==================== demux_rr_arbiter
demux_rr_arbiter/port_nets.png
The bar under the picture is 20 µm long.
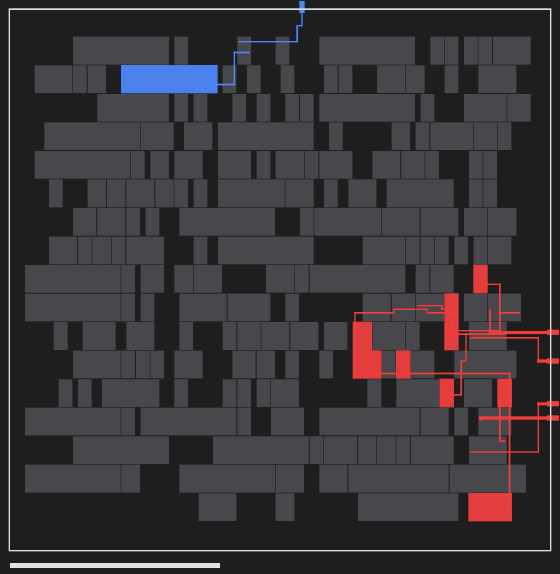
demux_rr_arbiter/zoom.png
The bar under the picture is 10 µm long. Window x 11 to 41, y 11 to 41 µm. Cells in grey, sequential cells in the stronger grey; small squares are vias.
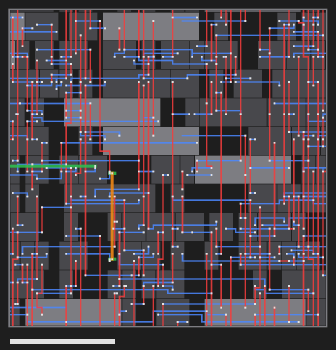
[src/rtl/demux_arb_pkg.sv]
// Shared types and constants for the round-robin demux arbiter.
package demux_arb_pkg;

  localparam int REQ_N = 4;
  localparam int SEL_W = 2;

  typedef enum logic [1:0] {
    ST_IDLE = 2'd0,
    ST_OWN  = 2'd1,
    ST_GAP  = 2'd2
  } state_e;

endpackage

[src/rtl/rr_priority_pick.sv]
// Rotating-priority pick: first set request at or after ptr, wrapping 3->0.
module rr_priority_pick
  import demux_arb_pkg::*;
(
  input  logic [REQ_N-1:0] req,
  input  logic [SEL_W-1:0] ptr,
  output logic [SEL_W-1:0] win,
  output logic             vld
);

  logic [SEL_W-1:0] idx;

  // Walk offsets from farthest to nearest so the nearest set bit wins last.
  always_comb begin
    win = '0;
    vld = 1'b0;
    idx = '0;
    for (int i = REQ_N - 1; i >= 0; i--) begin
      idx = ptr + SEL_W'(i);
      if (req[idx]) begin
        win = idx;
        vld = 1'b1;
      end
    end
  end

endmodule

[src/rtl/demux_rr_arbiter.sv]
// Round-robin owner of a 1-to-4 demux with hold limit and a one-cycle
// break-before-make gap between owners. All outputs come from flops.
module demux_rr_arbiter
  import demux_arb_pkg::*;
#(
  parameter int HOLD_MAX = 8
) (
  input  logic             clk,
  input  logic             rst,
  input  logic [REQ_N-1:0] req,
  input  logic             done,
  output logic             S1,
  output logic             S0,
  output logic             En,
  output logic [REQ_N-1:0] grant,
  output logic             busy,
  output logic             timeout
);

  localparam logic [7:0]       HOLD_CNT  = 8'(HOLD_MAX);
  localparam logic [REQ_N-1:0] GRANT_ONE = REQ_N'(1);

  state_e           state_q, state_d;
  logic [SEL_W-1:0] ptr_q, ptr_d;
  logic [SEL_W-1:0] sel_q, sel_d;
  logic [7:0]       cnt_q, cnt_d;
  logic             en_q, en_d;
  logic [REQ_N-1:0] grant_q, grant_d;
  logic             busy_q, busy_d;
  logic             to_q, to_d;

  logic [SEL_W-1:0] pick_win;
  logic             pick_vld;
  logic             hold_hit;

  rr_priority_pick u_pick (
    .req (req),
    .ptr (ptr_q),
    .win (pick_win),
    .vld (pick_vld)
  );

  assign hold_hit = (cnt_q == HOLD_CNT);

  // Next-state and registered-output logic; IDLE and GAP arbitrate identically.
  always_comb begin
    state_d = state_q;
    ptr_d   = ptr_q;
    sel_d   = sel_q;
    cnt_d   = cnt_q;
    en_d    = en_q;
    grant_d = grant_q;
    to_d    = 1'b0;
    case (state_q)
      ST_IDLE, ST_GAP: begin
        if (pick_vld) begin
          state_d = ST_OWN;
          en_d    = 1'b1;
          sel_d   = pick_win;
          grant_d = GRANT_ONE << pick_win;
          cnt_d   = 8'd1;
        end else begin
          state_d = ST_IDLE;
          en_d    = 1'b0;
          grant_d = '0;
          cnt_d   = '0;
        end
      end
      ST_OWN: begin
        if (done || !req[sel_q] || hold_hit) begin
          state_d = ST_GAP;
          en_d    = 1'b0;
          grant_d = '0;
          cnt_d   = '0;
          ptr_d   = sel_q + SEL_W'(1);
          // Only a forced revoke pulses timeout; a voluntary release wins ties.
          to_d    = hold_hit && !done && req[sel_q];
        end else begin
          cnt_d = cnt_q + 8'd1;
        end
      end
      default: begin
        state_d = ST_IDLE;
        en_d    = 1'b0;
        grant_d = '0;
        cnt_d   = '0;
      end
    endcase
    busy_d = (state_d != ST_IDLE);
  end

  // State and output registers; reset clears everything without waiting for clk.
  always_ff @(posedge clk or posedge rst) begin
    if (rst) begin
      state_q <= ST_IDLE;
      ptr_q   <= '0;
      sel_q   <= '0;
      cnt_q   <= '0;
      en_q    <= 1'b0;
      grant_q <= '0;
      busy_q  <= 1'b0;
      to_q    <= 1'b0;
    end else begin
      state_q <= state_d;
      ptr_q   <= ptr_d;
      sel_q   <= sel_d;
      cnt_q   <= cnt_d;
      en_q    <= en_d;
      grant_q <= grant_d;
      busy_q  <= busy_d;
      to_q    <= to_d;
    end
  end

  assign S1      = sel_q[1];
  assign S0      = sel_q[0];
  assign En      = en_q;
  assign grant   = grant_q;
  assign busy    = busy_q;
  assign timeout = to_q;

endmodule
[config.mk]
export PLATFORM = sky130hd
export DESIGN_NAME = demux_rr_arbiter
export DESIGN_NICKNAME = d
export VERILOG_FILES = /design/src/rtl/demux_arb_pkg.sv /design/src/rtl/rr_priority_pick.sv /design/src/rtl/demux_rr_arbiter.sv
export SDC_FILE = /design/constraint.sdc
export NUM_CORES = 1
export LEC_CHECK = 0
export ABC_AREA = 1
export CAP_MARGIN = 20
export CORE_UTILIZATION = 48
export DETAILED_ROUTE_END_ITERATION = 6
export PLACE_DENSITY = 0.68
export RECOVER_POWER = 100
export SETUP_SLACK_MARGIN = 0.3
export SLEW_MARGIN = 20
export SYNTH_ARGS = -nofsm -noshare
export SYNTH_HDL_FRONTEND = slang
export SYNTH_SLANG_ARGS = --single-unit
export TNS_END_PERCENT = 5
[constraint.sdc]
create_clock -name clk -period 1.4 [get_ports clk]
set_input_delay 0.28 -clock clk [delete_from_list [all_inputs] [get_ports clk]]
set_output_delay 0.28 -clock clk [all_outputs]
set_load 0.005 [all_outputs]
==> notes.md <==
run metrics: GR peak layer met2, Yosys warnings 0, Signal buffers 38, Comb. pwr roughly 0.0020 W, worst hold path type reg2reg, # H-tree levels 1, worst path cell trace inv_1 -> ha_2 -> nand4_1 -> nand3_4 -> nand2_2 -> nand2_1 -> o21ai_1, clk buf depth 2, largest net degree at the start of global routing 22, endpoints failing setup 0, Cell Area, Synth 1175 µm², GRT Util Overall 0.2239, XOR/XNOR Area Share 0.02236, multi-input gates 105, outcome finished, final reports clean, Synth Seq Share 0.4473
About demux_rr_arbiter/port_nets.png:
En -> blue  # bits 1, direction output, edge top, end cells 1, wire 15.0 µm
req -> red  # bits 4, direction input, edge right, end cells 9, wire 116 µm

About demux_rr_arbiter/zoom.png:
met2 -> red
met3 -> green
met1 -> blue
met4 -> orange
sequential cells in the window = 6
cells with their middle in the window = 91
netlist names of flops here include = cnt_q (2), sel_q (2)
most frequent = nand2_1 (22), buf_4 (13), inv_1 (9)


==================== keypad_hit_filter
keypad_hit_filter/zoom.png
The bar under the picture is 10 µm long. Window x 24 to 54, y 24 to 54 µm. Cells in grey, sequential cells in the stronger grey; small squares are vias.
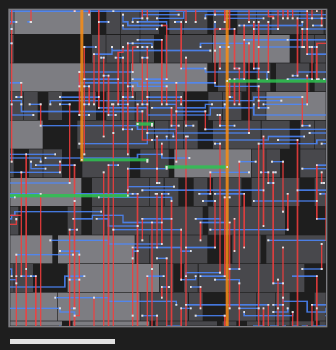
keypad_hit_filter/final_clocks.png
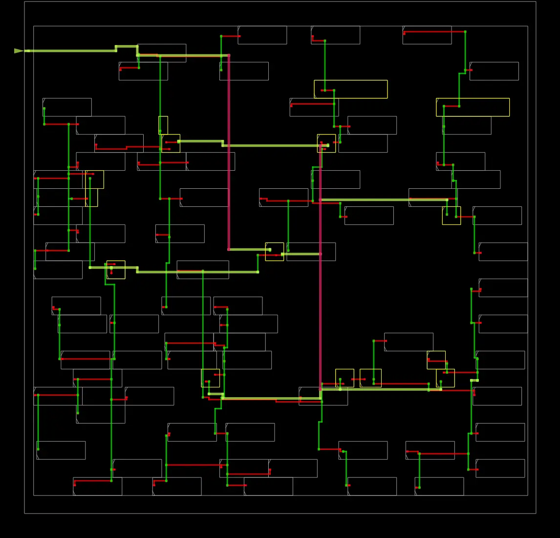
### config.mk
export PLATFORM = sky130hd
export DESIGN_NAME = keypad_hit_filter
export DESIGN_NICKNAME = d
export VERILOG_FILES = /design/src/rtl/keypad_hit_filter.sv
export SDC_FILE = /design/constraint.sdc
export NUM_CORES = 1
export LEC_CHECK = 0
export ABC_AREA = 1
export CAP_MARGIN = 20
export CORE_MARGIN = 1
export CORE_UTILIZATION = 59
export CTS_BUF_LIST = sky130_fd_sc_hd__clkbuf_4
export DETAILED_ROUTE_END_ITERATION = 10
export DONT_BUFFER_PORTS = 1
export PLACE_DENSITY_LB_ADDON = 0.2
export SLEW_MARGIN = 20
export SYNTH_ARGS = -nofsm -noshare
export SYNTH_HDL_FRONTEND = slang
export SYNTH_SLANG_ARGS = --single-unit
### constraint.sdc
create_clock -name clk -period 3.5 [get_ports clk]
set_input_delay 0.7 -clock clk [delete_from_list [all_inputs] [get_ports clk]]
set_output_delay 0.7 -clock clk [all_outputs]
set_load 0.01 [all_outputs]
### src/rtl/keypad_hit_filter.sv
// keypad_hit_filter
// Conditions the raw 8-key keypad for the game core. The block first
// synchronises the keypad into the clock domain and debounces the whole
// vector. It rejects multi-key chords and turns each clean single-key press
// into a one-hot hit. That hit is held until the game core acknowledges it
// on its slow tick.
module keypad_hit_filter #(
    parameter int unsigned DEBOUNCE_CYCLES = 250000,
    parameter int unsigned CNT_W           = 18
) (
    input  logic       clk,
    input  logic       RESET,
    input  logic [7:0] keypad,
    input  logic       enable,
    input  logic       hit_ack,
    output logic       hit_valid,
    output logic [7:0] hit_key,
    output logic [2:0] hit_idx,
    output logic       overrun,
    output logic       multi_err
);

    // Terminal count: the vector must match the candidate for this many
    // consecutive cycles after being captured before it is accepted.
    localparam logic [CNT_W-1:0] LP_CNT_MAX = CNT_W'(DEBOUNCE_CYCLES - 1);

    typedef enum logic [0:0] {
        ST_EMPTY = 1'b0,
        ST_HELD  = 1'b1
    } state_t;

    // ------------------------------------------------------------------
    // Helper functions
    // ------------------------------------------------------------------

    // Number of keys set in a vector.
    function automatic logic [3:0] f_popcount(input logic [7:0] v);
        logic [3:0] c;
        c = 4'd0;
        for (int i = 0; i < 8; i++) begin
            c = c + {3'b000, v[i]};
        end
        return c;
    endfunction

    // Binary index of a one-hot vector (0 for an all-zero vector).
    function automatic logic [2:0] f_onehot_idx(input logic [7:0] v);
        logic [2:0] idx;
        idx = 3'd0;
        for (int i = 0; i < 8; i++) begin
            if (v[i]) begin
                idx = 3'(i);
            end else begin
                idx = idx;
            end
        end
        return idx;
    endfunction

    // ------------------------------------------------------------------
    // State
    // ------------------------------------------------------------------
    logic [7:0]       r_s1;
    logic [7:0]       r_s2;
    logic [7:0]       r_cand;
    logic [CNT_W-1:0] r_cnt;
    logic [7:0]       r_stable;
    logic [7:0]       r_stable_d;

    state_t           r_state;
    logic             r_hit_valid;
    logic [7:0]       r_hit_key;
    logic [2:0]       r_hit_idx;
    logic             r_overrun;
    logic             r_multi_err;

    // Event-detect results
    logic             w_changed;
    logic [7:0]       w_rise;
    logic             w_multi;
    logic             w_press;

    // Hit-register next values
    state_t           w_state_nxt;
    logic [7:0]       w_key_nxt;
    logic [2:0]       w_idx_nxt;
    logic             w_ovr_nxt;
    logic             w_multi_nxt;

    // ------------------------------------------------------------------
    // Synchroniser
    // ------------------------------------------------------------------

    // Two-flop synchroniser for the asynchronous keypad vector.
    always_ff @(posedge clk) begin
        if (RESET) begin
            r_s1 <= 8'h00;
            r_s2 <= 8'h00;
        end else begin
            r_s1 <= keypad;
            r_s2 <= r_s1;
        end
    end

    // ------------------------------------------------------------------
    // Debounce
    // ------------------------------------------------------------------

    // Any change restarts the count; once the count saturates the
    // candidate becomes the accepted vector.
    always_ff @(posedge clk) begin
        if (RESET) begin
            r_cand   <= 8'h00;
            r_cnt    <= '0;
            r_stable <= 8'h00;
        end else if (r_s2 != r_cand) begin
            r_cand <= r_s2;
            r_cnt  <= '0;
        end else if (r_cnt == LP_CNT_MAX) begin
            r_stable <= r_cand;
        end else begin
            r_cnt <= r_cnt + {{(CNT_W-1){1'b0}}, 1'b1};
        end
    end

    // One-cycle delayed copy of the accepted vector for edge detection.
    always_ff @(posedge clk) begin
        if (RESET) begin
            r_stable_d <= 8'h00;
        end else begin
            r_stable_d <= r_stable;
        end
    end

    // ------------------------------------------------------------------
    // Event detect
    // ------------------------------------------------------------------

    // Chords raise an error. A single new key raises a press. Releases and
    // held keys produce nothing because only a rising bit can press.
    always_comb begin
        w_changed = (r_stable != r_stable_d);
        w_rise    = r_stable & ~r_stable_d;
        w_multi   = 1'b0;
        w_press   = 1'b0;
        if (w_changed) begin
            if (f_popcount(r_stable) > 4'd1) begin
                w_multi = 1'b1;
            end else if (f_popcount(w_rise) == 4'd1) begin
                w_press = 1'b1;
            end else begin
                w_press = 1'b0;
            end
        end else begin
            w_multi = 1'b0;
        end
    end

    // ------------------------------------------------------------------
    // Hit register FSM
    // ------------------------------------------------------------------

    // State register and registered outputs.
    always_ff @(posedge clk) begin
        if (RESET) begin
            r_state     <= ST_EMPTY;
            r_hit_valid <= 1'b0;
            r_hit_key   <= 8'h00;
            r_hit_idx   <= 3'd0;
            r_overrun   <= 1'b0;
            r_multi_err <= 1'b0;
        end else begin
            r_state     <= w_state_nxt;
            r_hit_valid <= (w_state_nxt == ST_HELD);
            r_hit_key   <= w_key_nxt;
            r_hit_idx   <= w_idx_nxt;
            r_overrun   <= w_ovr_nxt;
            r_multi_err <= w_multi_nxt;
        end
    end

    // Next-state logic. The first hit wins over later presses. An ack in
    // the same cycle as a press lets the new press replace the held hit.
    always_comb begin
        w_state_nxt = r_state;
        w_key_nxt   = r_hit_key;
        w_idx_nxt   = r_hit_idx;
        w_ovr_nxt   = 1'b0;
        w_multi_nxt = w_multi;
        case (r_state)
            ST_EMPTY: begin
                if (w_press && enable) begin
                    w_state_nxt = ST_HELD;
                    w_key_nxt   = w_rise;
                    w_idx_nxt   = f_onehot_idx(w_rise);
                end else begin
                    w_state_nxt = ST_EMPTY;
                end
            end
            ST_HELD: begin
                if (hit_ack) begin
                    if (w_press && enable) begin
                        w_state_nxt = ST_HELD;
                        w_key_nxt   = w_rise;
                        w_idx_nxt   = f_onehot_idx(w_rise);
                    end else begin
                        w_state_nxt = ST_EMPTY;
                        w_key_nxt   = 8'h00;
                        w_idx_nxt   = 3'd0;
                    end
                end else if (w_press) begin
                    w_ovr_nxt = 1'b1;
                end else begin
                    w_state_nxt = ST_HELD;
                end
            end
            default: begin
                w_state_nxt = ST_EMPTY;
                w_key_nxt   = 8'h00;
                w_idx_nxt   = 3'd0;
            end
        endcase
    end

    assign hit_valid = r_hit_valid;
    assign hit_key   = r_hit_key;
    assign hit_idx   = r_hit_idx;
    assign overrun   = r_overrun;
    assign multi_err = r_multi_err;

endmodule

==> notes.md <==
run metrics: Post-DP HPWL about 4300 µm, arrival time at the worst endpoint slightly above 4 ns, outcome complete, but fails checks, NetSw 0.0003214 W, Worst Setup End Kind flip-flop, post_cts resized 19, violated checks negative setup slack, Comb. pwr 0.0000385 W, Port Buf Inserts 0, largest net degree at the start of global routing roughly 46, met2 WL just over 3000 µm, multi-input gates ~260, yosys synthesis chip area between 3000 and 4000 µm², XOR/XNOR Area Share 0.02630, filler cell count 455, Ports 26, final core utilization 0.7037, endpoints failing setup 12, post-route setup slack -0.2317 ns, non-clk buf share 0.02935, crit path DRT 3.84 ns
Notes on keypad_hit_filter/zoom.png above:
met3 -> green
met1 -> blue
met2 -> red
met4 -> orange
most frequent = inv_1 (20), dfxtp_1 (9)
netlist names of flops here include = r_cnt (4), r_stable (4), r_stable_d (4)
sequential cells in the window = 12
cells with their middle in the window = 85

Notes on keypad_hit_filter/final_clocks.png above:
flop count: 72
Worst Skew: 0.01591 ns
CLK BUF: 9


==================== cache_dfp_arbiter
===== src/rtl/cache_types.sv =====
// Shared cache-subsystem types: latched request kind plus arbiter state and grant encodings.
package cache_types;

  // Latched downstream operation.
  typedef enum logic [1:0] {
    REQ_NONE  = 2'd0,
    REQ_READ  = 2'd1,
    REQ_WRITE = 2'd2
  } req_t;

  // Arbiter FSM state; plain constants keep older tools and dumps happy.
  typedef logic [1:0] arb_state_t;
  localparam arb_state_t ARB_IDLE   = 2'd0;
  localparam arb_state_t ARB_BUSY_I = 2'd1;
  localparam arb_state_t ARB_BUSY_D = 2'd2;
  localparam arb_state_t ARB_DONE   = 2'd3;

  typedef enum logic {
    GRANT_I = 1'b0,
    GRANT_D = 1'b1
  } grant_t;

  // Encode a requester's read/write strobes as a latched operation.
  function automatic req_t req_of(input logic rd, input logic wr);
    if (wr) return REQ_WRITE;
    if (rd) return REQ_READ;
    return REQ_NONE;
  endfunction

endpackage


===== src/rtl/cache_arb_perf_cnt.sv =====
// Saturating event counter used for arbiter performance statistics.
module cache_arb_perf_cnt #(
  parameter int unsigned CNT_WIDTH = 32
) (
  input  logic                 clk,
  input  logic                 rst_n,
  input  logic                 inc,
  output logic [CNT_WIDTH-1:0] count
);

  logic [CNT_WIDTH-1:0] count_q;

  // Count events, holding at all-ones instead of wrapping.
  always_ff @(posedge clk or negedge rst_n) begin
    if (!rst_n) begin
      count_q <= '0;
    end else if (inc && (count_q != '1)) begin
      count_q <= count_q + CNT_WIDTH'(1);
    end
  end

  assign count = count_q;

endmodule


===== src/rtl/cache_dfp_arbiter.sv =====
// Round-robin arbiter sharing one line-granular memory port between the I-cache and D-cache.
// A grant is held for the whole line transaction; request, response and data are registered.
// Optional build macro: CACHE_ARB_PERF_CNT_EN adds grant and conflict counters.
module cache_dfp_arbiter
  import cache_types::*;
#(
  parameter int unsigned ADDR_WIDTH = 32,
  parameter int unsigned LINE_WIDTH = 256,
  parameter int unsigned CNT_WIDTH  = 32
) (
  input  logic                  clk,
  input  logic                  rst_n,
  input  logic [ADDR_WIDTH-1:0] i_addr,
  input  logic                  i_read,
  input  logic                  i_write,
  input  logic [LINE_WIDTH-1:0] i_wdata,
  output logic [LINE_WIDTH-1:0] i_rdata,
  output logic                  i_resp,
  input  logic [ADDR_WIDTH-1:0] d_addr,
  input  logic                  d_read,
  input  logic                  d_write,
  input  logic [LINE_WIDTH-1:0] d_wdata,
  output logic [LINE_WIDTH-1:0] d_rdata,
  output logic                  d_resp,
  output logic [ADDR_WIDTH-1:0] mem_addr,
  output logic                  mem_read,
  output logic                  mem_write,
  output logic [LINE_WIDTH-1:0] mem_wdata,
  input  logic [LINE_WIDTH-1:0] mem_rdata,
  input  logic                  mem_resp,
  output logic [CNT_WIDTH-1:0]  perf_i_grants,
  output logic [CNT_WIDTH-1:0]  perf_d_grants,
  output logic [CNT_WIDTH-1:0]  perf_conflicts
);

  arb_state_t            state_q, state_d;
  grant_t                last_grant_q;
  req_t                  op_q;
  logic [ADDR_WIDTH-1:0] addr_q;
  logic [LINE_WIDTH-1:0] wdata_q;
  logic [LINE_WIDTH-1:0] rdata_q;
  logic                  i_resp_q, d_resp_q;
  logic                  i_req, d_req, grant_i, grant_d, busy;

  // Round-robin pick: on a tie the port that did not win last time goes first.
  always_comb begin
    i_req   = i_read | i_write;
    d_req   = d_read | d_write;
    grant_i = (state_q == ARB_IDLE) && i_req && (!d_req || (last_grant_q == GRANT_D));
    grant_d = (state_q == ARB_IDLE) && d_req && !grant_i;
    busy    = (state_q == ARB_BUSY_I) || (state_q == ARB_BUSY_D);
  end

  // Next state: IDLE -> BUSY_x on grant, BUSY_x -> DONE on mem_resp, DONE -> IDLE.
  always_comb begin
    state_d = state_q;
    case (state_q)
      ARB_IDLE: begin
        if (grant_i)      state_d = ARB_BUSY_I;
        else if (grant_d) state_d = ARB_BUSY_D;
      end
      ARB_BUSY_I, ARB_BUSY_D: begin
        if (mem_resp) state_d = ARB_DONE;
      end
      default: state_d = ARB_IDLE;
    endcase
  end

  // Latch the granted request, capture the returned line and pulse the owner's resp.
  always_ff @(posedge clk or negedge rst_n) begin
    if (!rst_n) begin
      state_q      <= ARB_IDLE;
      last_grant_q <= GRANT_D;
      op_q         <= REQ_NONE;
      addr_q       <= '0;
      wdata_q      <= '0;
      rdata_q      <= '0;
      i_resp_q     <= 1'b0;
      d_resp_q     <= 1'b0;
    end else begin
      state_q <= state_d;
      if (grant_i) begin
        addr_q       <= i_addr;
        wdata_q      <= i_wdata;
        op_q         <= req_of(i_read, i_write);
        last_grant_q <= GRANT_I;
      end else if (grant_d) begin
        addr_q       <= d_addr;
        wdata_q      <= d_wdata;
        op_q         <= req_of(d_read, d_write);
        last_grant_q <= GRANT_D;
      end else if (busy && mem_resp) begin
        op_q    <= REQ_NONE;
        rdata_q <= mem_rdata;
      end
      i_resp_q <= (state_q == ARB_BUSY_I) && mem_resp;
      d_resp_q <= (state_q == ARB_BUSY_D) && mem_resp;
    end
  end

  assign mem_addr  = addr_q;
  assign mem_wdata = wdata_q;
  assign mem_read  = (op_q == REQ_READ);
  assign mem_write = (op_q == REQ_WRITE);
  assign i_rdata   = rdata_q;
  assign d_rdata   = rdata_q;
  assign i_resp    = i_resp_q;
  assign d_resp    = d_resp_q;

`ifdef CACHE_ARB_PERF_CNT_EN
  logic conflict;

  // A waiting port counts every cycle: loser of an IDLE tie or non-owner while busy/done.
  always_comb begin
    conflict = 1'b0;
    if (state_q == ARB_IDLE)           conflict = i_req && d_req;
    else if (last_grant_q == GRANT_I)  conflict = d_req;
    else                               conflict = i_req;
  end

  cache_arb_perf_cnt #(.CNT_WIDTH(CNT_WIDTH)) u_cnt_i (
    .clk   (clk),
    .rst_n (rst_n),
    .inc   (grant_i),
    .count (perf_i_grants)
  );

  cache_arb_perf_cnt #(.CNT_WIDTH(CNT_WIDTH)) u_cnt_d (
    .clk   (clk),
    .rst_n (rst_n),
    .inc   (grant_d),
    .count (perf_d_grants)
  );

  cache_arb_perf_cnt #(.CNT_WIDTH(CNT_WIDTH)) u_cnt_conflict (
    .clk   (clk),
    .rst_n (rst_n),
    .inc   (conflict),
    .count (perf_conflicts)
  );
`else
  assign perf_i_grants  = '0;
  assign perf_d_grants  = '0;
  assign perf_conflicts = '0;
`endif

`ifndef SYNTHESIS
  // Requester protocol and memory-side sanity.
  i_rw_excl: assert property (@(posedge clk) disable iff (!rst_n) !(i_read && i_write));
  d_rw_excl: assert property (@(posedge clk) disable iff (!rst_n) !(d_read && d_write));
  i_hold: assert property (@(posedge clk) disable iff (!rst_n)
    (i_req && !i_resp) |=> i_req);
  d_hold: assert property (@(posedge clk) disable iff (!rst_n)
    (d_req && !d_resp) |=> d_req);
  resp_in_busy: assert property (@(posedge clk) disable iff (!rst_n) mem_resp |-> busy);
`endif

endmodule


===== config.mk =====
export PLATFORM = sky130hd
export DESIGN_NAME = cache_dfp_arbiter
export DESIGN_NICKNAME = d
export VERILOG_FILES = /design/src/rtl/cache_types.sv /design/src/rtl/cache_arb_perf_cnt.sv /design/src/rtl/cache_dfp_arbiter.sv
export SDC_FILE = /design/constraint.sdc
export NUM_CORES = 1
export LEC_CHECK = 0
export CAP_MARGIN = 40
export CORE_AREA = 2 2 673 675
export CTS_BUF_LIST = sky130_fd_sc_hd__clkbuf_2
export CTS_CLUSTER_DIAMETER = 120
export DETAILED_ROUTE_END_ITERATION = 8
export DIE_AREA = 0 0 675 677
export PLACE_DENSITY_LB_ADDON = 0.12
export SYNTH_ARGS = -nofsm -noshare
export SYNTH_HDL_FRONTEND = slang
export SYNTH_SLANG_ARGS = --single-unit

===== constraint.sdc =====
create_clock -name clk -period 4.2 [get_ports clk]
set_input_delay 0.84 -clock clk [delete_from_list [all_inputs] [get_ports clk]]
set_output_delay 0.84 -clock clk [all_outputs]
set_load 0.1 [all_outputs]

cache_dfp_arbiter/met1.png
Supply wires on this layer in grey.
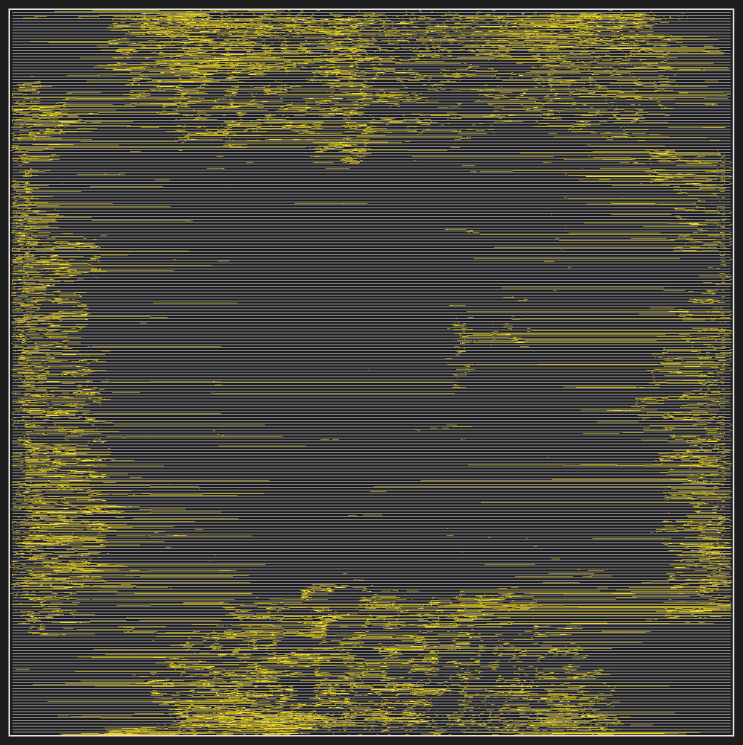
main direction = horizontal
wire length on this layer = 94.3 mm
share of all routed wire = 33%
final WL: 288800 µm
Via Count: 31740
met1 Use GR: 0.1159

cache_dfp_arbiter/final_clocks.png
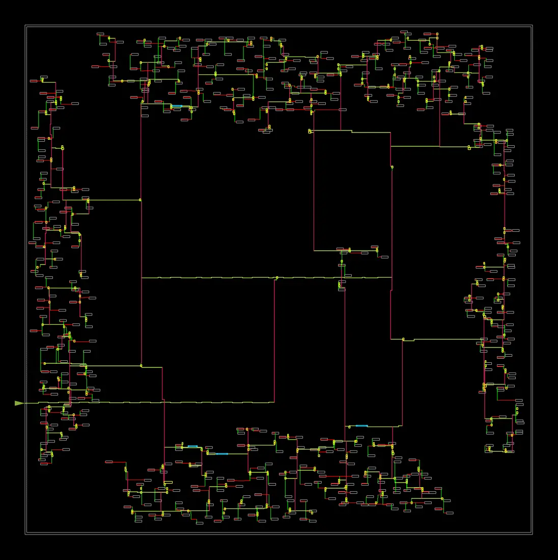
Latency at later pin: 1.81 ns
total CTS buffers: 208
CLK BUF: 302
flop count: 551
clock tree sinks: 551

==> notes.md <==
run metrics: EDFF count, synth 0, worst path cell trace clkdlybuf4s50_1 -> buf_8, Post-CTS Setup Repair Bufs 34, GRT Util Overall 0.1225, outcome finished, final reports clean, FP Core Util 0.05657, fa+ha+maj area frac 0.001964, core area between 400000 and 500000 µm², highest-delay cell along the critical path clkdlybuf4s50_1, n_diodes 45, WP depth 2, Top-area cell share 0.5400, CP Class reg2out, hold depth 3, Commonest Layout Cell dlygate4sd3_1, hold_ws 0.4798 ns, antenna violations before repair approximately 130, first-pass GRT wire length approximately 370000 µm, Top Metal Used met5, Clock buf/inv share 0.02323, R2R Setup Slk 0.75 ns, XOR/XNOR Area Share 0, yosys synthesis chip area 25490 µm², grt met3 use 0.04808, count leader, synth dfrtp_1, non-clk buf share 0.5748, Post-Synth Simple-Gate Area 0.06922

==================== uart_receiver
==> config.mk <==
export PLATFORM = sky130hd
export DESIGN_NAME = uart_receiver
export DESIGN_NICKNAME = d
export VERILOG_FILES = /design/src/rtl/uart_receiver.sv
export SDC_FILE = /design/constraint.sdc
export NUM_CORES = 1
export LEC_CHECK = 0
export ABC_CLOCK_PERIOD_IN_PS = 3300
export CELL_PAD_IN_SITES_DETAIL_PLACEMENT = 1
export CELL_PAD_IN_SITES_GLOBAL_PLACEMENT = 2
export CORE_AREA = 3 3 62 64
export CTS_CLUSTER_SIZE = 10
export DETAILED_ROUTE_END_ITERATION = 7
export DIE_AREA = 0 0 65 67
export DONT_BUFFER_PORTS = 1
export PLACE_DENSITY_LB_ADDON = 0.1
export SLEW_MARGIN = 0
export SYNTH_ARGS = -nofsm -noshare
export SYNTH_HDL_FRONTEND = slang
export SYNTH_SLANG_ARGS = --single-unit
==> constraint.sdc <==
create_clock -name clk -period 3.3 [get_ports clk]
set_input_delay 0.66 -clock clk [delete_from_list [all_inputs] [get_ports clk]]
set_output_delay 0.66 -clock clk [all_outputs]
set_load 0.02 [all_outputs]
==> src/rtl/uart_receiver.sv <==
// 8N1 UART receive deserialiser with glitch, framing and overrun detection.
// Define UART_RX_PARITY_EN to receive an even-parity bit after D7.
module uart_receiver #(
    parameter int CLKS_PER_BIT = 16
) (
    input  logic       clk,
    input  logic       reset,
    input  logic       rxd_pin,
    input  logic       ack,
    output logic [7:0] data_recv,
    output logic       rdy,
    output logic       frame_err,
    output logic       overrun,
    output logic       parity_err
);

    localparam int CW = $clog2(CLKS_PER_BIT);
    localparam logic [CW-1:0] FULL = CW'(CLKS_PER_BIT - 1);
    localparam logic [CW-1:0] HALF = CW'(CLKS_PER_BIT / 2 - 1);

    typedef enum logic [2:0] {
        S_IDLE,
        S_START,
        S_DATA,
`ifdef UART_RX_PARITY_EN
        S_PARITY,
`endif
        S_STOP,
        S_BREAK
    } state_t;

    state_t        state, state_n;
    logic [CW-1:0] cnt, cnt_n;
    logic [2:0]    idx, idx_n;
    logic [7:0]    shift, shift_n;
    logic [7:0]    data_n;
    logic          rdy_n;
    logic          ovr_n;
    logic          ferr_n;
    logic          sync1, rxs;
    logic          take;

    // rxd_pin is asynchronous; idle-high reset avoids a false start edge
    always_ff @(posedge clk or negedge reset) begin
        if (!reset) begin
            sync1 <= 1'b1;
            rxs   <= 1'b1;
        end else begin
            sync1 <= rxd_pin;
            rxs   <= sync1;
        end
    end

    always_ff @(posedge clk or negedge reset) begin
        if (!reset) begin
            state     <= S_IDLE;
            cnt       <= '0;
            idx       <= '0;
            shift     <= '0;
            data_recv <= 8'h00;
            rdy       <= 1'b0;
            overrun   <= 1'b0;
            frame_err <= 1'b0;
        end else begin
            state     <= state_n;
            cnt       <= cnt_n;
            idx       <= idx_n;
            shift     <= shift_n;
            data_recv <= data_n;
            rdy       <= rdy_n;
            overrun   <= ovr_n;
            frame_err <= ferr_n;
        end
    end

`ifdef UART_RX_PARITY_EN
    logic par, par_n;
    logic perr_n;

    always_ff @(posedge clk or negedge reset) begin
        if (!reset) begin
            par        <= 1'b0;
            parity_err <= 1'b0;
        end else begin
            par        <= par_n;
            parity_err <= perr_n;
        end
    end
`else
    assign parity_err = 1'b0;
`endif

    always_comb begin
        state_n = state;
        cnt_n   = cnt;
        idx_n   = idx;
        shift_n = shift;
        data_n  = data_recv;
        rdy_n   = rdy;
        ovr_n   = overrun;
        ferr_n  = 1'b0;
        take    = 1'b0;
`ifdef UART_RX_PARITY_EN
        par_n   = par;
        perr_n  = 1'b0;
`endif

        if (ack && rdy) begin
            rdy_n = 1'b0;
            ovr_n = 1'b0;
        end

        unique case (state)
            S_IDLE: begin
                if (!rxs) begin
                    cnt_n   = HALF;
                    state_n = S_START;
                end
            end
            S_START: begin
                if (cnt != '0) begin
                    cnt_n = cnt - 1'b1;
                end else if (!rxs) begin
                    cnt_n   = FULL;
                    idx_n   = 3'd0;
                    state_n = S_DATA;
                end else begin
                    state_n = S_IDLE;
                end
            end
            S_DATA: begin
                if (cnt != '0) begin
                    cnt_n = cnt - 1'b1;
                end else begin
                    cnt_n        = FULL;
                    shift_n[idx] = rxs;
                    if (idx == 3'd7) begin
`ifdef UART_RX_PARITY_EN
                        state_n = S_PARITY;
`else
                        state_n = S_STOP;
`endif
                    end else begin
                        idx_n = idx + 3'd1;
                    end
                end
            end
`ifdef UART_RX_PARITY_EN
            S_PARITY: begin
                if (cnt != '0) begin
                    cnt_n = cnt - 1'b1;
                end else begin
                    cnt_n   = FULL;
                    par_n   = rxs;
                    state_n = S_STOP;
                end
            end
`endif
            S_STOP: begin
                if (cnt != '0) begin
                    cnt_n = cnt - 1'b1;
                end else begin
                    take = rxs;
`ifdef UART_RX_PARITY_EN
                    perr_n = ^{shift, par};
                    take   = rxs && !perr_n;
`endif
                    if (!rxs) begin
                        ferr_n  = 1'b1;
                        state_n = S_BREAK;
                    end else begin
                        state_n = S_IDLE;
                    end
                    // a same-edge ack frees the buffer, so the load wins
                    if (take) begin
                        if (rdy && !ack) begin
                            ovr_n = 1'b1;
                        end else begin
                            data_n = shift;
                            rdy_n  = 1'b1;
                        end
                    end
                end
            end
            S_BREAK: begin
                if (rxs) begin
                    state_n = S_IDLE;
                end
            end
            default: state_n = S_IDLE;
        endcase
    end

endmodule

uart_receiver/zoom.png
The bar under the picture is 10 µm long. Window x 18 to 48, y 18 to 48 µm. Cells in grey, sequential cells in the stronger grey; small squares are vias.
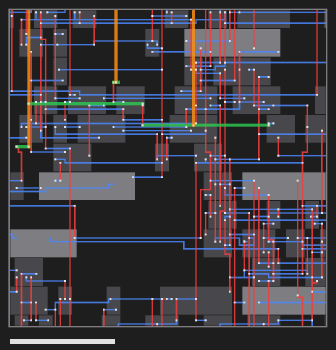
met2 -> red
met1 -> blue
met4 -> orange
met3 -> green
most frequent = nand4_1 (7), inv_1 (4), dfrtp_1 (4)
sequential cells in the window = 5
cells with their middle in the window = 44
netlist names of flops here include = idx (2), state (2)

uart_receiver/port_nets.png
The bar under the picture is 20 µm long.
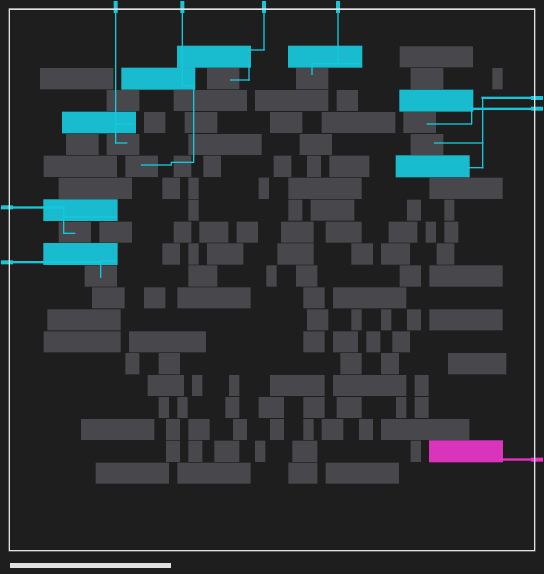
frame_err -> magenta  # bits 1, direction output, edge right, end cells 1, wire 3.80 µm
data_recv -> cyan  # bits 8, direction output, edge 4 top, 2 right, 2 left, end cells 8, wire 141 µm

==> notes.md <==
run metrics: outcome finished, final reports clean, clock network power share 0.286, die y size 67 µm, Clock Tree Root clkbuf_4, Post-DP HPWL roughly 1800 µm, vias per inst ~5.5, Synth Seq Share 0.5339, n_diodes 0, core area approximately 3300 µm², Signal buffers 2, GR peak layer met2, Final Total Pwr approximately 0.0011 W, final hold violation count 0, Final Critical Period 1.963 ns, Seq power ~0.00054 W, Logic pwr share 0.211, Latency at later pin 0.33 ns, end of the critical path data_recv[3], arrival time at the worst endpoint roughly 2.2 ns, EDFF count, synth 0, Clock buf/inv share 0.05446, Post-Layout Cell Count 171, Commonest Layout Cell dfrtp_1, pwr dens approximately 680 nW/µm², worst hold path type in2async, Final nets ~130, Final Max Slew Viols 0, Port Buf Inserts 0

==================== ifns_lane_scheduler
--- src/rtl/ifns_pkg.sv ---
// Shared IFNS lane types and widths.
package ifns_pkg;
   localparam int IFNS_DATA_W = 10;
   localparam int IFNS_CODE_W = 14;

   typedef enum logic {
      IDLE,
      BURST
   } sched_state_t;
endpackage

--- src/rtl/ifns_rr_pick.sv ---
// Round-robin priority pick: first valid index after rr_ptr, wrapping.
module ifns_rr_pick
   import ifns_pkg::*;
#(
   parameter int  NUM_REQ = 4,
   localparam int SRC_W   = $clog2(NUM_REQ)
) (
   input  logic [NUM_REQ-1:0] req_valid,
   input  logic [SRC_W-1:0]   rr_ptr,
   output logic               any,
   output logic [SRC_W-1:0]   pick
);

   logic [SRC_W-1:0] idx;

   // Scan farthest-first so the nearest valid index wins.
   always_comb begin
      any  = |req_valid;
      pick = '0;
      idx  = '0;
      for (int k = NUM_REQ; k >= 1; k--) begin
         idx = SRC_W'((int'(rr_ptr) + k) % NUM_REQ);
         if (req_valid[idx])
            pick = idx;
      end
   end

endmodule

--- src/rtl/ifns_lane_scheduler.sv ---
// Round-robin burst scheduler feeding one shared IFNS encoder lane.
// Optional per-requester stats counters: define IFNS_SCHED_STATS_EN.
module ifns_lane_scheduler
   import ifns_pkg::*;
#(
   parameter int                     NUM_REQ     = 4,
   parameter int                     MAX_BURST   = 8,
   parameter logic [IFNS_DATA_W-1:0] IDLE_WORD   = 10'h000,
   parameter int                     ENC_LATENCY = 1,
   localparam int                    SRC_W       = $clog2(NUM_REQ)
) (
   input  logic                           clock,
   input  logic                           rst_n,
   input  logic [NUM_REQ-1:0]             req_valid,
   input  logic [NUM_REQ-1:0]             req_last,
   input  logic [NUM_REQ*IFNS_DATA_W-1:0] req_data,
   output logic [NUM_REQ-1:0]             req_ready,
   output logic [IFNS_DATA_W-1:0]         enc_datain,
   output logic                           enc_valid,
   output logic                           out_valid,
   output logic [SRC_W-1:0]               out_src,
`ifdef IFNS_SCHED_STATS_EN
   output logic [NUM_REQ*16-1:0]          stat_words,
   output logic [NUM_REQ*16-1:0]          stat_grants,
`endif
   output logic                           busy
);

   sched_state_t state, state_nxt;

   logic [SRC_W-1:0]       owner, owner_nxt;
   logic [SRC_W-1:0]       rr_ptr, rr_nxt;
   logic [SRC_W-1:0]       pick;
   logic [7:0]             burst_cnt, cnt_nxt;
   logic                   any_valid;
   logic                   grant;
   logic                   xfer;
   logic                   cap_hit;
   logic [IFNS_DATA_W-1:0] owner_data;
   logic [SRC_W-1:0]       enc_src;
   logic                   vld_dly [ENC_LATENCY];
   logic [SRC_W-1:0]       src_dly [ENC_LATENCY];

   ifns_rr_pick #(
      .NUM_REQ (NUM_REQ)
   ) u_pick (
      .req_valid (req_valid),
      .rr_ptr    (rr_ptr),
      .any       (any_valid),
      .pick      (pick)
   );

   assign busy       = (state == BURST);
   assign grant      = (state == IDLE) & any_valid;
   assign owner_data = req_data[int'(owner)*IFNS_DATA_W +: IFNS_DATA_W];
   assign cap_hit    = ({1'b0, burst_cnt} + 9'd1) == 9'(MAX_BURST);

   // Exit on last, cap, or owner dropping valid (no transfer then).
   always_comb begin
      state_nxt = state;
      owner_nxt = owner;
      rr_nxt    = rr_ptr;
      cnt_nxt   = burst_cnt;
      req_ready = '0;
      xfer      = 1'b0;
      unique case (state)
         IDLE: begin
            if (any_valid) begin
               state_nxt = BURST;
               owner_nxt = pick;
               cnt_nxt   = '0;
            end
         end
         BURST: begin
            req_ready[owner] = 1'b1;
            xfer = req_valid[owner];
            if (xfer)
               cnt_nxt = burst_cnt + 8'd1;
            if (!req_valid[owner] || req_last[owner] || cap_hit) begin
               state_nxt = IDLE;
               rr_nxt    = owner;
            end
         end
         default: state_nxt = IDLE;
      endcase
   end

   always_ff @(posedge clock or negedge rst_n) begin
      if (!rst_n) begin
         state     <= IDLE;
         owner     <= '0;
         rr_ptr    <= SRC_W'(NUM_REQ - 1);
         burst_cnt <= '0;
      end else begin
         state     <= state_nxt;
         owner     <= owner_nxt;
         rr_ptr    <= rr_nxt;
         burst_cnt <= cnt_nxt;
      end
   end

   always_ff @(posedge clock or negedge rst_n) begin
      if (!rst_n) begin
         enc_datain <= IDLE_WORD;
         enc_valid  <= 1'b0;
         enc_src    <= '0;
      end else begin
         enc_datain <= xfer ? owner_data : IDLE_WORD;
         enc_valid  <= xfer;
         enc_src    <= xfer ? owner : '0;
      end
   end

   // Tracks the encoder register stages so tags line up with codeout.
   always_ff @(posedge clock or negedge rst_n) begin
      if (!rst_n) begin
         for (int i = 0; i < ENC_LATENCY; i++) begin
            vld_dly[i] <= 1'b0;
            src_dly[i] <= '0;
         end
      end else begin
         vld_dly[0] <= enc_valid;
         src_dly[0] <= enc_src;
         for (int i = 1; i < ENC_LATENCY; i++) begin
            vld_dly[i] <= vld_dly[i-1];
            src_dly[i] <= src_dly[i-1];
         end
      end
   end

   assign out_valid = vld_dly[ENC_LATENCY-1];
   assign out_src   = src_dly[ENC_LATENCY-1];

`ifdef IFNS_SCHED_STATS_EN
   always_ff @(posedge clock or negedge rst_n) begin
      if (!rst_n) begin
         stat_words  <= '0;
         stat_grants <= '0;
      end else begin
         for (int i = 0; i < NUM_REQ; i++) begin
            if (xfer && owner == SRC_W'(i) &&
                stat_words[16*i +: 16] != 16'hFFFF)
               stat_words[16*i +: 16] <= stat_words[16*i +: 16] + 16'd1;
            if (grant && pick == SRC_W'(i) &&
                stat_grants[16*i +: 16] != 16'hFFFF)
               stat_grants[16*i +: 16] <= stat_grants[16*i +: 16] + 16'd1;
         end
      end
   end
`endif

endmodule
--- config.mk ---
export PLATFORM = sky130hd
export DESIGN_NAME = ifns_lane_scheduler
export DESIGN_NICKNAME = d
export VERILOG_FILES = /design/src/rtl/ifns_pkg.sv /design/src/rtl/ifns_rr_pick.sv /design/src/rtl/ifns_lane_scheduler.sv
export SDC_FILE = /design/constraint.sdc
export NUM_CORES = 1
export LEC_CHECK = 0
export ABC_AREA = 1
export CAP_MARGIN = 20
export CORE_UTILIZATION = 42
export CTS_BUF_LIST = sky130_fd_sc_hd__clkbuf_16
export CTS_CLUSTER_SIZE = 24
export DETAILED_ROUTE_END_ITERATION = 8
export PLACE_DENSITY_LB_ADDON = 0.3
export SLEW_MARGIN = 30
export SYNTH_ARGS = -nofsm -noshare
export SYNTH_HDL_FRONTEND = slang
export SYNTH_SLANG_ARGS = --single-unit
--- constraint.sdc ---
create_clock -name clock -period 2.1 [get_ports clock]
set_clock_uncertainty 0.2 [all_clocks]
set_input_delay 0.42 -clock clock [delete_from_list [all_inputs] [get_ports clock]]
set_output_delay 0.42 -clock clock [all_outputs]
set_load 0.1 [all_outputs]
ifns_lane_scheduler/metal_stack.png
Only two layers are drawn.
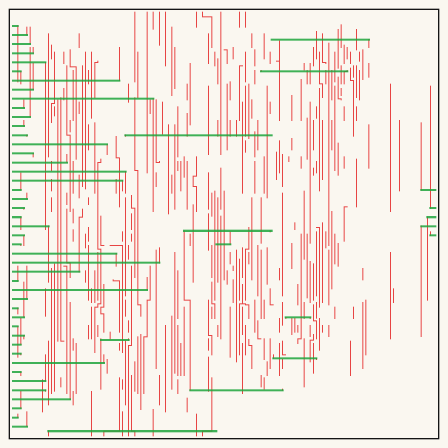
met3 -> green  # wire length 372 µm
met2 -> red  # wire length 2200 µm

==> notes.md <==
run metrics: Critical Path Fanout Max 6, Final Critical Period 1.908 ns, grt met3 use 0.1054, Signal buffers roughly 78, Biggest Area Class buffers, Floorplan Nets between 200 and 300, outcome finished, final reports clean, met1 Use GR 0.2622, Yosys warnings 0, TritonCTS clock tree yes, Ports a little under 70, Initial DRC Count roughly 87, Setup TNS Final 0 ns, largest net degree at the start of global routing 30, Yosys Instances about 210, post-route cell area around 2700 µm², non-clk buf share 0.3306, GRT overflow 0, Seq cells post-synth 29
ifns_lane_scheduler/port_nets.png
The bar under the picture is 20 µm long.
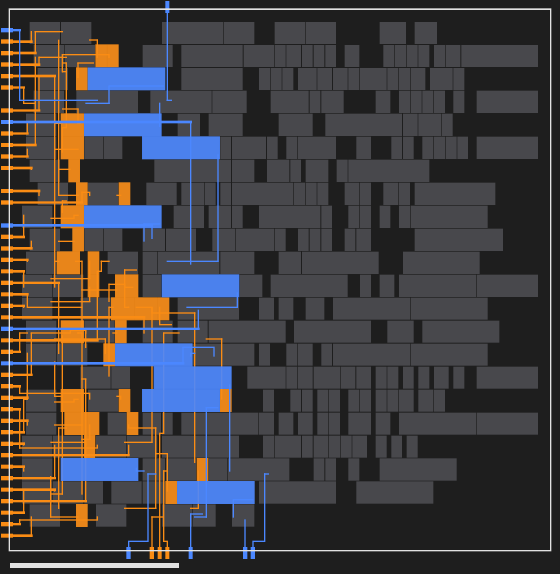
req_data -> orange  # bits 40, direction input, edge 37 left, 3 bottom, end cells 30, wire 624 µm
enc_datain -> blue  # bits 10, direction output, edge 5 left, 4 bottom, 1 top, end cells 10, wire 243 µm


==================== program_counter
program_counter/port_nets.png
The bar under the picture is 10 µm long.
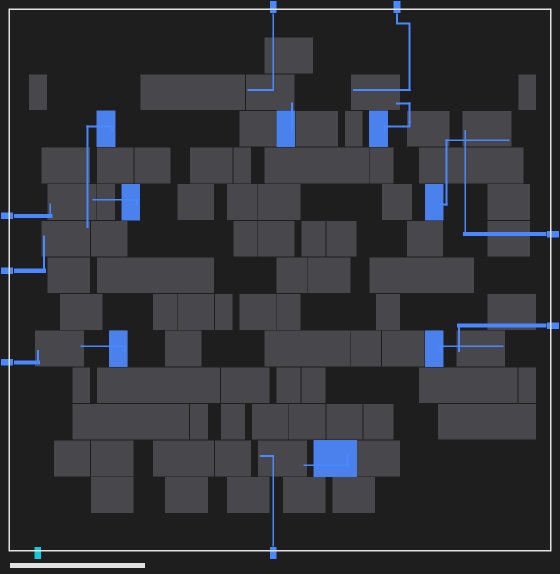
program_counter/met1.png
Supply wires on this layer in grey.
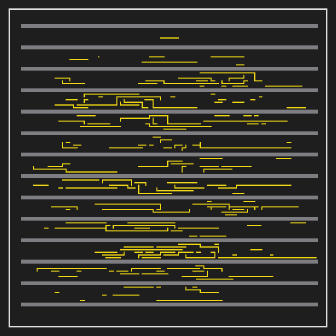
program_counter/final_clocks.png
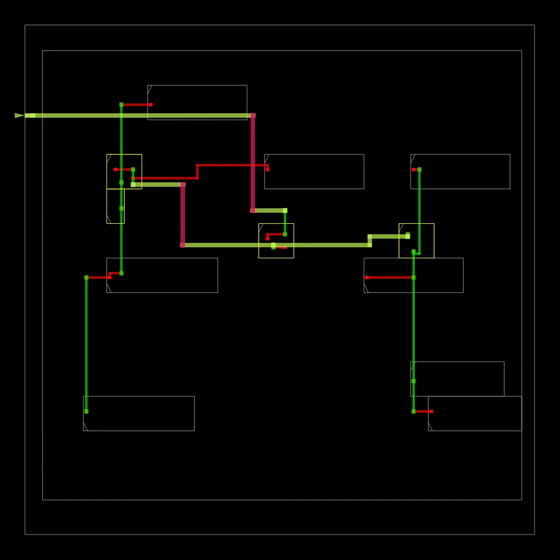
===== src/rtl/cpu_pkg.sv =====
//==============================================================================
// Module      : cpu_pkg
// Description : Shared CPU constants and types: address width, default reset
//               vector and the program-counter next-value select encoding.
// Revision    : 1.0 - initial release
//==============================================================================
`default_nettype none

package cpu_pkg;

    localparam int                  c_ADDR_W       = 8;
    localparam logic [c_ADDR_W-1:0] c_RESET_VECTOR = 8'h00;

    typedef enum logic [1:0] {
        PC_HOLD = 2'd0,
        PC_INC  = 2'd1,
        PC_JUMP = 2'd2,
        PC_RET  = 2'd3
    } pc_sel_e;

    // Sequential fetch address; the 8-bit result wraps 8'hFF -> 8'h00.
    function automatic logic [c_ADDR_W-1:0] next_seq_addr(input logic [c_ADDR_W-1:0] addr);
        return addr + c_ADDR_W'(1);
    endfunction

endpackage : cpu_pkg

`default_nettype wire


===== src/rtl/pc_return_stack.sv =====
//==============================================================================
// Module      : pc_return_stack
// Description : LIFO return-address stack with registered depth count. Entry
//               storage is not reset; only the depth is cleared.
// Revision    : 1.0 - initial release
//==============================================================================
`default_nettype none

module pc_return_stack
    import cpu_pkg::*;
#(
    parameter int DEPTH = 4,
    parameter int WIDTH = c_ADDR_W
) (
    input  logic                       clock,
    input  logic                       clear,
    input  logic                       push,
    input  logic                       pop,
    input  logic [WIDTH-1:0]           din,
    output logic [WIDTH-1:0]           dout,
    output logic [$clog2(DEPTH+1)-1:0] depth,
    output logic                       empty,
    output logic                       full
);

    localparam int c_CNT_W = $clog2(DEPTH + 1);
    localparam int c_IDX_W = $clog2(DEPTH);

    logic [WIDTH-1:0]   r_mem [DEPTH];
    logic [c_CNT_W-1:0] r_depth;
    logic [c_CNT_W-1:0] w_top;
    logic               w_push;
    logic               w_pop;

    // Requests are qualified here as well so the depth can never run past its
    // bounds, even if a caller misbehaves.
    assign w_push = push & ~pop & ~full;
    assign w_pop  = pop & ~push & ~empty;
    assign w_top  = r_depth - c_CNT_W'(1);

    always_ff @(posedge clock) begin
        if (clear) begin
            r_depth <= '0;
        end else if (w_push) begin
            r_depth <= r_depth + c_CNT_W'(1);
        end else if (w_pop) begin
            r_depth <= w_top;
        end
    end

    always_ff @(posedge clock) begin
        if (!clear && w_push) begin
            r_mem[r_depth[c_IDX_W-1:0]] <= din;
        end
    end

    assign dout  = r_mem[w_top[c_IDX_W-1:0]];
    assign depth = r_depth;
    assign empty = (r_depth == '0);
    assign full  = (r_depth == c_CNT_W'(DEPTH));

endmodule : pc_return_stack

`default_nettype wire


===== src/rtl/program_counter.sv =====
//==============================================================================
// Module      : program_counter
// Description : 8-bit program counter with increment, jump and an optional
//               call/return stack (enabled by macro PC_CALL_STACK_EN).
// Revision    : 1.0 - initial release
//==============================================================================
`default_nettype none

module program_counter
    import cpu_pkg::*;
#(
    parameter logic [c_ADDR_W-1:0] RESET_VECTOR = c_RESET_VECTOR,
    parameter int                  STACK_DEPTH  = 4
) (
    input  logic                clock,
    input  logic                clear,
    input  logic                en_pc,
    input  logic                increment,
    input  logic                execute,
    input  logic [c_ADDR_W-1:0] jump_addr,
    input  logic                call,
    input  logic                ret,
    output logic [c_ADDR_W-1:0] pc,
    output logic                stack_empty,
    output logic                stack_full,
    output logic                stack_err
);

    logic [c_ADDR_W-1:0] r_pc;
    logic [c_ADDR_W-1:0] w_ret_addr;
    logic                w_exec;
    logic                w_inc;
    pc_sel_e             w_sel;

    assign w_exec = en_pc & execute;
    assign w_inc  = en_pc & increment & ~execute;

`ifdef PC_CALL_STACK_EN
    logic                           w_empty;
    logic                           w_full;
    logic                           w_call_ok;
    logic                           w_ret_ok;
    logic                           w_err;
    logic                           r_err;
    logic [$clog2(STACK_DEPTH+1)-1:0] w_depth_unused;

    assign w_call_ok = w_exec & call & ~ret & ~w_full;
    assign w_ret_ok  = w_exec & ret & ~call & ~w_empty;
    // Simultaneous call+ret, overflow and underflow all freeze pc and the stack.
    assign w_err     = w_exec & ((call & ret) | (call & w_full) | (ret & w_empty));

    pc_return_stack #(
        .DEPTH (STACK_DEPTH),
        .WIDTH (c_ADDR_W)
    ) u_stack (
        .clock (clock),
        .clear (clear),
        .push  (w_call_ok),
        .pop   (w_ret_ok),
        .din   (r_pc),
        .dout  (w_ret_addr),
        .depth (w_depth_unused),
        .empty (w_empty),
        .full  (w_full)
    );

    always_comb begin
        w_sel = PC_HOLD;
        if (w_err) begin
            w_sel = PC_HOLD;
        end else if (w_ret_ok) begin
            w_sel = PC_RET;
        end else if (w_exec) begin
            w_sel = PC_JUMP;
        end else if (w_inc) begin
            w_sel = PC_INC;
        end
    end

    always_ff @(posedge clock) begin
        if (clear) begin
            r_err <= 1'b0;
        end else begin
            r_err <= w_err;
        end
    end

    assign stack_empty = w_empty;
    assign stack_full  = w_full;
    assign stack_err   = r_err;
`else
    logic w_unused;

    // Without the stack, call/ret are don't-care and execute is a plain jump.
    assign w_unused   = &{1'b0, call, ret};
    assign w_ret_addr = '0;

    always_comb begin
        w_sel = PC_HOLD;
        if (w_exec) begin
            w_sel = PC_JUMP;
        end else if (w_inc) begin
            w_sel = PC_INC;
        end
    end

    assign stack_empty = 1'b1;
    assign stack_full  = 1'b0;
    assign stack_err   = 1'b0;
`endif

    always_ff @(posedge clock) begin
        if (clear) begin
            r_pc <= RESET_VECTOR;
        end else begin
            unique case (w_sel)
                PC_INC:  r_pc <= next_seq_addr(r_pc);
                PC_JUMP: r_pc <= jump_addr;
                PC_RET:  r_pc <= w_ret_addr;
                default: r_pc <= r_pc;
            endcase
        end
    end

    assign pc = r_pc;

endmodule : program_counter

`default_nettype wire


===== config.mk =====
export PLATFORM = sky130hd
export DESIGN_NAME = program_counter
export DESIGN_NICKNAME = d
export VERILOG_FILES = /design/src/rtl/cpu_pkg.sv /design/src/rtl/pc_return_stack.sv /design/src/rtl/program_counter.sv
export SDC_FILE = /design/constraint.sdc
export NUM_CORES = 1
export LEC_CHECK = 0
export CAP_MARGIN = 5
export CORE_UTILIZATION = 33
export DETAILED_ROUTE_END_ITERATION = 12
export PLACE_DENSITY_LB_ADDON = 0.25
export SLEW_MARGIN = 40
export SYNTH_ARGS = -nofsm -noshare
export SYNTH_HDL_FRONTEND = slang
export SYNTH_HIERARCHICAL = 1
export SYNTH_SLANG_ARGS = --single-unit
export TNS_END_PERCENT = 50

===== constraint.sdc =====
create_clock -name clock -period 1.5 [get_ports clock]
set_clock_uncertainty 0.2 [all_clocks]
set_input_delay 0.225 -clock clock [delete_from_list [all_inputs] [get_ports clock]]
set_output_delay 0.225 -clock clock [all_outputs]
set_load 0.03 [all_outputs]

==> notes.md <==
run metrics: Post-Route M1 WL about 520 µm, outcome finished, final reports clean, Die X around 40 µm, Commonest Layout Cell clkdlybuf4s50_1, met2 usage 0.3185, worst hold endpoint pc[5], pwr dens between 700 and 800 nW/µm², Synth Seq Share 0.3342, leading post-synthesis cells by cell area dfxtp_1 33%, a311oi_1 9.1%, buf_4 6.3%, commonest cells in the synthesized netlist 8 x dfxtp_1, 7 x nor2_1, 5 x a311oi_1, 5 x o21ai_0, max reg flops 8, met2 WL ~600 µm, R2R Setup Slk around 0.06 ns, arrival time at the worst endpoint about 1.1 ns, Yosys Instances slightly below 60, Synth Area per Inst just over 8 µm², full die area 1608 µm², worst hold path type reg2reg, FP Core Util 0.3593
About program_counter/port_nets.png:
jump_addr -> blue  # bits 8, direction input, edge 3 left, 2 top, 2 right, 1 bottom, end cells 8, wire 100 µm
call -> cyan  # bits 1, direction input, edge bottom, end cells 0

About program_counter/met1.png:
longest straight run = 12.4 µm
share of all routed wire = 43%
Via Count: 547
final WL: 1228 µm
met1 Use GR: 0.2119

About program_counter/final_clocks.png:
flop count: 8
Latency at later pin: 0.26 ns
CLK BUF: 4
clock tree sinks: 8


==================== gray_pack_unit_flat
gray_pack_unit_flat/met1.png
Supply wires on this layer in grey.
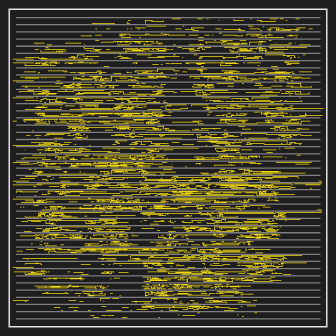
## src/rtl/gray_pack_unit_if.sv

```systemverilog
// Pixel stream and data-memory write port of gray_pack_unit.
// master is the packing unit; slave is the pixel source and memory around it.
interface gray_pack_unit_if #(
  parameter int N = 32
);
  logic         in_valid;
  logic [N-1:0] in_data;
  logic         in_ready;
  logic         mem_we;
  logic [N-1:0] mem_addr;
  logic [N-1:0] mem_wdata;
  logic         mem_ready;

  modport master (
    input  in_valid, in_data, mem_ready,
    output in_ready, mem_we, mem_addr, mem_wdata
  );

  modport slave (
    output in_valid, in_data, mem_ready,
    input  in_ready, mem_we, mem_addr, mem_wdata
  );
endinterface

```

## src/rtl/gray_pack_unit.sv

```systemverilog
// Saturates averaged grey pixels to 8 bits, packs four per word little-endian
// and writes each word to consecutive memory addresses, one frame per start.
module gray_pack_unit #(
  parameter int          N         = 32,
  parameter logic [31:0] BASE_ADDR = 32'h0000_0000,
  parameter int          PIXELS    = 16
) (
  input  logic                clk,
  input  logic                rst,
  input  logic                start,
  gray_pack_unit_if.master    bus,
  output logic                busy,
  output logic                done
);

  typedef enum logic [1:0] {
    IDLE   = 2'd0,
    PACK   = 2'd1,
    WRITE  = 2'd2,
    FINISH = 2'd3
  } state_t;

  localparam logic [20:0]  PIX_TOTAL = 21'(PIXELS);
  localparam logic [N-1:0] ADDR_BASE = N'(BASE_ADDR);
  localparam logic [N-1:0] ADDR_STEP = N'(3'd4);

  state_t      state;
  state_t      state_nxt;
  logic [N-1:0] addr;
  logic [31:0] word;
  logic [31:0] word_nxt;
  logic [1:0]  lane;
  logic [20:0] pix_cnt;
  logic [20:0] pix_cnt_inc;
  logic [7:0]  pix_sat;
  logic        accept;
  logic        word_full;
  logic        unused_in_hi;

  function automatic logic [7:0] sat8(input logic [9:0] v);
    if (v[9:8] != 2'b00) begin
      sat8 = 8'hFF;
    end else begin
      sat8 = v[7:0];
    end
  endfunction

  assign unused_in_hi = ^bus.in_data[N-1:10];
  assign bus.mem_addr = addr;

  // Next-state decode and the word as it looks once the incoming pixel lands
  always_comb begin
    pix_sat     = sat8(bus.in_data[9:0]);
    accept      = bus.in_valid & bus.in_ready;
    pix_cnt_inc = pix_cnt + 21'd1;
    word_nxt    = word;
    word_nxt[{lane, 3'b000} +: 8] = pix_sat;
    word_full   = (lane == 2'd3) | (pix_cnt_inc == PIX_TOTAL);
    state_nxt   = state;
    case (state)
      IDLE: begin
        if (start) begin
          state_nxt = PACK;
        end else begin
          state_nxt = IDLE;
        end
      end
      PACK: begin
        if (accept && word_full) begin
          state_nxt = WRITE;
        end else begin
          state_nxt = PACK;
        end
      end
      WRITE: begin
        if (bus.mem_ready) begin
          state_nxt = (pix_cnt == PIX_TOTAL) ? FINISH : PACK;
        end else begin
          state_nxt = WRITE;
        end
      end
      FINISH:  state_nxt = IDLE;
      default: state_nxt = IDLE;
    endcase
  end

  // State, datapath and registered outputs (outputs follow the next state)
  always_ff @(posedge clk) begin
    if (!rst) begin
      state         <= IDLE;
      addr          <= {N{1'b0}};
      word          <= 32'd0;
      lane          <= 2'd0;
      pix_cnt       <= 21'd0;
      bus.in_ready  <= 1'b0;
      bus.mem_we    <= 1'b0;
      bus.mem_wdata <= {N{1'b0}};
      busy          <= 1'b0;
      done          <= 1'b0;
    end else begin
      state        <= state_nxt;
      bus.in_ready <= (state_nxt == PACK);
      bus.mem_we   <= (state_nxt == WRITE);
      busy         <= (state_nxt != IDLE);
      done         <= (state_nxt == FINISH);
      case (state)
        IDLE: begin
          if (start) begin
            addr    <= ADDR_BASE;
            word    <= 32'd0;
            lane    <= 2'd0;
            pix_cnt <= 21'd0;
          end
        end
        PACK: begin
          if (accept) begin
            word    <= word_nxt;
            lane    <= lane + 2'd1;
            pix_cnt <= pix_cnt_inc;
            // Unfilled lanes of a short last word are still zero in word_nxt
            if (word_full) begin
              bus.mem_wdata <= N'(word_nxt);
            end
          end
        end
        WRITE: begin
          if (bus.mem_ready) begin
            addr <= addr + ADDR_STEP;
            word <= 32'd0;
          end
        end
        FINISH: begin
          word <= 32'd0;
        end
        default: begin
          word <= 32'd0;
        end
      endcase
    end
  end

endmodule

```

## src/flat_wrapper.sv

```systemverilog
// flat-port wrapper written by rule: the top's interface ports become plain ports
module gray_pack_unit_flat 
#(
  parameter int          N         = 32,
  parameter logic [31:0] BASE_ADDR = 32'h0000_0000,
  parameter int          PIXELS    = 16
)
  (clk, rst, start, busy, done, bus_in_valid, bus_in_data, bus_mem_ready, bus_in_ready, bus_mem_we, bus_mem_addr, bus_mem_wdata);
  gray_pack_unit_if #(.N(N)) bus_i ();
  input  logic clk;
  input  logic rst;
  input  logic start;
  output logic busy;
  output logic done;
  input wire logic [$bits(bus_i.in_valid)-1:0] bus_in_valid;
  input wire logic [$bits(bus_i.in_data)-1:0] bus_in_data;
  input wire logic [$bits(bus_i.mem_ready)-1:0] bus_mem_ready;
  output wire logic [$bits(bus_i.in_ready)-1:0] bus_in_ready;
  output wire logic [$bits(bus_i.mem_we)-1:0] bus_mem_we;
  output wire logic [$bits(bus_i.mem_addr)-1:0] bus_mem_addr;
  output wire logic [$bits(bus_i.mem_wdata)-1:0] bus_mem_wdata;
  assign bus_i.in_valid = bus_in_valid;
  assign bus_i.in_data = bus_in_data;
  assign bus_i.mem_ready = bus_mem_ready;
  assign bus_in_ready = bus_i.in_ready;
  assign bus_mem_we = bus_i.mem_we;
  assign bus_mem_addr = bus_i.mem_addr;
  assign bus_mem_wdata = bus_i.mem_wdata;
  gray_pack_unit #(.N(N), .BASE_ADDR(BASE_ADDR), .PIXELS(PIXELS)) u_core (.clk(clk), .rst(rst), .start(start), .bus(bus_i), .busy(busy), .done(done));
endmodule
```

## config.mk

```make
export PLATFORM = sky130hd
export DESIGN_NAME = gray_pack_unit_flat
export DESIGN_NICKNAME = d
export VERILOG_FILES = /design/src/rtl/gray_pack_unit_if.sv /design/src/rtl/gray_pack_unit.sv /design/src/flat_wrapper.sv
export SDC_FILE = /design/constraint.sdc
export NUM_CORES = 1
export LEC_CHECK = 0
export CAP_MARGIN = 20
export CORE_MARGIN = 2
export CORE_UTILIZATION = 45
export CTS_CLUSTER_DIAMETER = 50
export CTS_CLUSTER_SIZE = 20
export DETAILED_ROUTE_END_ITERATION = 10
export GPL_TIMING_DRIVEN = 0
export PLACE_DENSITY_LB_ADDON = 0.1
export SLEW_MARGIN = 25
export SYNTH_ARGS = -nofsm -noshare
export SYNTH_HDL_FRONTEND = slang
export SYNTH_SLANG_ARGS = --single-unit
```

## constraint.sdc

```tcl
create_clock -name clk -period 7.3 [get_ports clk]
set_input_delay 1.46 -clock clk [delete_from_list [all_inputs] [get_ports clk]]
set_output_delay 1.46 -clock clk [all_outputs]
set_load 0.01 [all_outputs]
```

==> notes.md <==
run metrics: Int Power around 0.0013 W, aoi share 0.1813, Clock Tree Root clkbuf_16, post-route cell area between 7000 and 8000 µm², yosys synthesis chip area slightly above 6000 µm², clk buf depth 2, GRT Util Overall 0.2354, Final Total Pwr 0.001699 W, RR Startpoint u_core.pix_cnt[0], leading post-synthesis cells by cell area dfxtp_1 41%, nor2_1 6.2%, nor3_2 5.0%, Layout area overhead 27.92%, MI comb area 3146 µm², core area between 10000 and 15000 µm², WP depth 8, final core utilization 0.5855, hold_ws 0.5021 ns, EDFF count, synth 0, Critical Path Fanout Max 6, Top Metal Used met4, full die area ~14000 µm², sequential cell fraction of total power 0.399, outcome finished, final reports clean, met2 WL 7920 µm
Notes on gray_pack_unit_flat/met1.png above:
nets with wire on the layer = 778
main direction = horizontal
share of all routed wire = 46%
Via Count: 5667
final WL: 16360 µm


==================== data_break_ctl
data_break_ctl/final_clocks.png
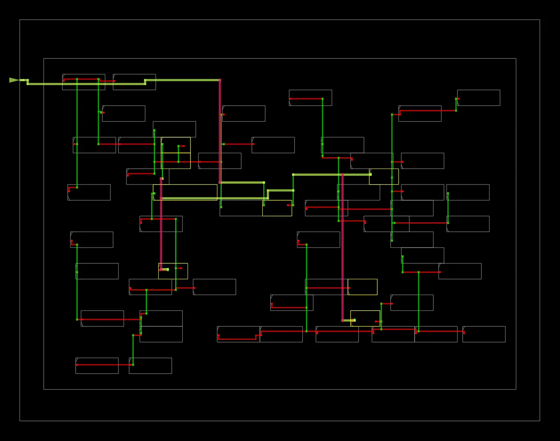
data_break_ctl/met1.png
Supply wires on this layer in grey.
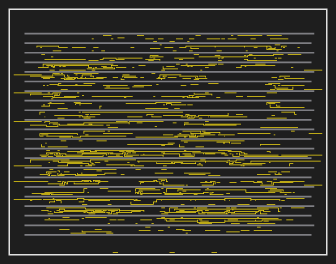
## src/rtl/data_break_ctl.sv

```systemverilog
// data_break_ctl
// Single-cycle data-break (DMA) controller between the RK8E disk controller
// and main memory. A level request from the disk is held pending until the
// CPU reaches a major-state boundary; then one two-state break cycle
// (DB0, DB1) is run against the memory port, followed by a one-cycle GAP
// that lets the disk drop its request after it has seen DB1.
//
// Optional feature macro: DB_TIMEOUT_EN
//   defined   : a pending request that sees no boundary within TIMEOUT_CYCLES
//               PEND cycles is abandoned and the sticky db_timeout flag sets.
//   undefined : PEND waits indefinitely and db_timeout is tied to 0.
//
// Ports
//   clk, reset        system clock, synchronous active-high reset
//   clear             IOCLR; abandons a break that has not started yet
//   data_break        disk break request (level)
//   to_disk           1 = memory->disk (read), 0 = disk->memory (write)
//   dma_addr          15-bit break address (field + address)
//   dma_wdata         disk word to be written to memory
//   cpu_boundary      CPU may yield the memory this cycle
//   mem_rdata         memory read data, valid the cycle after mem_rd
//   break_in_prog     CPU must hold; the break owns memory
//   db_state          DB0/DB1 state code for the disk's state input, else 0
//   mem_addr          memory address (latched break address)
//   mem_wdata         memory write data (latched disk word)
//   mem_rd, mem_we    one-cycle read strobe (DB0) / write strobe (DB1)
//   dma_rdata         last word read for the disk
//   db_timeout        sticky watchdog flag
//
// State table
//   state | meaning
//   IDLE  | no request outstanding; data_break sampled here only
//   PEND  | request seen, CPU held, waiting for cpu_boundary
//   DB0   | break state 0: address out, read strobe for reads
//   DB1   | break state 1: write strobe for writes, read data captured
//   GAP   | one idle cycle so the disk can drop data_break after DB1

module data_break_ctl #(
  parameter int         TIMEOUT_CYCLES = 4096,
  parameter logic [4:0] DB0_CODE       = 5'b10000,
  parameter logic [4:0] DB1_CODE       = 5'b10001
) (
  input  logic        clk,
  input  logic        reset,
  input  logic        clear,
  input  logic        data_break,
  input  logic        to_disk,
  input  logic [0:14] dma_addr,
  input  logic [0:11] dma_wdata,
  input  logic        cpu_boundary,
  input  logic [0:11] mem_rdata,
  output logic        break_in_prog,
  output logic [4:0]  db_state,
  output logic [0:14] mem_addr,
  output logic [0:11] mem_wdata,
  output logic        mem_rd,
  output logic        mem_we,
  output logic [0:11] dma_rdata,
  output logic        db_timeout
);

  if (TIMEOUT_CYCLES < 2) begin : g_bad_timeout
    $error("data_break_ctl: TIMEOUT_CYCLES must be at least 2");
  end

  typedef enum logic [2:0] {
    S_IDLE,
    S_PEND,
    S_DB0,
    S_DB1,
    S_GAP
  } state_e;

  state_e      state_q, state_d;
  logic [0:14] addr_q, addr_d;
  logic [0:11] wdata_q, wdata_d;
  logic        dir_q, dir_d;
  logic [0:11] rdata_q, rdata_d;
  logic        bip_q;
  logic [4:0]  dbs_q;
  logic        rd_q;
  logic        we_q;
  logic        tmo_fire;

`ifdef DB_TIMEOUT_EN
  localparam int CNT_W = $clog2(TIMEOUT_CYCLES);
  logic [CNT_W-1:0] cnt_q;
  logic             tmo_q;
  logic             tmo_hit;

  assign tmo_hit = (cnt_q == CNT_W'(TIMEOUT_CYCLES - 1));
`endif

  always_comb begin
    state_d  = state_q;
    addr_d   = addr_q;
    wdata_d  = wdata_q;
    dir_d    = dir_q;
    rdata_d  = rdata_q;
    tmo_fire = 1'b0;
    case (state_q)
      S_IDLE: begin
        if (data_break) state_d = S_PEND;
      end
      S_PEND: begin
        // clear and a dropped request both abandon the break before any
        // memory access; either beats a simultaneous boundary.
        if (clear || !data_break) begin
          state_d = S_IDLE;
        end else if (cpu_boundary) begin
          addr_d  = dma_addr;
          wdata_d = dma_wdata;
          dir_d   = to_disk;
          state_d = S_DB0;
        end
`ifdef DB_TIMEOUT_EN
        else if (tmo_hit) begin
          tmo_fire = 1'b1;
          state_d  = S_IDLE;
        end
`endif
      end
      S_DB0: state_d = S_DB1;
      S_DB1: begin
        if (dir_q) rdata_d = mem_rdata;
        state_d = S_GAP;
      end
      S_GAP:   state_d = S_IDLE;
      default: state_d = S_IDLE;
    endcase
  end

  // Outputs are decoded from the next state so they line up with the state
  // register they describe.
  always_ff @(posedge clk) begin
    if (reset) begin
      state_q <= S_IDLE;
      addr_q  <= '0;
      wdata_q <= '0;
      dir_q   <= 1'b0;
      rdata_q <= '0;
      bip_q   <= 1'b0;
      dbs_q   <= 5'd0;
      rd_q    <= 1'b0;
      we_q    <= 1'b0;
`ifdef DB_TIMEOUT_EN
      cnt_q   <= '0;
      tmo_q   <= 1'b0;
`endif
    end else begin
      state_q <= state_d;
      addr_q  <= addr_d;
      wdata_q <= wdata_d;
      dir_q   <= dir_d;
      rdata_q <= rdata_d;
      bip_q   <= (state_d == S_PEND) || (state_d == S_DB0) || (state_d == S_DB1);
      dbs_q   <= (state_d == S_DB0) ? DB0_CODE :
                 (state_d == S_DB1) ? DB1_CODE : 5'd0;
      rd_q    <= (state_d == S_DB0) && dir_d;
      we_q    <= (state_d == S_DB1) && !dir_d;
`ifdef DB_TIMEOUT_EN
      // Any cycle outside PEND zeroes the count, so it starts at 0 on entry.
      cnt_q   <= (state_q == S_PEND) ? cnt_q + 1'b1 : '0;
      if (clear)         tmo_q <= 1'b0;
      else if (tmo_fire) tmo_q <= 1'b1;
`endif
    end
  end

  assign break_in_prog = bip_q;
  assign db_state      = dbs_q;
  assign mem_addr      = addr_q;
  assign mem_wdata     = wdata_q;
  assign mem_rd        = rd_q;
  assign mem_we        = we_q;
  assign dma_rdata     = rdata_q;
`ifdef DB_TIMEOUT_EN
  assign db_timeout    = tmo_q;
`else
  assign db_timeout    = 1'b0;
`endif

endmodule

```

## config.mk

```make
export PLATFORM = sky130hd
export DESIGN_NAME = data_break_ctl
export DESIGN_NICKNAME = d
export VERILOG_FILES = /design/src/rtl/data_break_ctl.sv
export SDC_FILE = /design/constraint.sdc
export NUM_CORES = 1
export LEC_CHECK = 0
export CAP_MARGIN = 20
export CORE_ASPECT_RATIO = 0.75
export CORE_MARGIN = 4
export CORE_UTILIZATION = 36
export CTS_CLUSTER_SIZE = 14
export DETAILED_ROUTE_END_ITERATION = 16
export GPL_TIMING_DRIVEN = 0
export HOLD_SLACK_MARGIN = 0.06
export PLACE_DENSITY_LB_ADDON = 0.15
export SLEW_MARGIN = 10
export SYNTH_ARGS = -nofsm -noshare
export SYNTH_HDL_FRONTEND = slang
export SYNTH_SLANG_ARGS = --single-unit
```

## constraint.sdc

```tcl
create_clock -name clk -period 1.47 [get_ports clk]
set_input_delay 0.147 -clock clk [delete_from_list [all_inputs] [get_ports clk]]
set_output_delay 0.147 -clock clk [all_outputs]
set_load 0.1 [all_outputs]
```

==> notes.md <==
run metrics: max reg flops 15, met2 usage 0.2370, Critical Path Fanout Max 10, logic share of the area 0.2434, Cell Area, Synth 1800 µm², Main power group registers, Synth Area per Inst between 8 and 9 µm², Layout area overhead 63.31%, Synth Seq Share 0.5337, outcome finished, final reports clean, family with the most delay on the worst path simple AND/OR/NAND/NOR gates, final hold violation count 0, placed cell area between 2000 and 3000 µm², Yosys Instances between 200 and 250, max frequency 728.8 MHz, dpl ws -0.1431 ns, CLK BUF 7, Setup TNS Final 0 ns, per-cell routed wire length about 13 µm, Post-Layout Cell Count between 300 and 400, Net Sw Frac 0.2427, Logic pwr share 0.142, Seq cells post-synth roughly 48, Hold Startpoint reset, NetSw 0.0006629 W, relative slew slack 0.6259, DR WL met3 about 480 µm
## Picture notes: data_break_ctl/final_clocks.png
total CTS buffers: 5
clock tree sinks: 48
Worst Skew: 0.004559 ns
Latency at later pin: 0.30 ns
flop count: 48

## Picture notes: data_break_ctl/met1.png
share of all routed wire = 46%
nets with wire on the layer = 303
longest straight run = 34.5 µm
main direction = horizontal
wire length on this layer = 2270 µm


==================== ram_burst_reader
ram_burst_reader/final_clocks.png
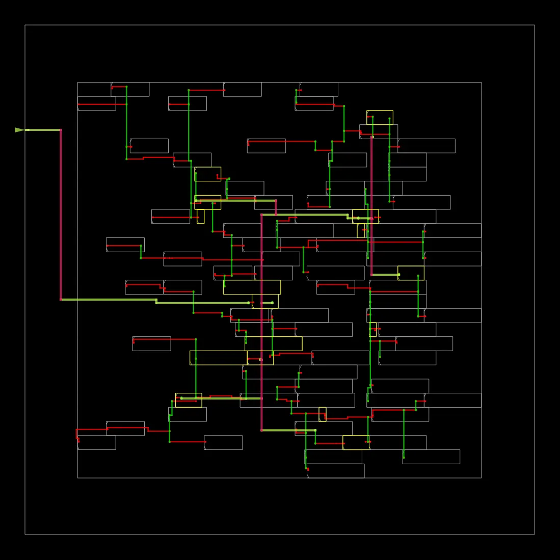
ram_burst_reader/met1.png
Supply wires on this layer in grey.
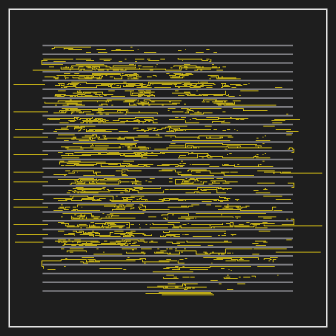
[config.mk]
export PLATFORM = sky130hd
export DESIGN_NAME = ram_burst_reader
export DESIGN_NICKNAME = d
export VERILOG_FILES = /design/src/rtl/ram_burst_reader.sv
export SDC_FILE = /design/constraint.sdc
export NUM_CORES = 1
export LEC_CHECK = 0
export ABC_CLOCK_PERIOD_IN_PS = 4800
export CAP_MARGIN = 20
export CORE_MARGIN = 10
export CORE_UTILIZATION = 58
export CTS_CLUSTER_DIAMETER = 50
export DETAILED_ROUTE_END_ITERATION = 8
export HOLD_SLACK_MARGIN = 0.08
export PLACE_DENSITY = 0.85
export SLEW_MARGIN = 20
export SYNTH_ARGS = -nofsm -noshare
export SYNTH_HDL_FRONTEND = slang
export SYNTH_SLANG_ARGS = --single-unit
[constraint.sdc]
create_clock -name rclk -period 4.8 [get_ports rclk]
set_clock_uncertainty 0.05 [all_clocks]
set_input_delay 1.44 -clock rclk [delete_from_list [all_inputs] [get_ports rclk]]
set_output_delay 1.44 -clock rclk [all_outputs]
set_load 0.01 [all_outputs]
[src/rtl/ram_burst_reader.sv]
// ram_burst_reader
//   Read-side burst engine for simple_dual_port_ram_asym. Accepts (address, length)
//   commands, issues one RAM read per cycle while credits allow, tracks the RAM's
//   fixed read latency and streams the words out on a valid/ready port with a
//   last marker. A 4-entry holding buffer absorbs reads already in flight when
//   the consumer stalls. A read is only issued while reads in the RAM pipeline
//   plus words in the buffer number fewer than 4, so every returning word has a slot.
//
// Ports
//   rclk       single clock, shared with the RAM read port
//   rst        synchronous active-high reset
//   cmd_valid  command valid
//   cmd_ready  command accepted on cmd_valid & cmd_ready
//   cmd_addr   first word address
//   cmd_len    burst length in words (0 = no reads, done pulse only)
//   raddr/re   RAM read port
//   rdata      RAM read data, valid RD_LAT cycles after re
//   m_valid    output word valid
//   m_ready    consumer ready
//   m_data     output word
//   m_last     final word of the burst, qualified by m_valid
//   busy       command in progress, through the done cycle
//   done       one-cycle pulse when the burst is complete
//
// FSM
//   state   | meaning
//   S_IDLE  | waiting for a command; cmd_ready high unless a done pulse is showing
//   S_ISSUE | issuing reads while words remain and credits are available
//   S_DRAIN | all reads issued; waiting for the last beat to be handshaken

module ram_burst_reader #(
    parameter int    RD_ADDR_WIDTH = 9,
    parameter int    RD_DATA_WIDTH = 8,
    parameter int    LEN_WIDTH     = 10,
    parameter string OUTPUT_REG    = "TRUE"
) (
    input  logic                     rclk,
    input  logic                     rst,
    input  logic                     cmd_valid,
    output logic                     cmd_ready,
    input  logic [RD_ADDR_WIDTH-1:0] cmd_addr,
    input  logic [LEN_WIDTH-1:0]     cmd_len,
    output logic [RD_ADDR_WIDTH-1:0] raddr,
    output logic                     re,
    input  logic [RD_DATA_WIDTH-1:0] rdata,
    output logic                     m_valid,
    input  logic                     m_ready,
    output logic [RD_DATA_WIDTH-1:0] m_data,
    output logic                     m_last,
    output logic                     busy,
    output logic                     done
);

    localparam int RD_LAT    = (OUTPUT_REG == "TRUE") ? 2 : 1;
    localparam int BUF_DEPTH = 4;

    typedef enum logic [1:0] {S_IDLE, S_ISSUE, S_DRAIN} state_t;

    state_t                   state_q, state_d;
    logic [RD_ADDR_WIDTH-1:0] addr_q, addr_d;
    logic [LEN_WIDTH-1:0]     remaining_q, remaining_d;
    logic                     done_q, done_d;

    // pipe_v_q[RD_LAT-1] high means rdata carries a requested word this cycle
    logic [RD_LAT-1:0]        pipe_v_q;
    logic [RD_LAT-1:0]        pipe_last_q;

    logic [RD_DATA_WIDTH-1:0] buf_data_q [BUF_DEPTH];
    logic                     buf_last_q [BUF_DEPTH];
    logic [1:0]               wr_ptr_q, rd_ptr_q;
    logic [2:0]               count_q;

    logic [2:0]               inflight;
    logic [2:0]               outstanding;
    logic                     accept, issue, last_issue, capture, pop;

    always_comb begin
        inflight = 3'd0;
        for (int i = 0; i < RD_LAT; i++) begin
            inflight = inflight + {2'b00, pipe_v_q[i]};
        end
    end

    assign outstanding = inflight + count_q;
    assign cmd_ready   = (state_q == S_IDLE) && !done_q && !rst;
    assign accept      = cmd_valid && cmd_ready;
    assign issue       = (state_q == S_ISSUE) && (remaining_q != '0)
                         && (outstanding < 3'(BUF_DEPTH));
    assign last_issue  = issue && (remaining_q == LEN_WIDTH'(1));
    assign capture     = pipe_v_q[RD_LAT-1];
    assign m_valid     = (count_q != 3'd0);
    assign pop         = m_valid && m_ready;
    assign m_data      = buf_data_q[rd_ptr_q];
    assign m_last      = buf_last_q[rd_ptr_q] && m_valid;
    assign re          = issue;
    assign raddr       = addr_q;
    assign done        = done_q;
    assign busy        = (state_q != S_IDLE) || done_q;

    always_comb begin
        state_d     = state_q;
        addr_d      = addr_q;
        remaining_d = remaining_q;
        done_d      = 1'b0;
        unique case (state_q)
            S_IDLE: begin
                if (accept) begin
                    if (cmd_len == '0) begin
                        done_d = 1'b1;
                    end else begin
                        addr_d      = cmd_addr;
                        remaining_d = cmd_len;
                        state_d     = S_ISSUE;
                    end
                end
            end
            S_ISSUE: begin
                if (issue) begin
                    addr_d      = addr_q + RD_ADDR_WIDTH'(1);
                    remaining_d = remaining_q - LEN_WIDTH'(1);
                    if (last_issue) begin
                        state_d = S_DRAIN;
                    end
                end
            end
            S_DRAIN: begin
                if (pop && m_last && (inflight == 3'd0)) begin
                    done_d  = 1'b1;
                    state_d = S_IDLE;
                end
            end
            default: state_d = S_IDLE;
        endcase
    end

    always_ff @(posedge rclk) begin
        if (rst) begin
            state_q     <= S_IDLE;
            addr_q      <= '0;
            remaining_q <= '0;
            done_q      <= 1'b0;
            pipe_v_q    <= '0;
            pipe_last_q <= '0;
            wr_ptr_q    <= 2'd0;
            rd_ptr_q    <= 2'd0;
            count_q     <= 3'd0;
            for (int i = 0; i < BUF_DEPTH; i++) begin
                buf_data_q[i] <= '0;
                buf_last_q[i] <= 1'b0;
            end
        end else begin
            state_q     <= state_d;
            addr_q      <= addr_d;
            remaining_q <= remaining_d;
            done_q      <= done_d;

            pipe_v_q[0]    <= issue;
            pipe_last_q[0] <= last_issue;
            for (int i = 1; i < RD_LAT; i++) begin
                pipe_v_q[i]    <= pipe_v_q[i-1];
                pipe_last_q[i] <= pipe_last_q[i-1];
            end

            if (capture) begin
                buf_data_q[wr_ptr_q] <= rdata;
                buf_last_q[wr_ptr_q] <= pipe_last_q[RD_LAT-1];
                wr_ptr_q             <= wr_ptr_q + 2'd1;
            end
            if (pop) begin
                rd_ptr_q <= rd_ptr_q + 2'd1;
            end
            unique case ({capture, pop})
                2'b10:   count_q <= count_q + 3'd1;
                2'b01:   count_q <= count_q - 3'd1;
                default: count_q <= count_q;
            endcase
        end
    end

endmodule

==> notes.md <==
run metrics: outcome finished, final reports clean, first-pass GRT wire length between 10000 and 15000 µm, MUX area fraction 0.05735, final WL 8542 µm, Layout area overhead 23.26%, post_cts resized 0, Port Buf Inserts between 50 and 60, Floorplan Nets roughly 370, worst path cell trace inv_1 -> ha_1 -> a31oi_1 -> xnor2_1 -> or3_1 -> inv_1 -> clkdlybuf4s50_1, ANT nets after route 0, Reg area approximately 1800 µm², Final Cycle Share 0.8893, final core utilization 0.7358, Yosys warnings 0, full die area 9617 µm², sequential cell fraction of total power 0.463, inverters 15, post-route cell area between 4000 and 5000 µm², met1 Use GR 0.2096, Commonest Layout Cell clkdlybuf4s50_1, RR Startpoint pipe_v_q[1], clock network power share 0.368, Clock Tree Root clkbuf_8, R2R Setup Slk 1.81 ns, sequential share of cell area 0.4090, Ports around 54, multi-input gates between 200 and 250, area leader, netlist edfxtp_1, final RePlAce weighted congestion between 0.8 and 0.9, Synth Area per Inst between 10 and 15 µm²
Notes on ram_burst_reader/final_clocks.png above:
clock tree sinks: 71
total CTS buffers: 9
flop count: 71

Notes on ram_burst_reader/met1.png above:
wire length on this layer = 3510 µm
share of all routed wire = 41%
main direction = horizontal
nets with wire on the layer = 394


==================== mem_access_unit
mem_access_unit/met1.png
Supply wires on this layer in grey.
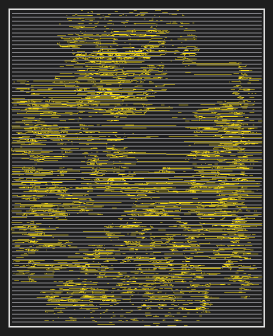
mem_access_unit/metal_stack.png
Only two layers are drawn.
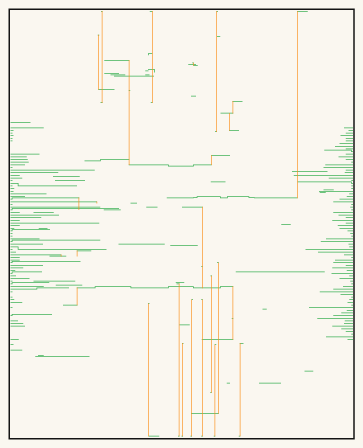
mem_access_unit/final_clocks.png
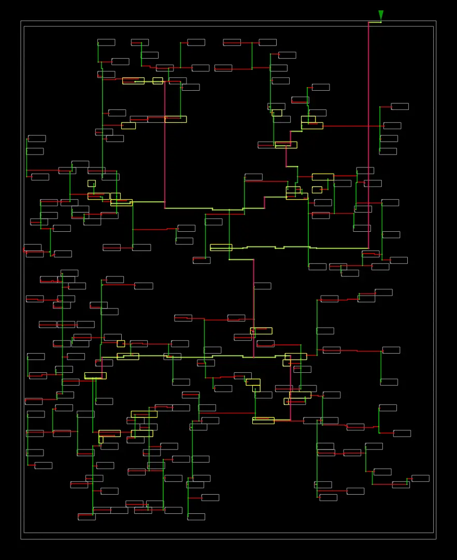
**config.mk**
```make
export PLATFORM = sky130hd
export DESIGN_NAME = mem_access_unit
export DESIGN_NICKNAME = d
export VERILOG_FILES = /design/src/rtl/mem_access_unit_pkg.sv /design/src/rtl/mem_access_unit_load_align.sv /design/src/rtl/mem_access_unit.sv
export SDC_FILE = /design/constraint.sdc
export NUM_CORES = 1
export LEC_CHECK = 0
export ABC_AREA = 1
export CORE_ASPECT_RATIO = 1.25
export CORE_UTILIZATION = 23
export DETAILED_ROUTE_END_ITERATION = 6
export PLACE_DENSITY = 0.48
export SYNTH_ARGS = -nofsm -noshare
export SYNTH_HDL_FRONTEND = slang
export SYNTH_SLANG_ARGS = --single-unit
```
**constraint.sdc**
```tcl
create_clock -name clk -period 2.4 [get_ports clk]
set_input_delay 0.72 -clock clk [delete_from_list [all_inputs] [get_ports clk]]
set_output_delay 0.72 -clock clk [all_outputs]
set_load 0.02 [all_outputs]
```
**src/rtl/mem_access_unit_pkg.sv**
```systemverilog
// Shared types for the memory stage: funct3 access sizes, LSU handshake states
// and the MEM/WB pipeline register layout.
package mem_access_unit_pkg;

    typedef enum logic [2:0] {
        MS_B  = 3'b000,
        MS_H  = 3'b001,
        MS_W  = 3'b010,
        MS_BU = 3'b100,
        MS_HU = 3'b101
    } memSize;

    typedef enum logic [1:0] {
        IDLE   = 2'd0,
        REQ    = 2'd1,
        WAIT_R = 2'd2
    } lsuState;

    typedef struct packed {
        logic        valid;
        logic        rdWriteEn;
        logic        misalignedExc;
        logic [4:0]  rdAddr;
        logic [31:0] rdWriteData;
        logic [31:0] pc;
    } wbReg;

    // Byte accesses are always aligned; halfwords need bit 0 clear, words both bits.
    function automatic logic isAligned(input logic [2:0] size, input logic [1:0] off);
        case (size)
            MS_H, MS_HU: isAligned = ~off[0];
            MS_W:        isAligned = (off == 2'b00);
            default:     isAligned = 1'b1;
        endcase
    endfunction

endpackage

```
**src/rtl/mem_access_unit_load_align.sv**
```systemverilog
// Load data formatting: shifts the addressed byte/halfword down and extends it.
module load_align
    import mem_access_unit_pkg::*;
(
    input  logic [31:0] rdata,
    input  logic [1:0]  offset,
    input  logic [2:0]  size,
    output logic [31:0] value
);

    logic [31:0] shifted;

    always_comb begin
        shifted = rdata >> {offset, 3'b000};
        case (size)
            MS_B:    value = {{24{shifted[7]}}, shifted[7:0]};
            MS_H:    value = {{16{shifted[15]}}, shifted[15:0]};
            MS_BU:   value = {24'h000000, shifted[7:0]};
            MS_HU:   value = {16'h0000, shifted[15:0]};
            default: value = shifted;
        endcase
    end

endmodule

```
**src/rtl/mem_access_unit.sv**
```systemverilog
// MEM stage of the rv32imc pipeline: data-memory req/gnt/rvalid handshake,
// load alignment, upstream stall generation and the MEM/WB register.
module mem_access_unit
    import mem_access_unit_pkg::*;
#(
    parameter int unsigned XLEN = 32
) (
    input  logic            clk,
    input  logic            rst,
    input  logic            inValid,
    input  logic            inMemRead,
    input  logic            inMemWrite,
    input  logic [2:0]      inSize,
    input  logic [XLEN-1:0] inAddr,
    input  logic [XLEN-1:0] inStoreData,
    input  logic [4:0]      inRdAddr,
    input  logic            inRdWriteEn,
    input  logic [XLEN-1:0] inRdWriteData,
    input  logic [XLEN-1:0] inPc,
    output logic            dmemReq,
    output logic            dmemWe,
    output logic [XLEN-1:0] dmemAddr,
    output logic [3:0]      dmemBe,
    output logic [XLEN-1:0] dmemWdata,
    input  logic            dmemGnt,
    input  logic            dmemRvalid,
    input  logic [XLEN-1:0] dmemRdata,
    output logic            stall,
    output logic            outValid,
    output logic            outRdWriteEn,
    output logic            misalignedExc,
    output logic [4:0]      outRdAddr,
    output logic [XLEN-1:0] outRdWriteData,
    output logic [XLEN-1:0] outPc
);

    lsuState         state, stateNext;
    wbReg            wb, wbNext;

    logic [XLEN-1:0] latAddr, latStoreData, latPc;
    logic [2:0]      latSize;
    logic            latStore, latRdWriteEn;
    logic [4:0]      latRdAddr;

    logic            memOp, aligned, accept;
    logic            reqStore;
    logic [XLEN-1:0] reqAddr, reqData;
    logic [2:0]      reqSize;
    logic [31:0]     loadValue;

    assign memOp   = inValid & (inMemRead | inMemWrite);
    assign aligned = isAligned(inSize, inAddr[1:0]);
    assign accept  = (state == IDLE) & memOp & aligned & ~rst;

    load_align u_align (
        .rdata  (dmemRdata),
        .offset (latAddr[1:0]),
        .size   (latSize),
        .value  (loadValue)
    );

    // In IDLE the request is issued straight from EX/MEM; afterwards from the latched copy.
    always_comb begin
        if (state == IDLE) begin
            reqStore = inMemWrite;
            reqAddr  = inAddr;
            reqData  = inStoreData;
            reqSize  = inSize;
        end else begin
            reqStore = latStore;
            reqAddr  = latAddr;
            reqData  = latStoreData;
            reqSize  = latSize;
        end
    end

    always_comb begin
        stateNext = state;
        dmemReq   = 1'b0;
        stall     = 1'b0;
        case (state)
            IDLE: begin
                if (memOp && aligned) begin
                    dmemReq = 1'b1;
                    if (!dmemGnt) begin
                        stateNext = REQ;
                        stall     = 1'b1;
                    end else if (!inMemWrite) begin
                        stateNext = WAIT_R;
                        stall     = 1'b1;
                    end
                end
            end
            REQ: begin
                dmemReq = 1'b1;
                if (!dmemGnt) begin
                    stall = 1'b1;
                end else if (latStore) begin
                    stateNext = IDLE;
                end else begin
                    stateNext = WAIT_R;
                    stall     = 1'b1;
                end
            end
            WAIT_R: begin
                if (dmemRvalid) stateNext = IDLE;
                else            stall     = 1'b1;
            end
            default: stateNext = IDLE;
        endcase
        if (rst) begin
            stateNext = IDLE;
            dmemReq   = 1'b0;
            stall     = 1'b0;
        end
    end

    always_comb begin
        dmemWe    = dmemReq & reqStore;
        dmemAddr  = '0;
        dmemBe    = '0;
        dmemWdata = '0;
        if (dmemReq) begin
            dmemAddr = {reqAddr[XLEN-1:2], 2'b00};
            case (reqSize[1:0])
                2'b00: begin
                    dmemBe    = 4'b0001 << reqAddr[1:0];
                    dmemWdata = {4{reqData[7:0]}};
                end
                2'b01: begin
                    dmemBe    = 4'b0011 << {reqAddr[1], 1'b0};
                    dmemWdata = {2{reqData[15:0]}};
                end
                default: begin
                    dmemBe    = 4'b1111;
                    dmemWdata = reqData;
                end
            endcase
        end
    end

    // An unstalled REQ/WAIT_R cycle is always the completing access of the latched instruction.
    always_comb begin
        wbNext = '0;
        if (!stall) begin
            case (state)
                WAIT_R: begin
                    wbNext.valid       = 1'b1;
                    wbNext.rdWriteEn   = latRdWriteEn;
                    wbNext.rdAddr      = latRdAddr;
                    wbNext.rdWriteData = loadValue;
                    wbNext.pc          = latPc;
                end
                REQ: begin
                    wbNext.valid       = 1'b1;
                    wbNext.rdWriteEn   = latRdWriteEn;
                    wbNext.rdAddr      = latRdAddr;
                    wbNext.rdWriteData = inRdWriteData;
                    wbNext.pc          = latPc;
                end
                default: begin
                    if (inValid) begin
                        wbNext.valid         = 1'b1;
                        wbNext.misalignedExc = memOp & ~aligned;
                        wbNext.rdWriteEn     = inRdWriteEn & ~(memOp & ~aligned);
                        wbNext.rdAddr        = inRdAddr;
                        wbNext.rdWriteData   = inRdWriteData;
                        wbNext.pc            = inPc;
                    end
                end
            endcase
        end
    end

    always_ff @(posedge clk) begin
        if (rst) begin
            state        <= IDLE;
            wb           <= '0;
            latAddr      <= '0;
            latStoreData <= '0;
            latPc        <= '0;
            latSize      <= '0;
            latStore     <= 1'b0;
            latRdWriteEn <= 1'b0;
            latRdAddr    <= '0;
        end else begin
            state <= stateNext;
            wb    <= wbNext;
            if (accept) begin
                latAddr      <= inAddr;
                latStoreData <= inStoreData;
                latPc        <= inPc;
                latSize      <= inSize;
                latStore     <= inMemWrite;
                latRdWriteEn <= inRdWriteEn;
                latRdAddr    <= inRdAddr;
            end
        end
    end

    assign outValid       = wb.valid;
    assign outRdWriteEn   = wb.rdWriteEn;
    assign misalignedExc  = wb.misalignedExc;
    assign outRdAddr      = wb.rdAddr;
    assign outRdWriteData = wb.rdWriteData;
    assign outPc          = wb.pc;

endmodule

```
==> notes.md <==
run metrics: Hold Buf Count CTS 0, outcome complete, but fails checks, arrival time at the worst endpoint about 2.3 ns, R2R Setup Slk -0.09 ns, aoi share 0.2427, Yosys warnings 0, worst path cell trace clkdlybuf4s50_1 -> o21ai_2 -> nor2_4 -> nand2_4 -> a21oi_4 -> buf_4 -> buf_8 -> nand2_1 -> a21oi_4 -> buf_6, Final Critical Period around 3.0 ns, post-route setup slack -0.6289 ns, fa+ha+maj area frac 0.005724, violated checks negative setup slack, Log Warnings 32, Final Max Slew Viols 0, Comb. pwr a little under 0.008 W, cell mode on critical path a21oi_4, endpoints failing setup between 150 and 200, clock network power share 0.201, clock tree sinks ~180, logic share of the area 0.3328, die y size approximately 220 µm, grt met3 use 0.04796, NetSw between 0.006 and 0.007 W
## Picture notes: mem_access_unit/met1.png
share of all routed wire = 42%
nets with wire on the layer = 1609
wire length on this layer = 14600 µm
main direction = horizontal

## Picture notes: mem_access_unit/metal_stack.png
met4 -> orange  # wire length 1010 µm
met3 -> green  # wire length 2140 µm
final WL: 35140 µm
Via Count: 9646

## Picture notes: mem_access_unit/final_clocks.png
flop count: 180
CLK BUF: 17
Clock Power: 0.00292 W


==================== fetch_control
fetch_control/met1.png
Supply wires on this layer in grey.
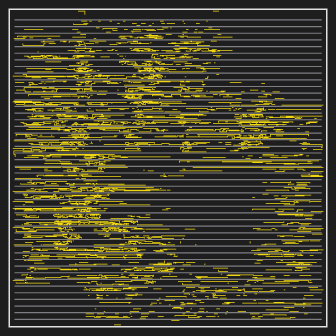
fetch_control/zoom.png
The bar under the picture is 10 µm long. Window x 50 to 80, y 50 to 80 µm. Cells in grey, sequential cells in the stronger grey; small squares are vias.
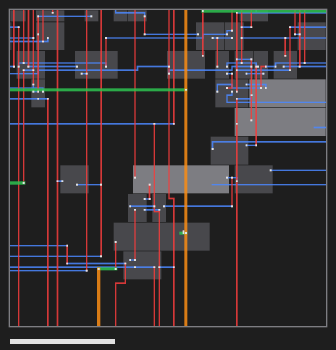
fetch_control/metal_stack.png
Only two layers are drawn.
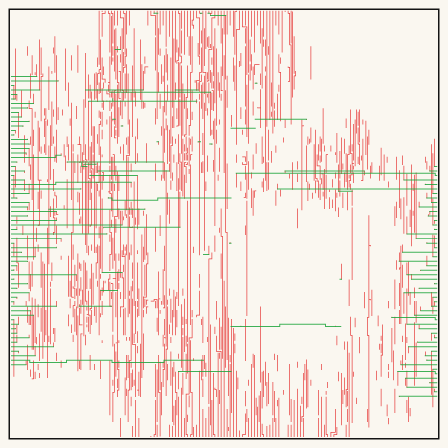
[src/rtl/fetch_pkg.sv]
// rtl/fetch_pkg.sv - shared types and constants for the instruction fetch controller
package fetch_pkg;

    typedef enum logic [1:0] {
        S_IDLE  = 2'd0,
        S_REQ   = 2'd1,
        S_VALID = 2'd2,
        S_FAULT = 2'd3
    } fetch_state_e;

    // Bytes per instruction; the sequential PC step.
    localparam int INSTR_BYTES = 4;

    // Low address bits that must be zero for a legal instruction address.
    localparam logic [1:0] ALIGN_MASK = 2'b11;

endpackage

[src/rtl/fetch_control.sv]
// rtl/fetch_control.sv - instruction fetch FSM between the PC register and instruction memory
//
// Purpose:
//   Fetches the instruction at current_address over a req/ack memory port,
//   holds it for decode behind a valid/ready handshake and computes the next
//   PC (PC+4, branch target, or hold). Bus errors, fetch timeouts and
//   misaligned branch targets raise a sticky fault that only reset clears.
//
// Build option:
//   FETCH_PERF_CNT_EN - adds perf_retired / perf_stall event counters.
//
// Ports:
//   clk, reset          clock (rising edge), asynchronous active-high reset
//   current_address     registered PC value
//   new_address         next PC, sampled by the PC register every edge
//   imem_req/imem_addr  fetch request and address
//   imem_ack/rdata/err  fetch completion, instruction word, bus error
//   instr/instr_valid   held instruction to decode
//   instr_ready         decode consumes instr
//   branch_taken/target redirect, qualified by instr_valid & instr_ready
//   fault/fault_addr    sticky fault flag and offending address
//   perf_retired        (option) retired instruction count
//   perf_stall          (option) S_REQ cycles without ack
module fetch_control
    import fetch_pkg::*;
#(
    parameter int ADDR_W         = 32,
    parameter int DATA_W         = 32,
    parameter int TIMEOUT_CYCLES = 255
) (
    input  logic              clk,
    input  logic              reset,
    input  logic [ADDR_W-1:0] current_address,
    output logic [ADDR_W-1:0] new_address,
    output logic              imem_req,
    output logic [ADDR_W-1:0] imem_addr,
    input  logic              imem_ack,
    input  logic [DATA_W-1:0] imem_rdata,
    input  logic              imem_err,
    output logic [DATA_W-1:0] instr,
    output logic              instr_valid,
    input  logic              instr_ready,
    input  logic              branch_taken,
    input  logic [ADDR_W-1:0] branch_target,
    output logic              fault,
    output logic [ADDR_W-1:0] fault_addr
`ifdef FETCH_PERF_CNT_EN
    ,
    output logic [31:0]       perf_retired,
    output logic [31:0]       perf_stall
`endif
);

    localparam int CNT_W = (TIMEOUT_CYCLES < 2) ? 1 : $clog2(TIMEOUT_CYCLES + 1);
    localparam logic [CNT_W-1:0] TOUT_LAST = CNT_W'(TIMEOUT_CYCLES - 1);

    fetch_state_e      state_q;
    logic [DATA_W-1:0] instr_q;
    logic [ADDR_W-1:0] fault_addr_q;
    logic [CNT_W-1:0]  tout_cnt_q;

    logic handshake;
    logic target_misaligned;
    logic retire;

    // A consumed instruction either retires (PC moves) or, for a misaligned
    // branch, turns into a fault with the PC held.
    assign handshake         = (state_q == S_VALID) && instr_ready;
    assign target_misaligned = (branch_target[1:0] & ALIGN_MASK) != 2'b00;
    assign retire            = handshake && !(branch_taken && target_misaligned);

    always_comb begin
        new_address = current_address;
        if (retire) begin
            if (branch_taken) begin
                new_address = branch_target;
            end else begin
                // Modulo 2^ADDR_W wrap is intended.
                new_address = current_address + ADDR_W'(INSTR_BYTES);
            end
        end
    end

    always_ff @(posedge clk or posedge reset) begin
        if (reset) begin
            state_q      <= S_IDLE;
            instr_q      <= '0;
            fault_addr_q <= '0;
            tout_cnt_q   <= '0;
        end else begin
            case (state_q)
                S_IDLE: begin
                    state_q <= S_REQ;
                end
                S_REQ: begin
                    if (imem_ack) begin
                        tout_cnt_q <= '0;
                        if (imem_err) begin
                            fault_addr_q <= current_address;
                            state_q      <= S_FAULT;
                        end else begin
                            instr_q <= imem_rdata;
                            state_q <= S_VALID;
                        end
                    end else if (tout_cnt_q == TOUT_LAST) begin
                        // This is the TIMEOUT_CYCLES-th cycle without an ack.
                        tout_cnt_q   <= '0;
                        fault_addr_q <= current_address;
                        state_q      <= S_FAULT;
                    end else begin
                        tout_cnt_q <= tout_cnt_q + 1'b1;
                    end
                end
                S_VALID: begin
                    if (handshake) begin
                        if (branch_taken && target_misaligned) begin
                            fault_addr_q <= branch_target;
                            state_q      <= S_FAULT;
                        end else begin
                            state_q <= S_REQ;
                        end
                    end
                end
                default: begin
                    state_q <= S_FAULT;
                end
            endcase
        end
    end

    // Outputs decode straight from registered state, so reset drops
    // imem_req immediately even in the middle of a request.
    assign imem_req    = (state_q == S_REQ);
    assign imem_addr   = current_address;
    assign instr       = instr_q;
    assign instr_valid = (state_q == S_VALID);
    assign fault       = (state_q == S_FAULT);
    assign fault_addr  = fault_addr_q;

`ifdef FETCH_PERF_CNT_EN
    logic [31:0] perf_retired_q;
    logic [31:0] perf_stall_q;

    always_ff @(posedge clk or posedge reset) begin
        if (reset) begin
            perf_retired_q <= '0;
            perf_stall_q   <= '0;
        end else begin
            if (retire) begin
                perf_retired_q <= perf_retired_q + 32'd1;
            end
            if ((state_q == S_REQ) && !imem_ack) begin
                perf_stall_q <= perf_stall_q + 32'd1;
            end
        end
    end

    assign perf_retired = perf_retired_q;
    assign perf_stall   = perf_stall_q;
`endif

endmodule

[config.mk]
export PLATFORM = sky130hd
export DESIGN_NAME = fetch_control
export DESIGN_NICKNAME = d
export VERILOG_FILES = /design/src/rtl/fetch_pkg.sv /design/src/rtl/fetch_control.sv
export SDC_FILE = /design/constraint.sdc
export NUM_CORES = 1
export LEC_CHECK = 0
export ABC_CLOCK_PERIOD_IN_PS = 3450
export CORE_MARGIN = 1.5
export CORE_UTILIZATION = 30
export CTS_CLUSTER_SIZE = 20
export DETAILED_ROUTE_END_ITERATION = 12
export PLACE_DENSITY = 0.66
export SYNTH_ARGS = -nofsm -noshare
export SYNTH_HDL_FRONTEND = slang
export SYNTH_SLANG_ARGS = --single-unit
[constraint.sdc]
create_clock -name clk -period 3.45 [get_ports clk]
set_input_delay 0.5175 -clock clk [delete_from_list [all_inputs] [get_ports clk]]
set_output_delay 0.5175 -clock clk [all_outputs]
set_load 0.005 [all_outputs]
==> notes.md <==
run metrics: clock network power share 0.315, Critical Path Fanout Max 3, commonest cells in the synthesized netlist 75 x nand2_1, 74 x dfrtp_1, 56 x o21ai_0, met2 WL around 8000 µm, vias in the first global route around 4700, Seq cells post-synth about 74, Top Metal Used met4, non-clk buf share 0.3518, Cell Area, Synth 4777 µm², Clock Power ~0.00098 W, relative slew slack 0.5280, family with the most delay on the worst path buffers and inverters, post-route setup slack between 0.08 and 0.09 ns, Leak 3.133 nW, Floorplan Nets roughly 630, outcome finished, final reports clean, post-route cell area around 7700 µm², arrival time at the worst endpoint around 2.9 ns, area leader, netlist dfrtp_1
About fetch_control/met1.png:
main direction = horizontal
wire length on this layer = 6700 µm
longest straight run = 57.0 µm

About fetch_control/zoom.png:
met1 -> blue
met4 -> orange
met2 -> red
met3 -> green
netlist names of flops here include = state_q (2), fault_addr (1)
sequential cells in the window = 3
most frequent = clkdlybuf4s50_1 (4), buf_4 (4)
cells with their middle in the window = 23

About fetch_control/metal_stack.png:
met2 -> red  # wire length 8230 µm
met3 -> green  # wire length 1220 µm
per-cell routed wire length: 16.94 µm
Via Count: 4792


==================== stepper_drive
stepper_drive/zoom.png
The bar under the picture is 10 µm long. Window x 21 to 51, y 30 to 60 µm. Cells in grey, sequential cells in the stronger grey; small squares are vias.
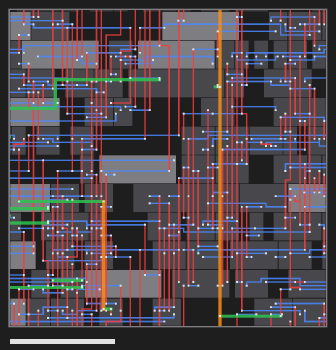
==> config.mk <==
export PLATFORM = sky130hd
export DESIGN_NAME = stepper_drive
export DESIGN_NICKNAME = d
export VERILOG_FILES = /design/src/rtl/stepper_drive.sv
export SDC_FILE = /design/constraint.sdc
export NUM_CORES = 1
export LEC_CHECK = 0
export CAP_MARGIN = 10
export CORE_ASPECT_RATIO = 1.25
export CORE_MARGIN = 4
export CORE_UTILIZATION = 53
export CTS_BUF_LIST = sky130_fd_sc_hd__clkbuf_16
export CTS_CLUSTER_SIZE = 28
export DETAILED_ROUTE_END_ITERATION = 7
export PLACE_DENSITY = 0.8
export SYNTH_ARGS = -nofsm -noshare
export SYNTH_HDL_FRONTEND = slang
export SYNTH_SLANG_ARGS = --single-unit
==> constraint.sdc <==
create_clock -name clk -period 3.2 [get_ports clk]
set_input_delay 0.64 -clock clk [delete_from_list [all_inputs] [get_ports clk]]
set_output_delay 0.64 -clock clk [all_outputs]
set_load 0.01 [all_outputs]
==> src/rtl/stepper_drive.sv <==
// Two-wheel stepper sequencer: accepts a step command, paces wave-drive coil
// phases with a per-command divider and reports busy/done back to the requester.
module stepper_drive #(
  parameter int unsigned STEP_W   = 16,
  parameter int unsigned DIV_W    = 20,
  parameter int unsigned FAST_DIV = 200000,
  parameter int unsigned SLOW_DIV = 400000,
  parameter int unsigned HOLD     = 1
) (
  input  logic              clk,
  input  logic              rst,
  input  logic              cmd_valid,
  output logic              cmd_ready,
  input  logic [STEP_W-1:0] cmd_steps,
  input  logic              cmd_dir_left,
  input  logic              cmd_dir_right,
  input  logic              speed,
  input  logic              abort,
  output logic [3:0]        motor_left,
  output logic [3:0]        motor_right,
  output logic              locked,
  output logic              done,
  output logic [STEP_W-1:0] steps_left
);

  localparam logic [DIV_W-1:0]  FAST_CNT = DIV_W'(FAST_DIV);
  localparam logic [DIV_W-1:0]  SLOW_CNT = DIV_W'(SLOW_DIV);
  localparam logic [DIV_W-1:0]  DIV_ONE  = DIV_W'(1);
  localparam logic [STEP_W-1:0] STEP_ONE = STEP_W'(1);

  typedef enum logic [1:0] {
    S_IDLE,
    S_RUN,
    S_DONE
  } state_e;

  state_e state_q, state_d;

  logic [DIV_W-1:0]  div_q, div_d;
  logic [DIV_W-1:0]  cnt_q, cnt_d;
  logic [STEP_W-1:0] steps_q, steps_d;
  logic [1:0]        pl_q, pl_d, pr_q, pr_d;
  logic              dl_q, dl_d, dr_q, dr_d;
  logic              energ_q, energ_d;
  logic              ready_en_q;
  logic              done_q;
  logic              accept;
  logic              tick;

  assign accept = cmd_valid && cmd_ready;
  // abort masks the tick so a coincident abort never advances the coils
  assign tick   = (state_q == S_RUN) && !abort && (cnt_q == div_q - DIV_ONE);

  always_ff @(posedge clk) begin
    if (!rst) state_q <= S_IDLE;
    else      state_q <= state_d;
  end

  always_comb begin
    state_d = state_q;
    case (state_q)
      S_IDLE: if (accept) state_d = (cmd_steps != '0) ? S_RUN : S_DONE;
      S_RUN: begin
        if (abort)                               state_d = S_DONE;
        else if (tick && (steps_q == STEP_ONE))  state_d = S_DONE;
      end
      S_DONE:  state_d = S_IDLE;
      default: state_d = S_IDLE;
    endcase
  end

  always_comb begin
    div_d   = div_q;
    cnt_d   = cnt_q;
    steps_d = steps_q;
    pl_d    = pl_q;
    pr_d    = pr_q;
    dl_d    = dl_q;
    dr_d    = dr_q;
    energ_d = energ_q;
    if (accept) begin
      dl_d    = cmd_dir_left;
      dr_d    = cmd_dir_right;
      div_d   = speed ? FAST_CNT : SLOW_CNT;
      steps_d = cmd_steps;
      cnt_d   = '0;
    end else if (tick) begin
      cnt_d   = '0;
      steps_d = steps_q - STEP_ONE;
      pl_d    = dl_q ? pl_q + 2'd1 : pl_q - 2'd1;
      pr_d    = dr_q ? pr_q + 2'd1 : pr_q - 2'd1;
      energ_d = 1'b1;
    end else if ((state_q == S_RUN) && !abort) begin
      cnt_d   = cnt_q + DIV_ONE;
    end
  end

  always_ff @(posedge clk) begin
    if (!rst) begin
      div_q      <= '0;
      cnt_q      <= '0;
      steps_q    <= '0;
      pl_q       <= '0;
      pr_q       <= '0;
      dl_q       <= 1'b0;
      dr_q       <= 1'b0;
      energ_q    <= 1'b0;
      ready_en_q <= 1'b0;
      done_q     <= 1'b0;
    end else begin
      div_q      <= div_d;
      cnt_q      <= cnt_d;
      steps_q    <= steps_d;
      pl_q       <= pl_d;
      pr_q       <= pr_d;
      dl_q       <= dl_d;
      dr_q       <= dr_d;
      energ_q    <= energ_d;
      ready_en_q <= 1'b1;
      done_q     <= (state_q == S_DONE);
    end
  end

  // coils stay dark until the first step has ever been taken since reset
  always_comb begin
    cmd_ready   = 1'b0;
    locked      = 1'b0;
    motor_left  = '0;
    motor_right = '0;
    case (state_q)
      S_IDLE:  cmd_ready = ready_en_q;
      S_RUN:   locked    = 1'b1;
      default: ;
    endcase
    if (energ_q && ((state_q == S_RUN) || (HOLD != 0))) begin
      motor_left  = 4'b0001 << pl_q;
      motor_right = 4'b0001 << pr_q;
    end
  end

  assign done       = done_q;
  assign steps_left = steps_q;

endmodule

==> notes.md <==
run metrics: outcome finished, final reports clean, filler cell count 435, highest-delay cell along the critical path dfxtp_1, Tightest Pin Transition roughly 1 ns, vias per inst ~5.8, end of the critical path steps_left[11], post_cts resized 0, Log Warnings 29, CP max stage delay between 0.5 and 0.6 ns, post-route setup slack ~0.32 ns, Post-Synth Simple-Gate Area 0.3281, post-route cell area about 3400 µm², clk buf depth 2, drt pass-1 iters 4, placed cell area 3317 µm², relative slew slack 0.3346, FP Core Util 0.5480, Clock Tree Root clkbuf_16, Post-DP HPWL just under 5000 µm, Yosys Instances 334, aoi share 0.1434, Hold Buf Count CTS 0, Clock buf/inv share 0.03740, leading post-synthesis cells by cell area dfxtp_1 36%, xnor2_1 6.0%, nor2_1 5.4%, Top-area cell share 0.3596, Worst Setup End Kind flip-flop
Notes on stepper_drive/zoom.png above:
met2 -> red
met3 -> green
met1 -> blue
met4 -> orange
most frequent = dfxtp_1 (7), nor2_1 (5), xnor2_1 (5)
netlist names of flops here include = steps_left (6), div_q (1)
sequential cells in the window = 7
cells with their middle in the window = 68


==================== output_uart_tx
output_uart_tx/metal_stack.png
Only two layers are drawn.
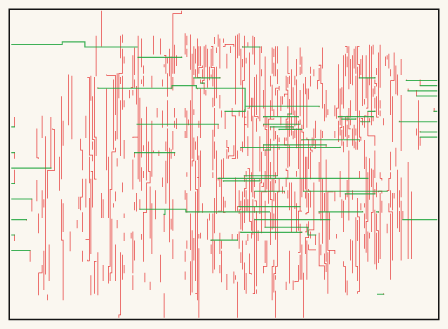
output_uart_tx/zoom.png
The bar under the picture is 10 µm long. Window x 42 to 72, y 26 to 56 µm. Cells in grey, sequential cells in the stronger grey; small squares are vias.
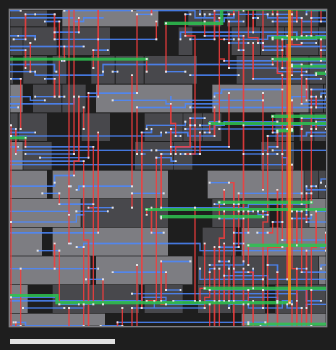
[config.mk]
export PLATFORM = sky130hd
export DESIGN_NAME = output_uart_tx
export DESIGN_NICKNAME = d
export VERILOG_FILES = /design/src/rtl/output_uart_tx.sv
export SDC_FILE = /design/constraint.sdc
export NUM_CORES = 1
export LEC_CHECK = 0
export CAP_MARGIN = 0
export CORE_ASPECT_RATIO = 0.7
export CORE_MARGIN = 4
export CORE_UTILIZATION = 59
export CTS_CLUSTER_SIZE = 12
export DETAILED_ROUTE_END_ITERATION = 7
export PLACE_DENSITY = 0.79
export SETUP_SLACK_MARGIN = 0.3
export SLEW_MARGIN = 40
export SYNTH_ARGS = -nofsm -noshare
export SYNTH_HDL_FRONTEND = slang
export SYNTH_SLANG_ARGS = --single-unit
[constraint.sdc]
create_clock -name clock -period 4 [get_ports clock]
set_input_delay 0.8 -clock clock [delete_from_list [all_inputs] [get_ports clock]]
set_output_delay 0.8 -clock clock [all_outputs]
set_load 0.1 [all_outputs]
[src/rtl/output_uart_tx.sv]
// output_uart_tx
// Buffers 16-bit words written by the CPU output path in a small FIFO and
// sends each one on a UART TX line as two 8N1 bytes: high byte first, and
// LSB first within each byte.
//
// Ports
//   clock       system clock, rising edge
//   reset       asynchronous, active-high
//   data_in     word to enqueue
//   outputWrite push strobe; each cycle it is high is one push
//   tx          serial line, idles high
//   busy        FIFO non-empty or a frame in flight
//   full        FIFO holds FIFO_DEPTH words
//   overflow    sticky; a push was dropped because the FIFO was full
//   fifo_count  words waiting in the FIFO (the word being sent is not counted)
//
// state | meaning
// IDLE  | line high; pops the head word when the FIFO is non-empty
// START | start bit (low) for CLKS_PER_BIT cycles
// DATA  | 8 data bits, LSB first, CLKS_PER_BIT cycles each
// STOP  | stop bit (high); after the high byte, start the low byte with no gap
module output_uart_tx #(
  parameter int CLKS_PER_BIT = 434,
  parameter int FIFO_DEPTH   = 4
) (
  input  logic                        clock,
  input  logic                        reset,
  input  logic [15:0]                 data_in,
  input  logic                        outputWrite,
  output logic                        tx,
  output logic                        busy,
  output logic                        full,
  output logic                        overflow,
  output logic [$clog2(FIFO_DEPTH):0] fifo_count
);

  localparam int PW = $clog2(FIFO_DEPTH);
  localparam int CW = PW + 1;
  localparam int BW = $clog2(CLKS_PER_BIT);
  localparam logic [BW-1:0] BAUD_LAST = BW'(CLKS_PER_BIT - 1);
  localparam logic [CW-1:0] CNT_FULL  = CW'(FIFO_DEPTH);

  typedef enum logic [1:0] {IDLE, START, DATA, STOP} state_t;

  state_t          state_q, state_d;
  logic [BW-1:0]   baud_q, baud_d;
  logic [2:0]      bit_idx_q, bit_idx_d;
  logic            byte_hi_q, byte_hi_d;
  logic [7:0]      shift_q, shift_d;
  // Only the low byte needs holding: the high byte goes straight to shift_q.
  logic [7:0]      hold_lo_q, hold_lo_d;
  logic [PW-1:0]   wr_ptr_q, wr_ptr_d;
  logic [PW-1:0]   rd_ptr_q, rd_ptr_d;
  logic [CW-1:0]   count_q, count_d;
  logic            tx_q, tx_d;
  logic            busy_q, busy_d;
  logic            overflow_q, overflow_d;
  logic [15:0]     mem_q [FIFO_DEPTH];

  logic push, pop, baud_last, fifo_full;

  always_comb begin
    state_d    = state_q;
    baud_d     = baud_q;
    bit_idx_d  = bit_idx_q;
    byte_hi_d  = byte_hi_q;
    shift_d    = shift_q;
    hold_lo_d  = hold_lo_q;
    overflow_d = overflow_q;
    pop        = 1'b0;
    baud_last  = (baud_q == BAUD_LAST);
    fifo_full  = (count_q == CNT_FULL);

    case (state_q)
      IDLE: begin
        if (count_q != '0) begin
          pop       = 1'b1;
          shift_d   = mem_q[rd_ptr_q][15:8];
          hold_lo_d = mem_q[rd_ptr_q][7:0];
          byte_hi_d = 1'b1;
          baud_d    = '0;
          state_d   = START;
        end
      end
      START: begin
        if (baud_last) begin
          baud_d    = '0;
          bit_idx_d = 3'd0;
          state_d   = DATA;
        end else begin
          baud_d = baud_q + BW'(1);
        end
      end
      DATA: begin
        if (baud_last) begin
          baud_d    = '0;
          shift_d   = shift_q >> 1;
          bit_idx_d = bit_idx_q + 3'd1;
          if (bit_idx_q == 3'd7) state_d = STOP;
        end else begin
          baud_d = baud_q + BW'(1);
        end
      end
      STOP: begin
        if (baud_last) begin
          baud_d = '0;
          if (byte_hi_q) begin
            shift_d   = hold_lo_q;
            byte_hi_d = 1'b0;
            state_d   = START;
          end else begin
            state_d = IDLE;
          end
        end else begin
          baud_d = baud_q + BW'(1);
        end
      end
      default: state_d = IDLE;
    endcase

    // A concurrent pop frees a slot, so a full FIFO still accepts the push.
    push = outputWrite && (!fifo_full || pop);
    if (outputWrite && fifo_full && !pop) overflow_d = 1'b1;

    wr_ptr_d = push ? wr_ptr_q + PW'(1) : wr_ptr_q;
    rd_ptr_d = pop  ? rd_ptr_q + PW'(1) : rd_ptr_q;
    case ({push, pop})
      2'b10:   count_d = count_q + CW'(1);
      2'b01:   count_d = count_q - CW'(1);
      default: count_d = count_q;
    endcase

    // tx and busy are decoded from next state so they are glitch-free flops.
    case (state_d)
      START:   tx_d = 1'b0;
      DATA:    tx_d = shift_d[0];
      default: tx_d = 1'b1;
    endcase
    busy_d = (state_d != IDLE) || (count_d != '0);
  end

  always_ff @(posedge clock or posedge reset) begin
    if (reset) begin
      state_q    <= IDLE;
      baud_q     <= '0;
      bit_idx_q  <= 3'd0;
      byte_hi_q  <= 1'b1;
      shift_q    <= 8'h00;
      hold_lo_q  <= 8'h00;
      wr_ptr_q   <= '0;
      rd_ptr_q   <= '0;
      count_q    <= '0;
      tx_q       <= 1'b1;
      busy_q     <= 1'b0;
      overflow_q <= 1'b0;
    end else begin
      state_q    <= state_d;
      baud_q     <= baud_d;
      bit_idx_q  <= bit_idx_d;
      byte_hi_q  <= byte_hi_d;
      shift_q    <= shift_d;
      hold_lo_q  <= hold_lo_d;
      wr_ptr_q   <= wr_ptr_d;
      rd_ptr_q   <= rd_ptr_d;
      count_q    <= count_d;
      tx_q       <= tx_d;
      busy_q     <= busy_d;
      overflow_q <= overflow_d;
    end
  end

  // Storage needs no reset: reset clears the pointers, which discards contents.
  always_ff @(posedge clock) begin
    if (push) mem_q[wr_ptr_q] <= data_in;
  end

  assign tx         = tx_q;
  assign busy       = busy_q;
  assign overflow   = overflow_q;
  assign full       = (count_q == CNT_FULL);
  assign fifo_count = count_q;

endmodule

==> notes.md <==
run metrics: endpoints failing setup 0, n_diodes 0, NetSw ~0.0012 W, relative slew slack 0.4851, grt met3 use 0.05376, Synth Seq Share 0.6476, full die area 9214 µm², Biggest Area Class registers, cells after synthesis between 300 and 400, per-cell routed wire length 18.91 µm, # H-tree levels 3, total CTS buffers 9, Final Total Pwr 0.003498 W, Critical Path Fanout Max 13, outcome finished, final reports clean, Reg area 2950 µm², vias in the first global route about 2700, CP Launch Point outputWrite, die y size about 82 µm, Initial DRC Count approximately 300, Post-Route M1 WL slightly below 4000 µm, final hold violation count 0, family with the most delay on the worst path simple AND/OR/NAND/NOR gates, hold depth 1, MUX area fraction 0.08597, Startpoint Class primary input, clk buf depth 2, unrepaired setup endpoints after global routing false, Synth Flop Type edfxtp_1, leading post-synthesis cells by cell area edfxtp_1 42%, dfrtp_1 21%, mux4_2 7.9%
About output_uart_tx/metal_stack.png:
met3 -> green  # wire length 575 µm
met2 -> red  # wire length 4020 µm

About output_uart_tx/zoom.png:
met1 -> blue
met2 -> red
met3 -> green
met4 -> orange
sequential cells in the window = 10
netlist names of flops here include = shift_q (5), mem_q (4)
most frequent = a22o_1 (7), dfrtp_1 (6), buf_4 (5)
cells with their middle in the window = 61



==> gallery <==
Metal 1.
Supply wires on this layer in grey.
shot_01.png
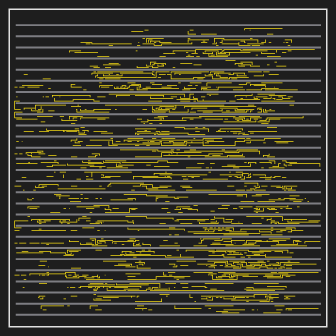
shot_02.png
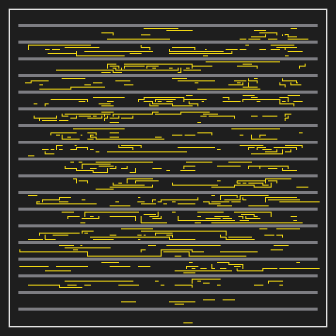
shot_03.png
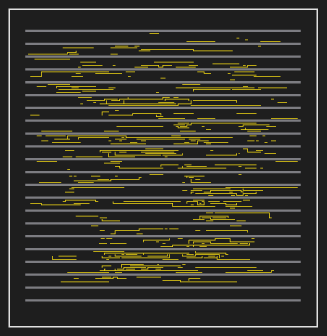
shot_04.png
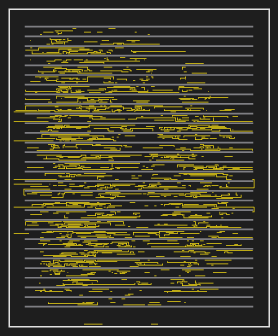
shot_05.png
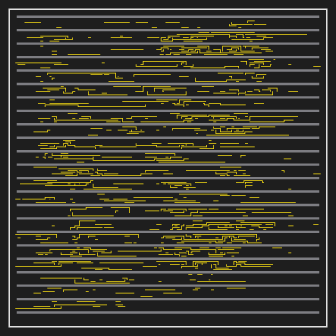
shot_06.png
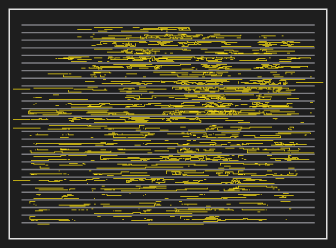
keypad_hit_filter -> shot_01.png
uart_receiver -> shot_03.png
demux_rr_arbiter -> shot_02.png
output_uart_tx -> shot_06.png
stepper_drive -> shot_04.png
ifns_lane_scheduler -> shot_05.png

Key to shot_02.png:
nets with wire on the layer = 184
main direction = horizontal
longest straight run = 14.7 µm


==> notes/layouts.md <==
Pictures saved along the way, in no particular order.

Clock nets.
Plate I
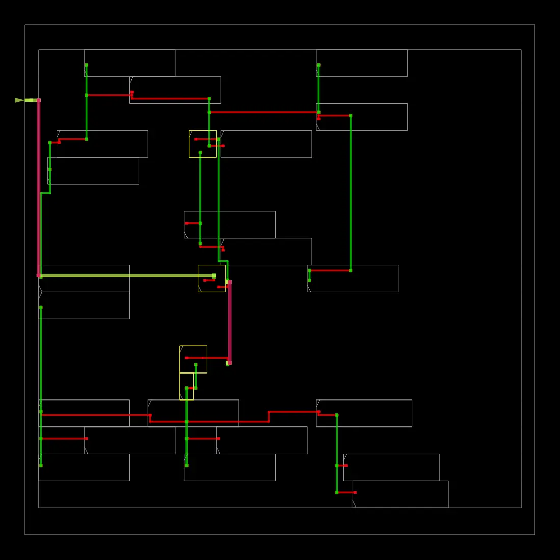
Plate II
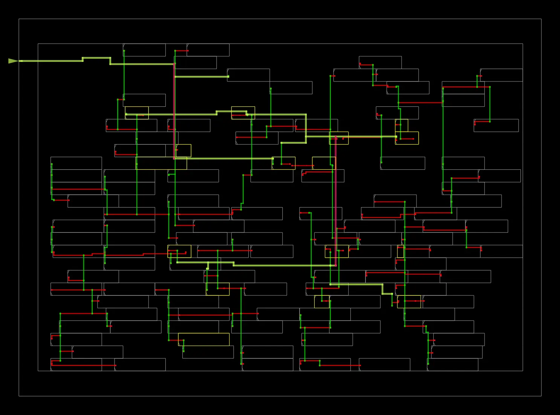
Plate III
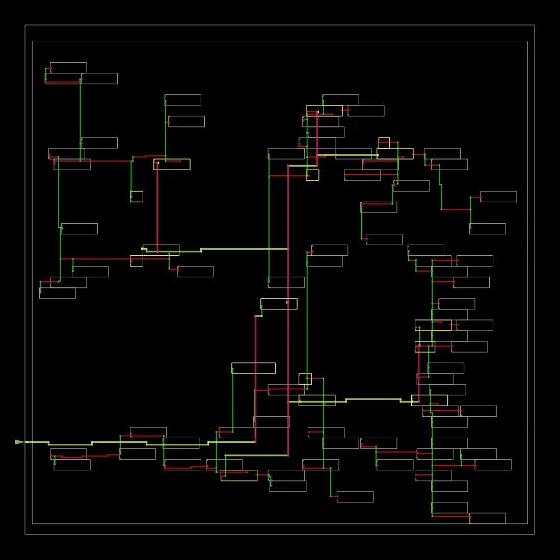
Plate IV
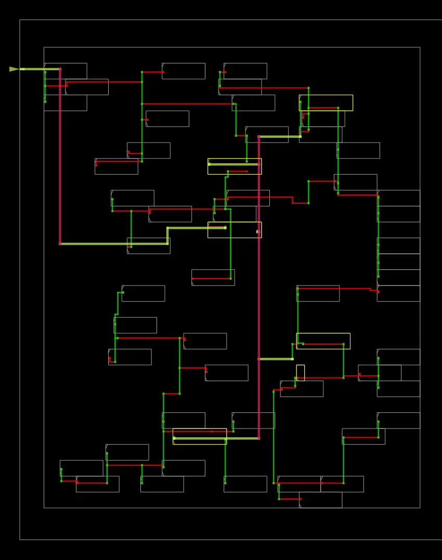
Plate V
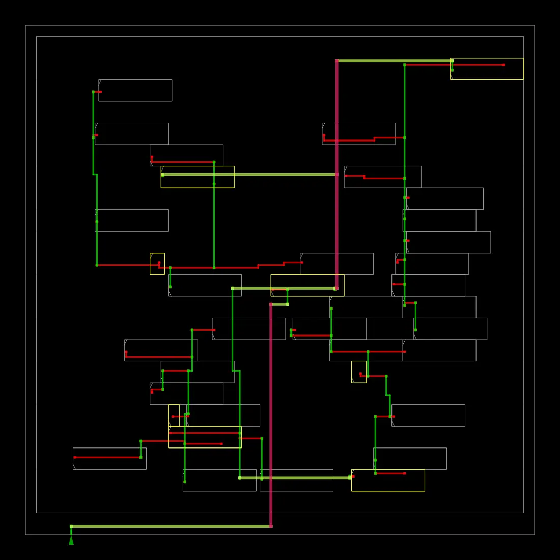
Plate VI
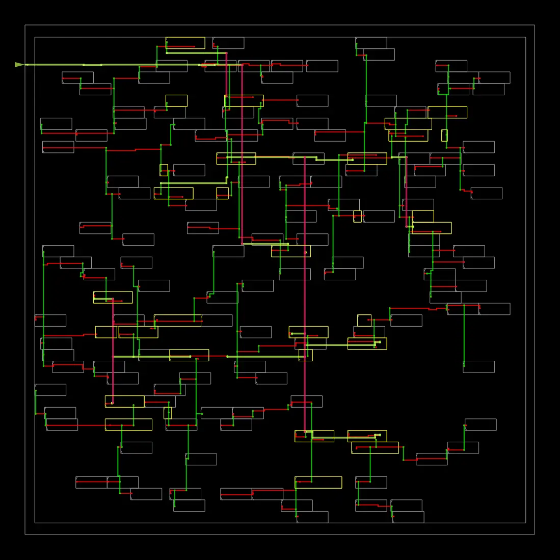
For ifns_lane_scheduler, see Plate V.
For stepper_drive, see Plate IV.
For fetch_control, see Plate III.
For output_uart_tx, see Plate II.
For demux_rr_arbiter, see Plate I.
For gray_pack_unit_flat, see Plate VI.
Of these, most sequential cells: Plate VI
Of these, most clock buffers: Plate VI

No activity file was given, so power comes from the tool's default toggle rates.
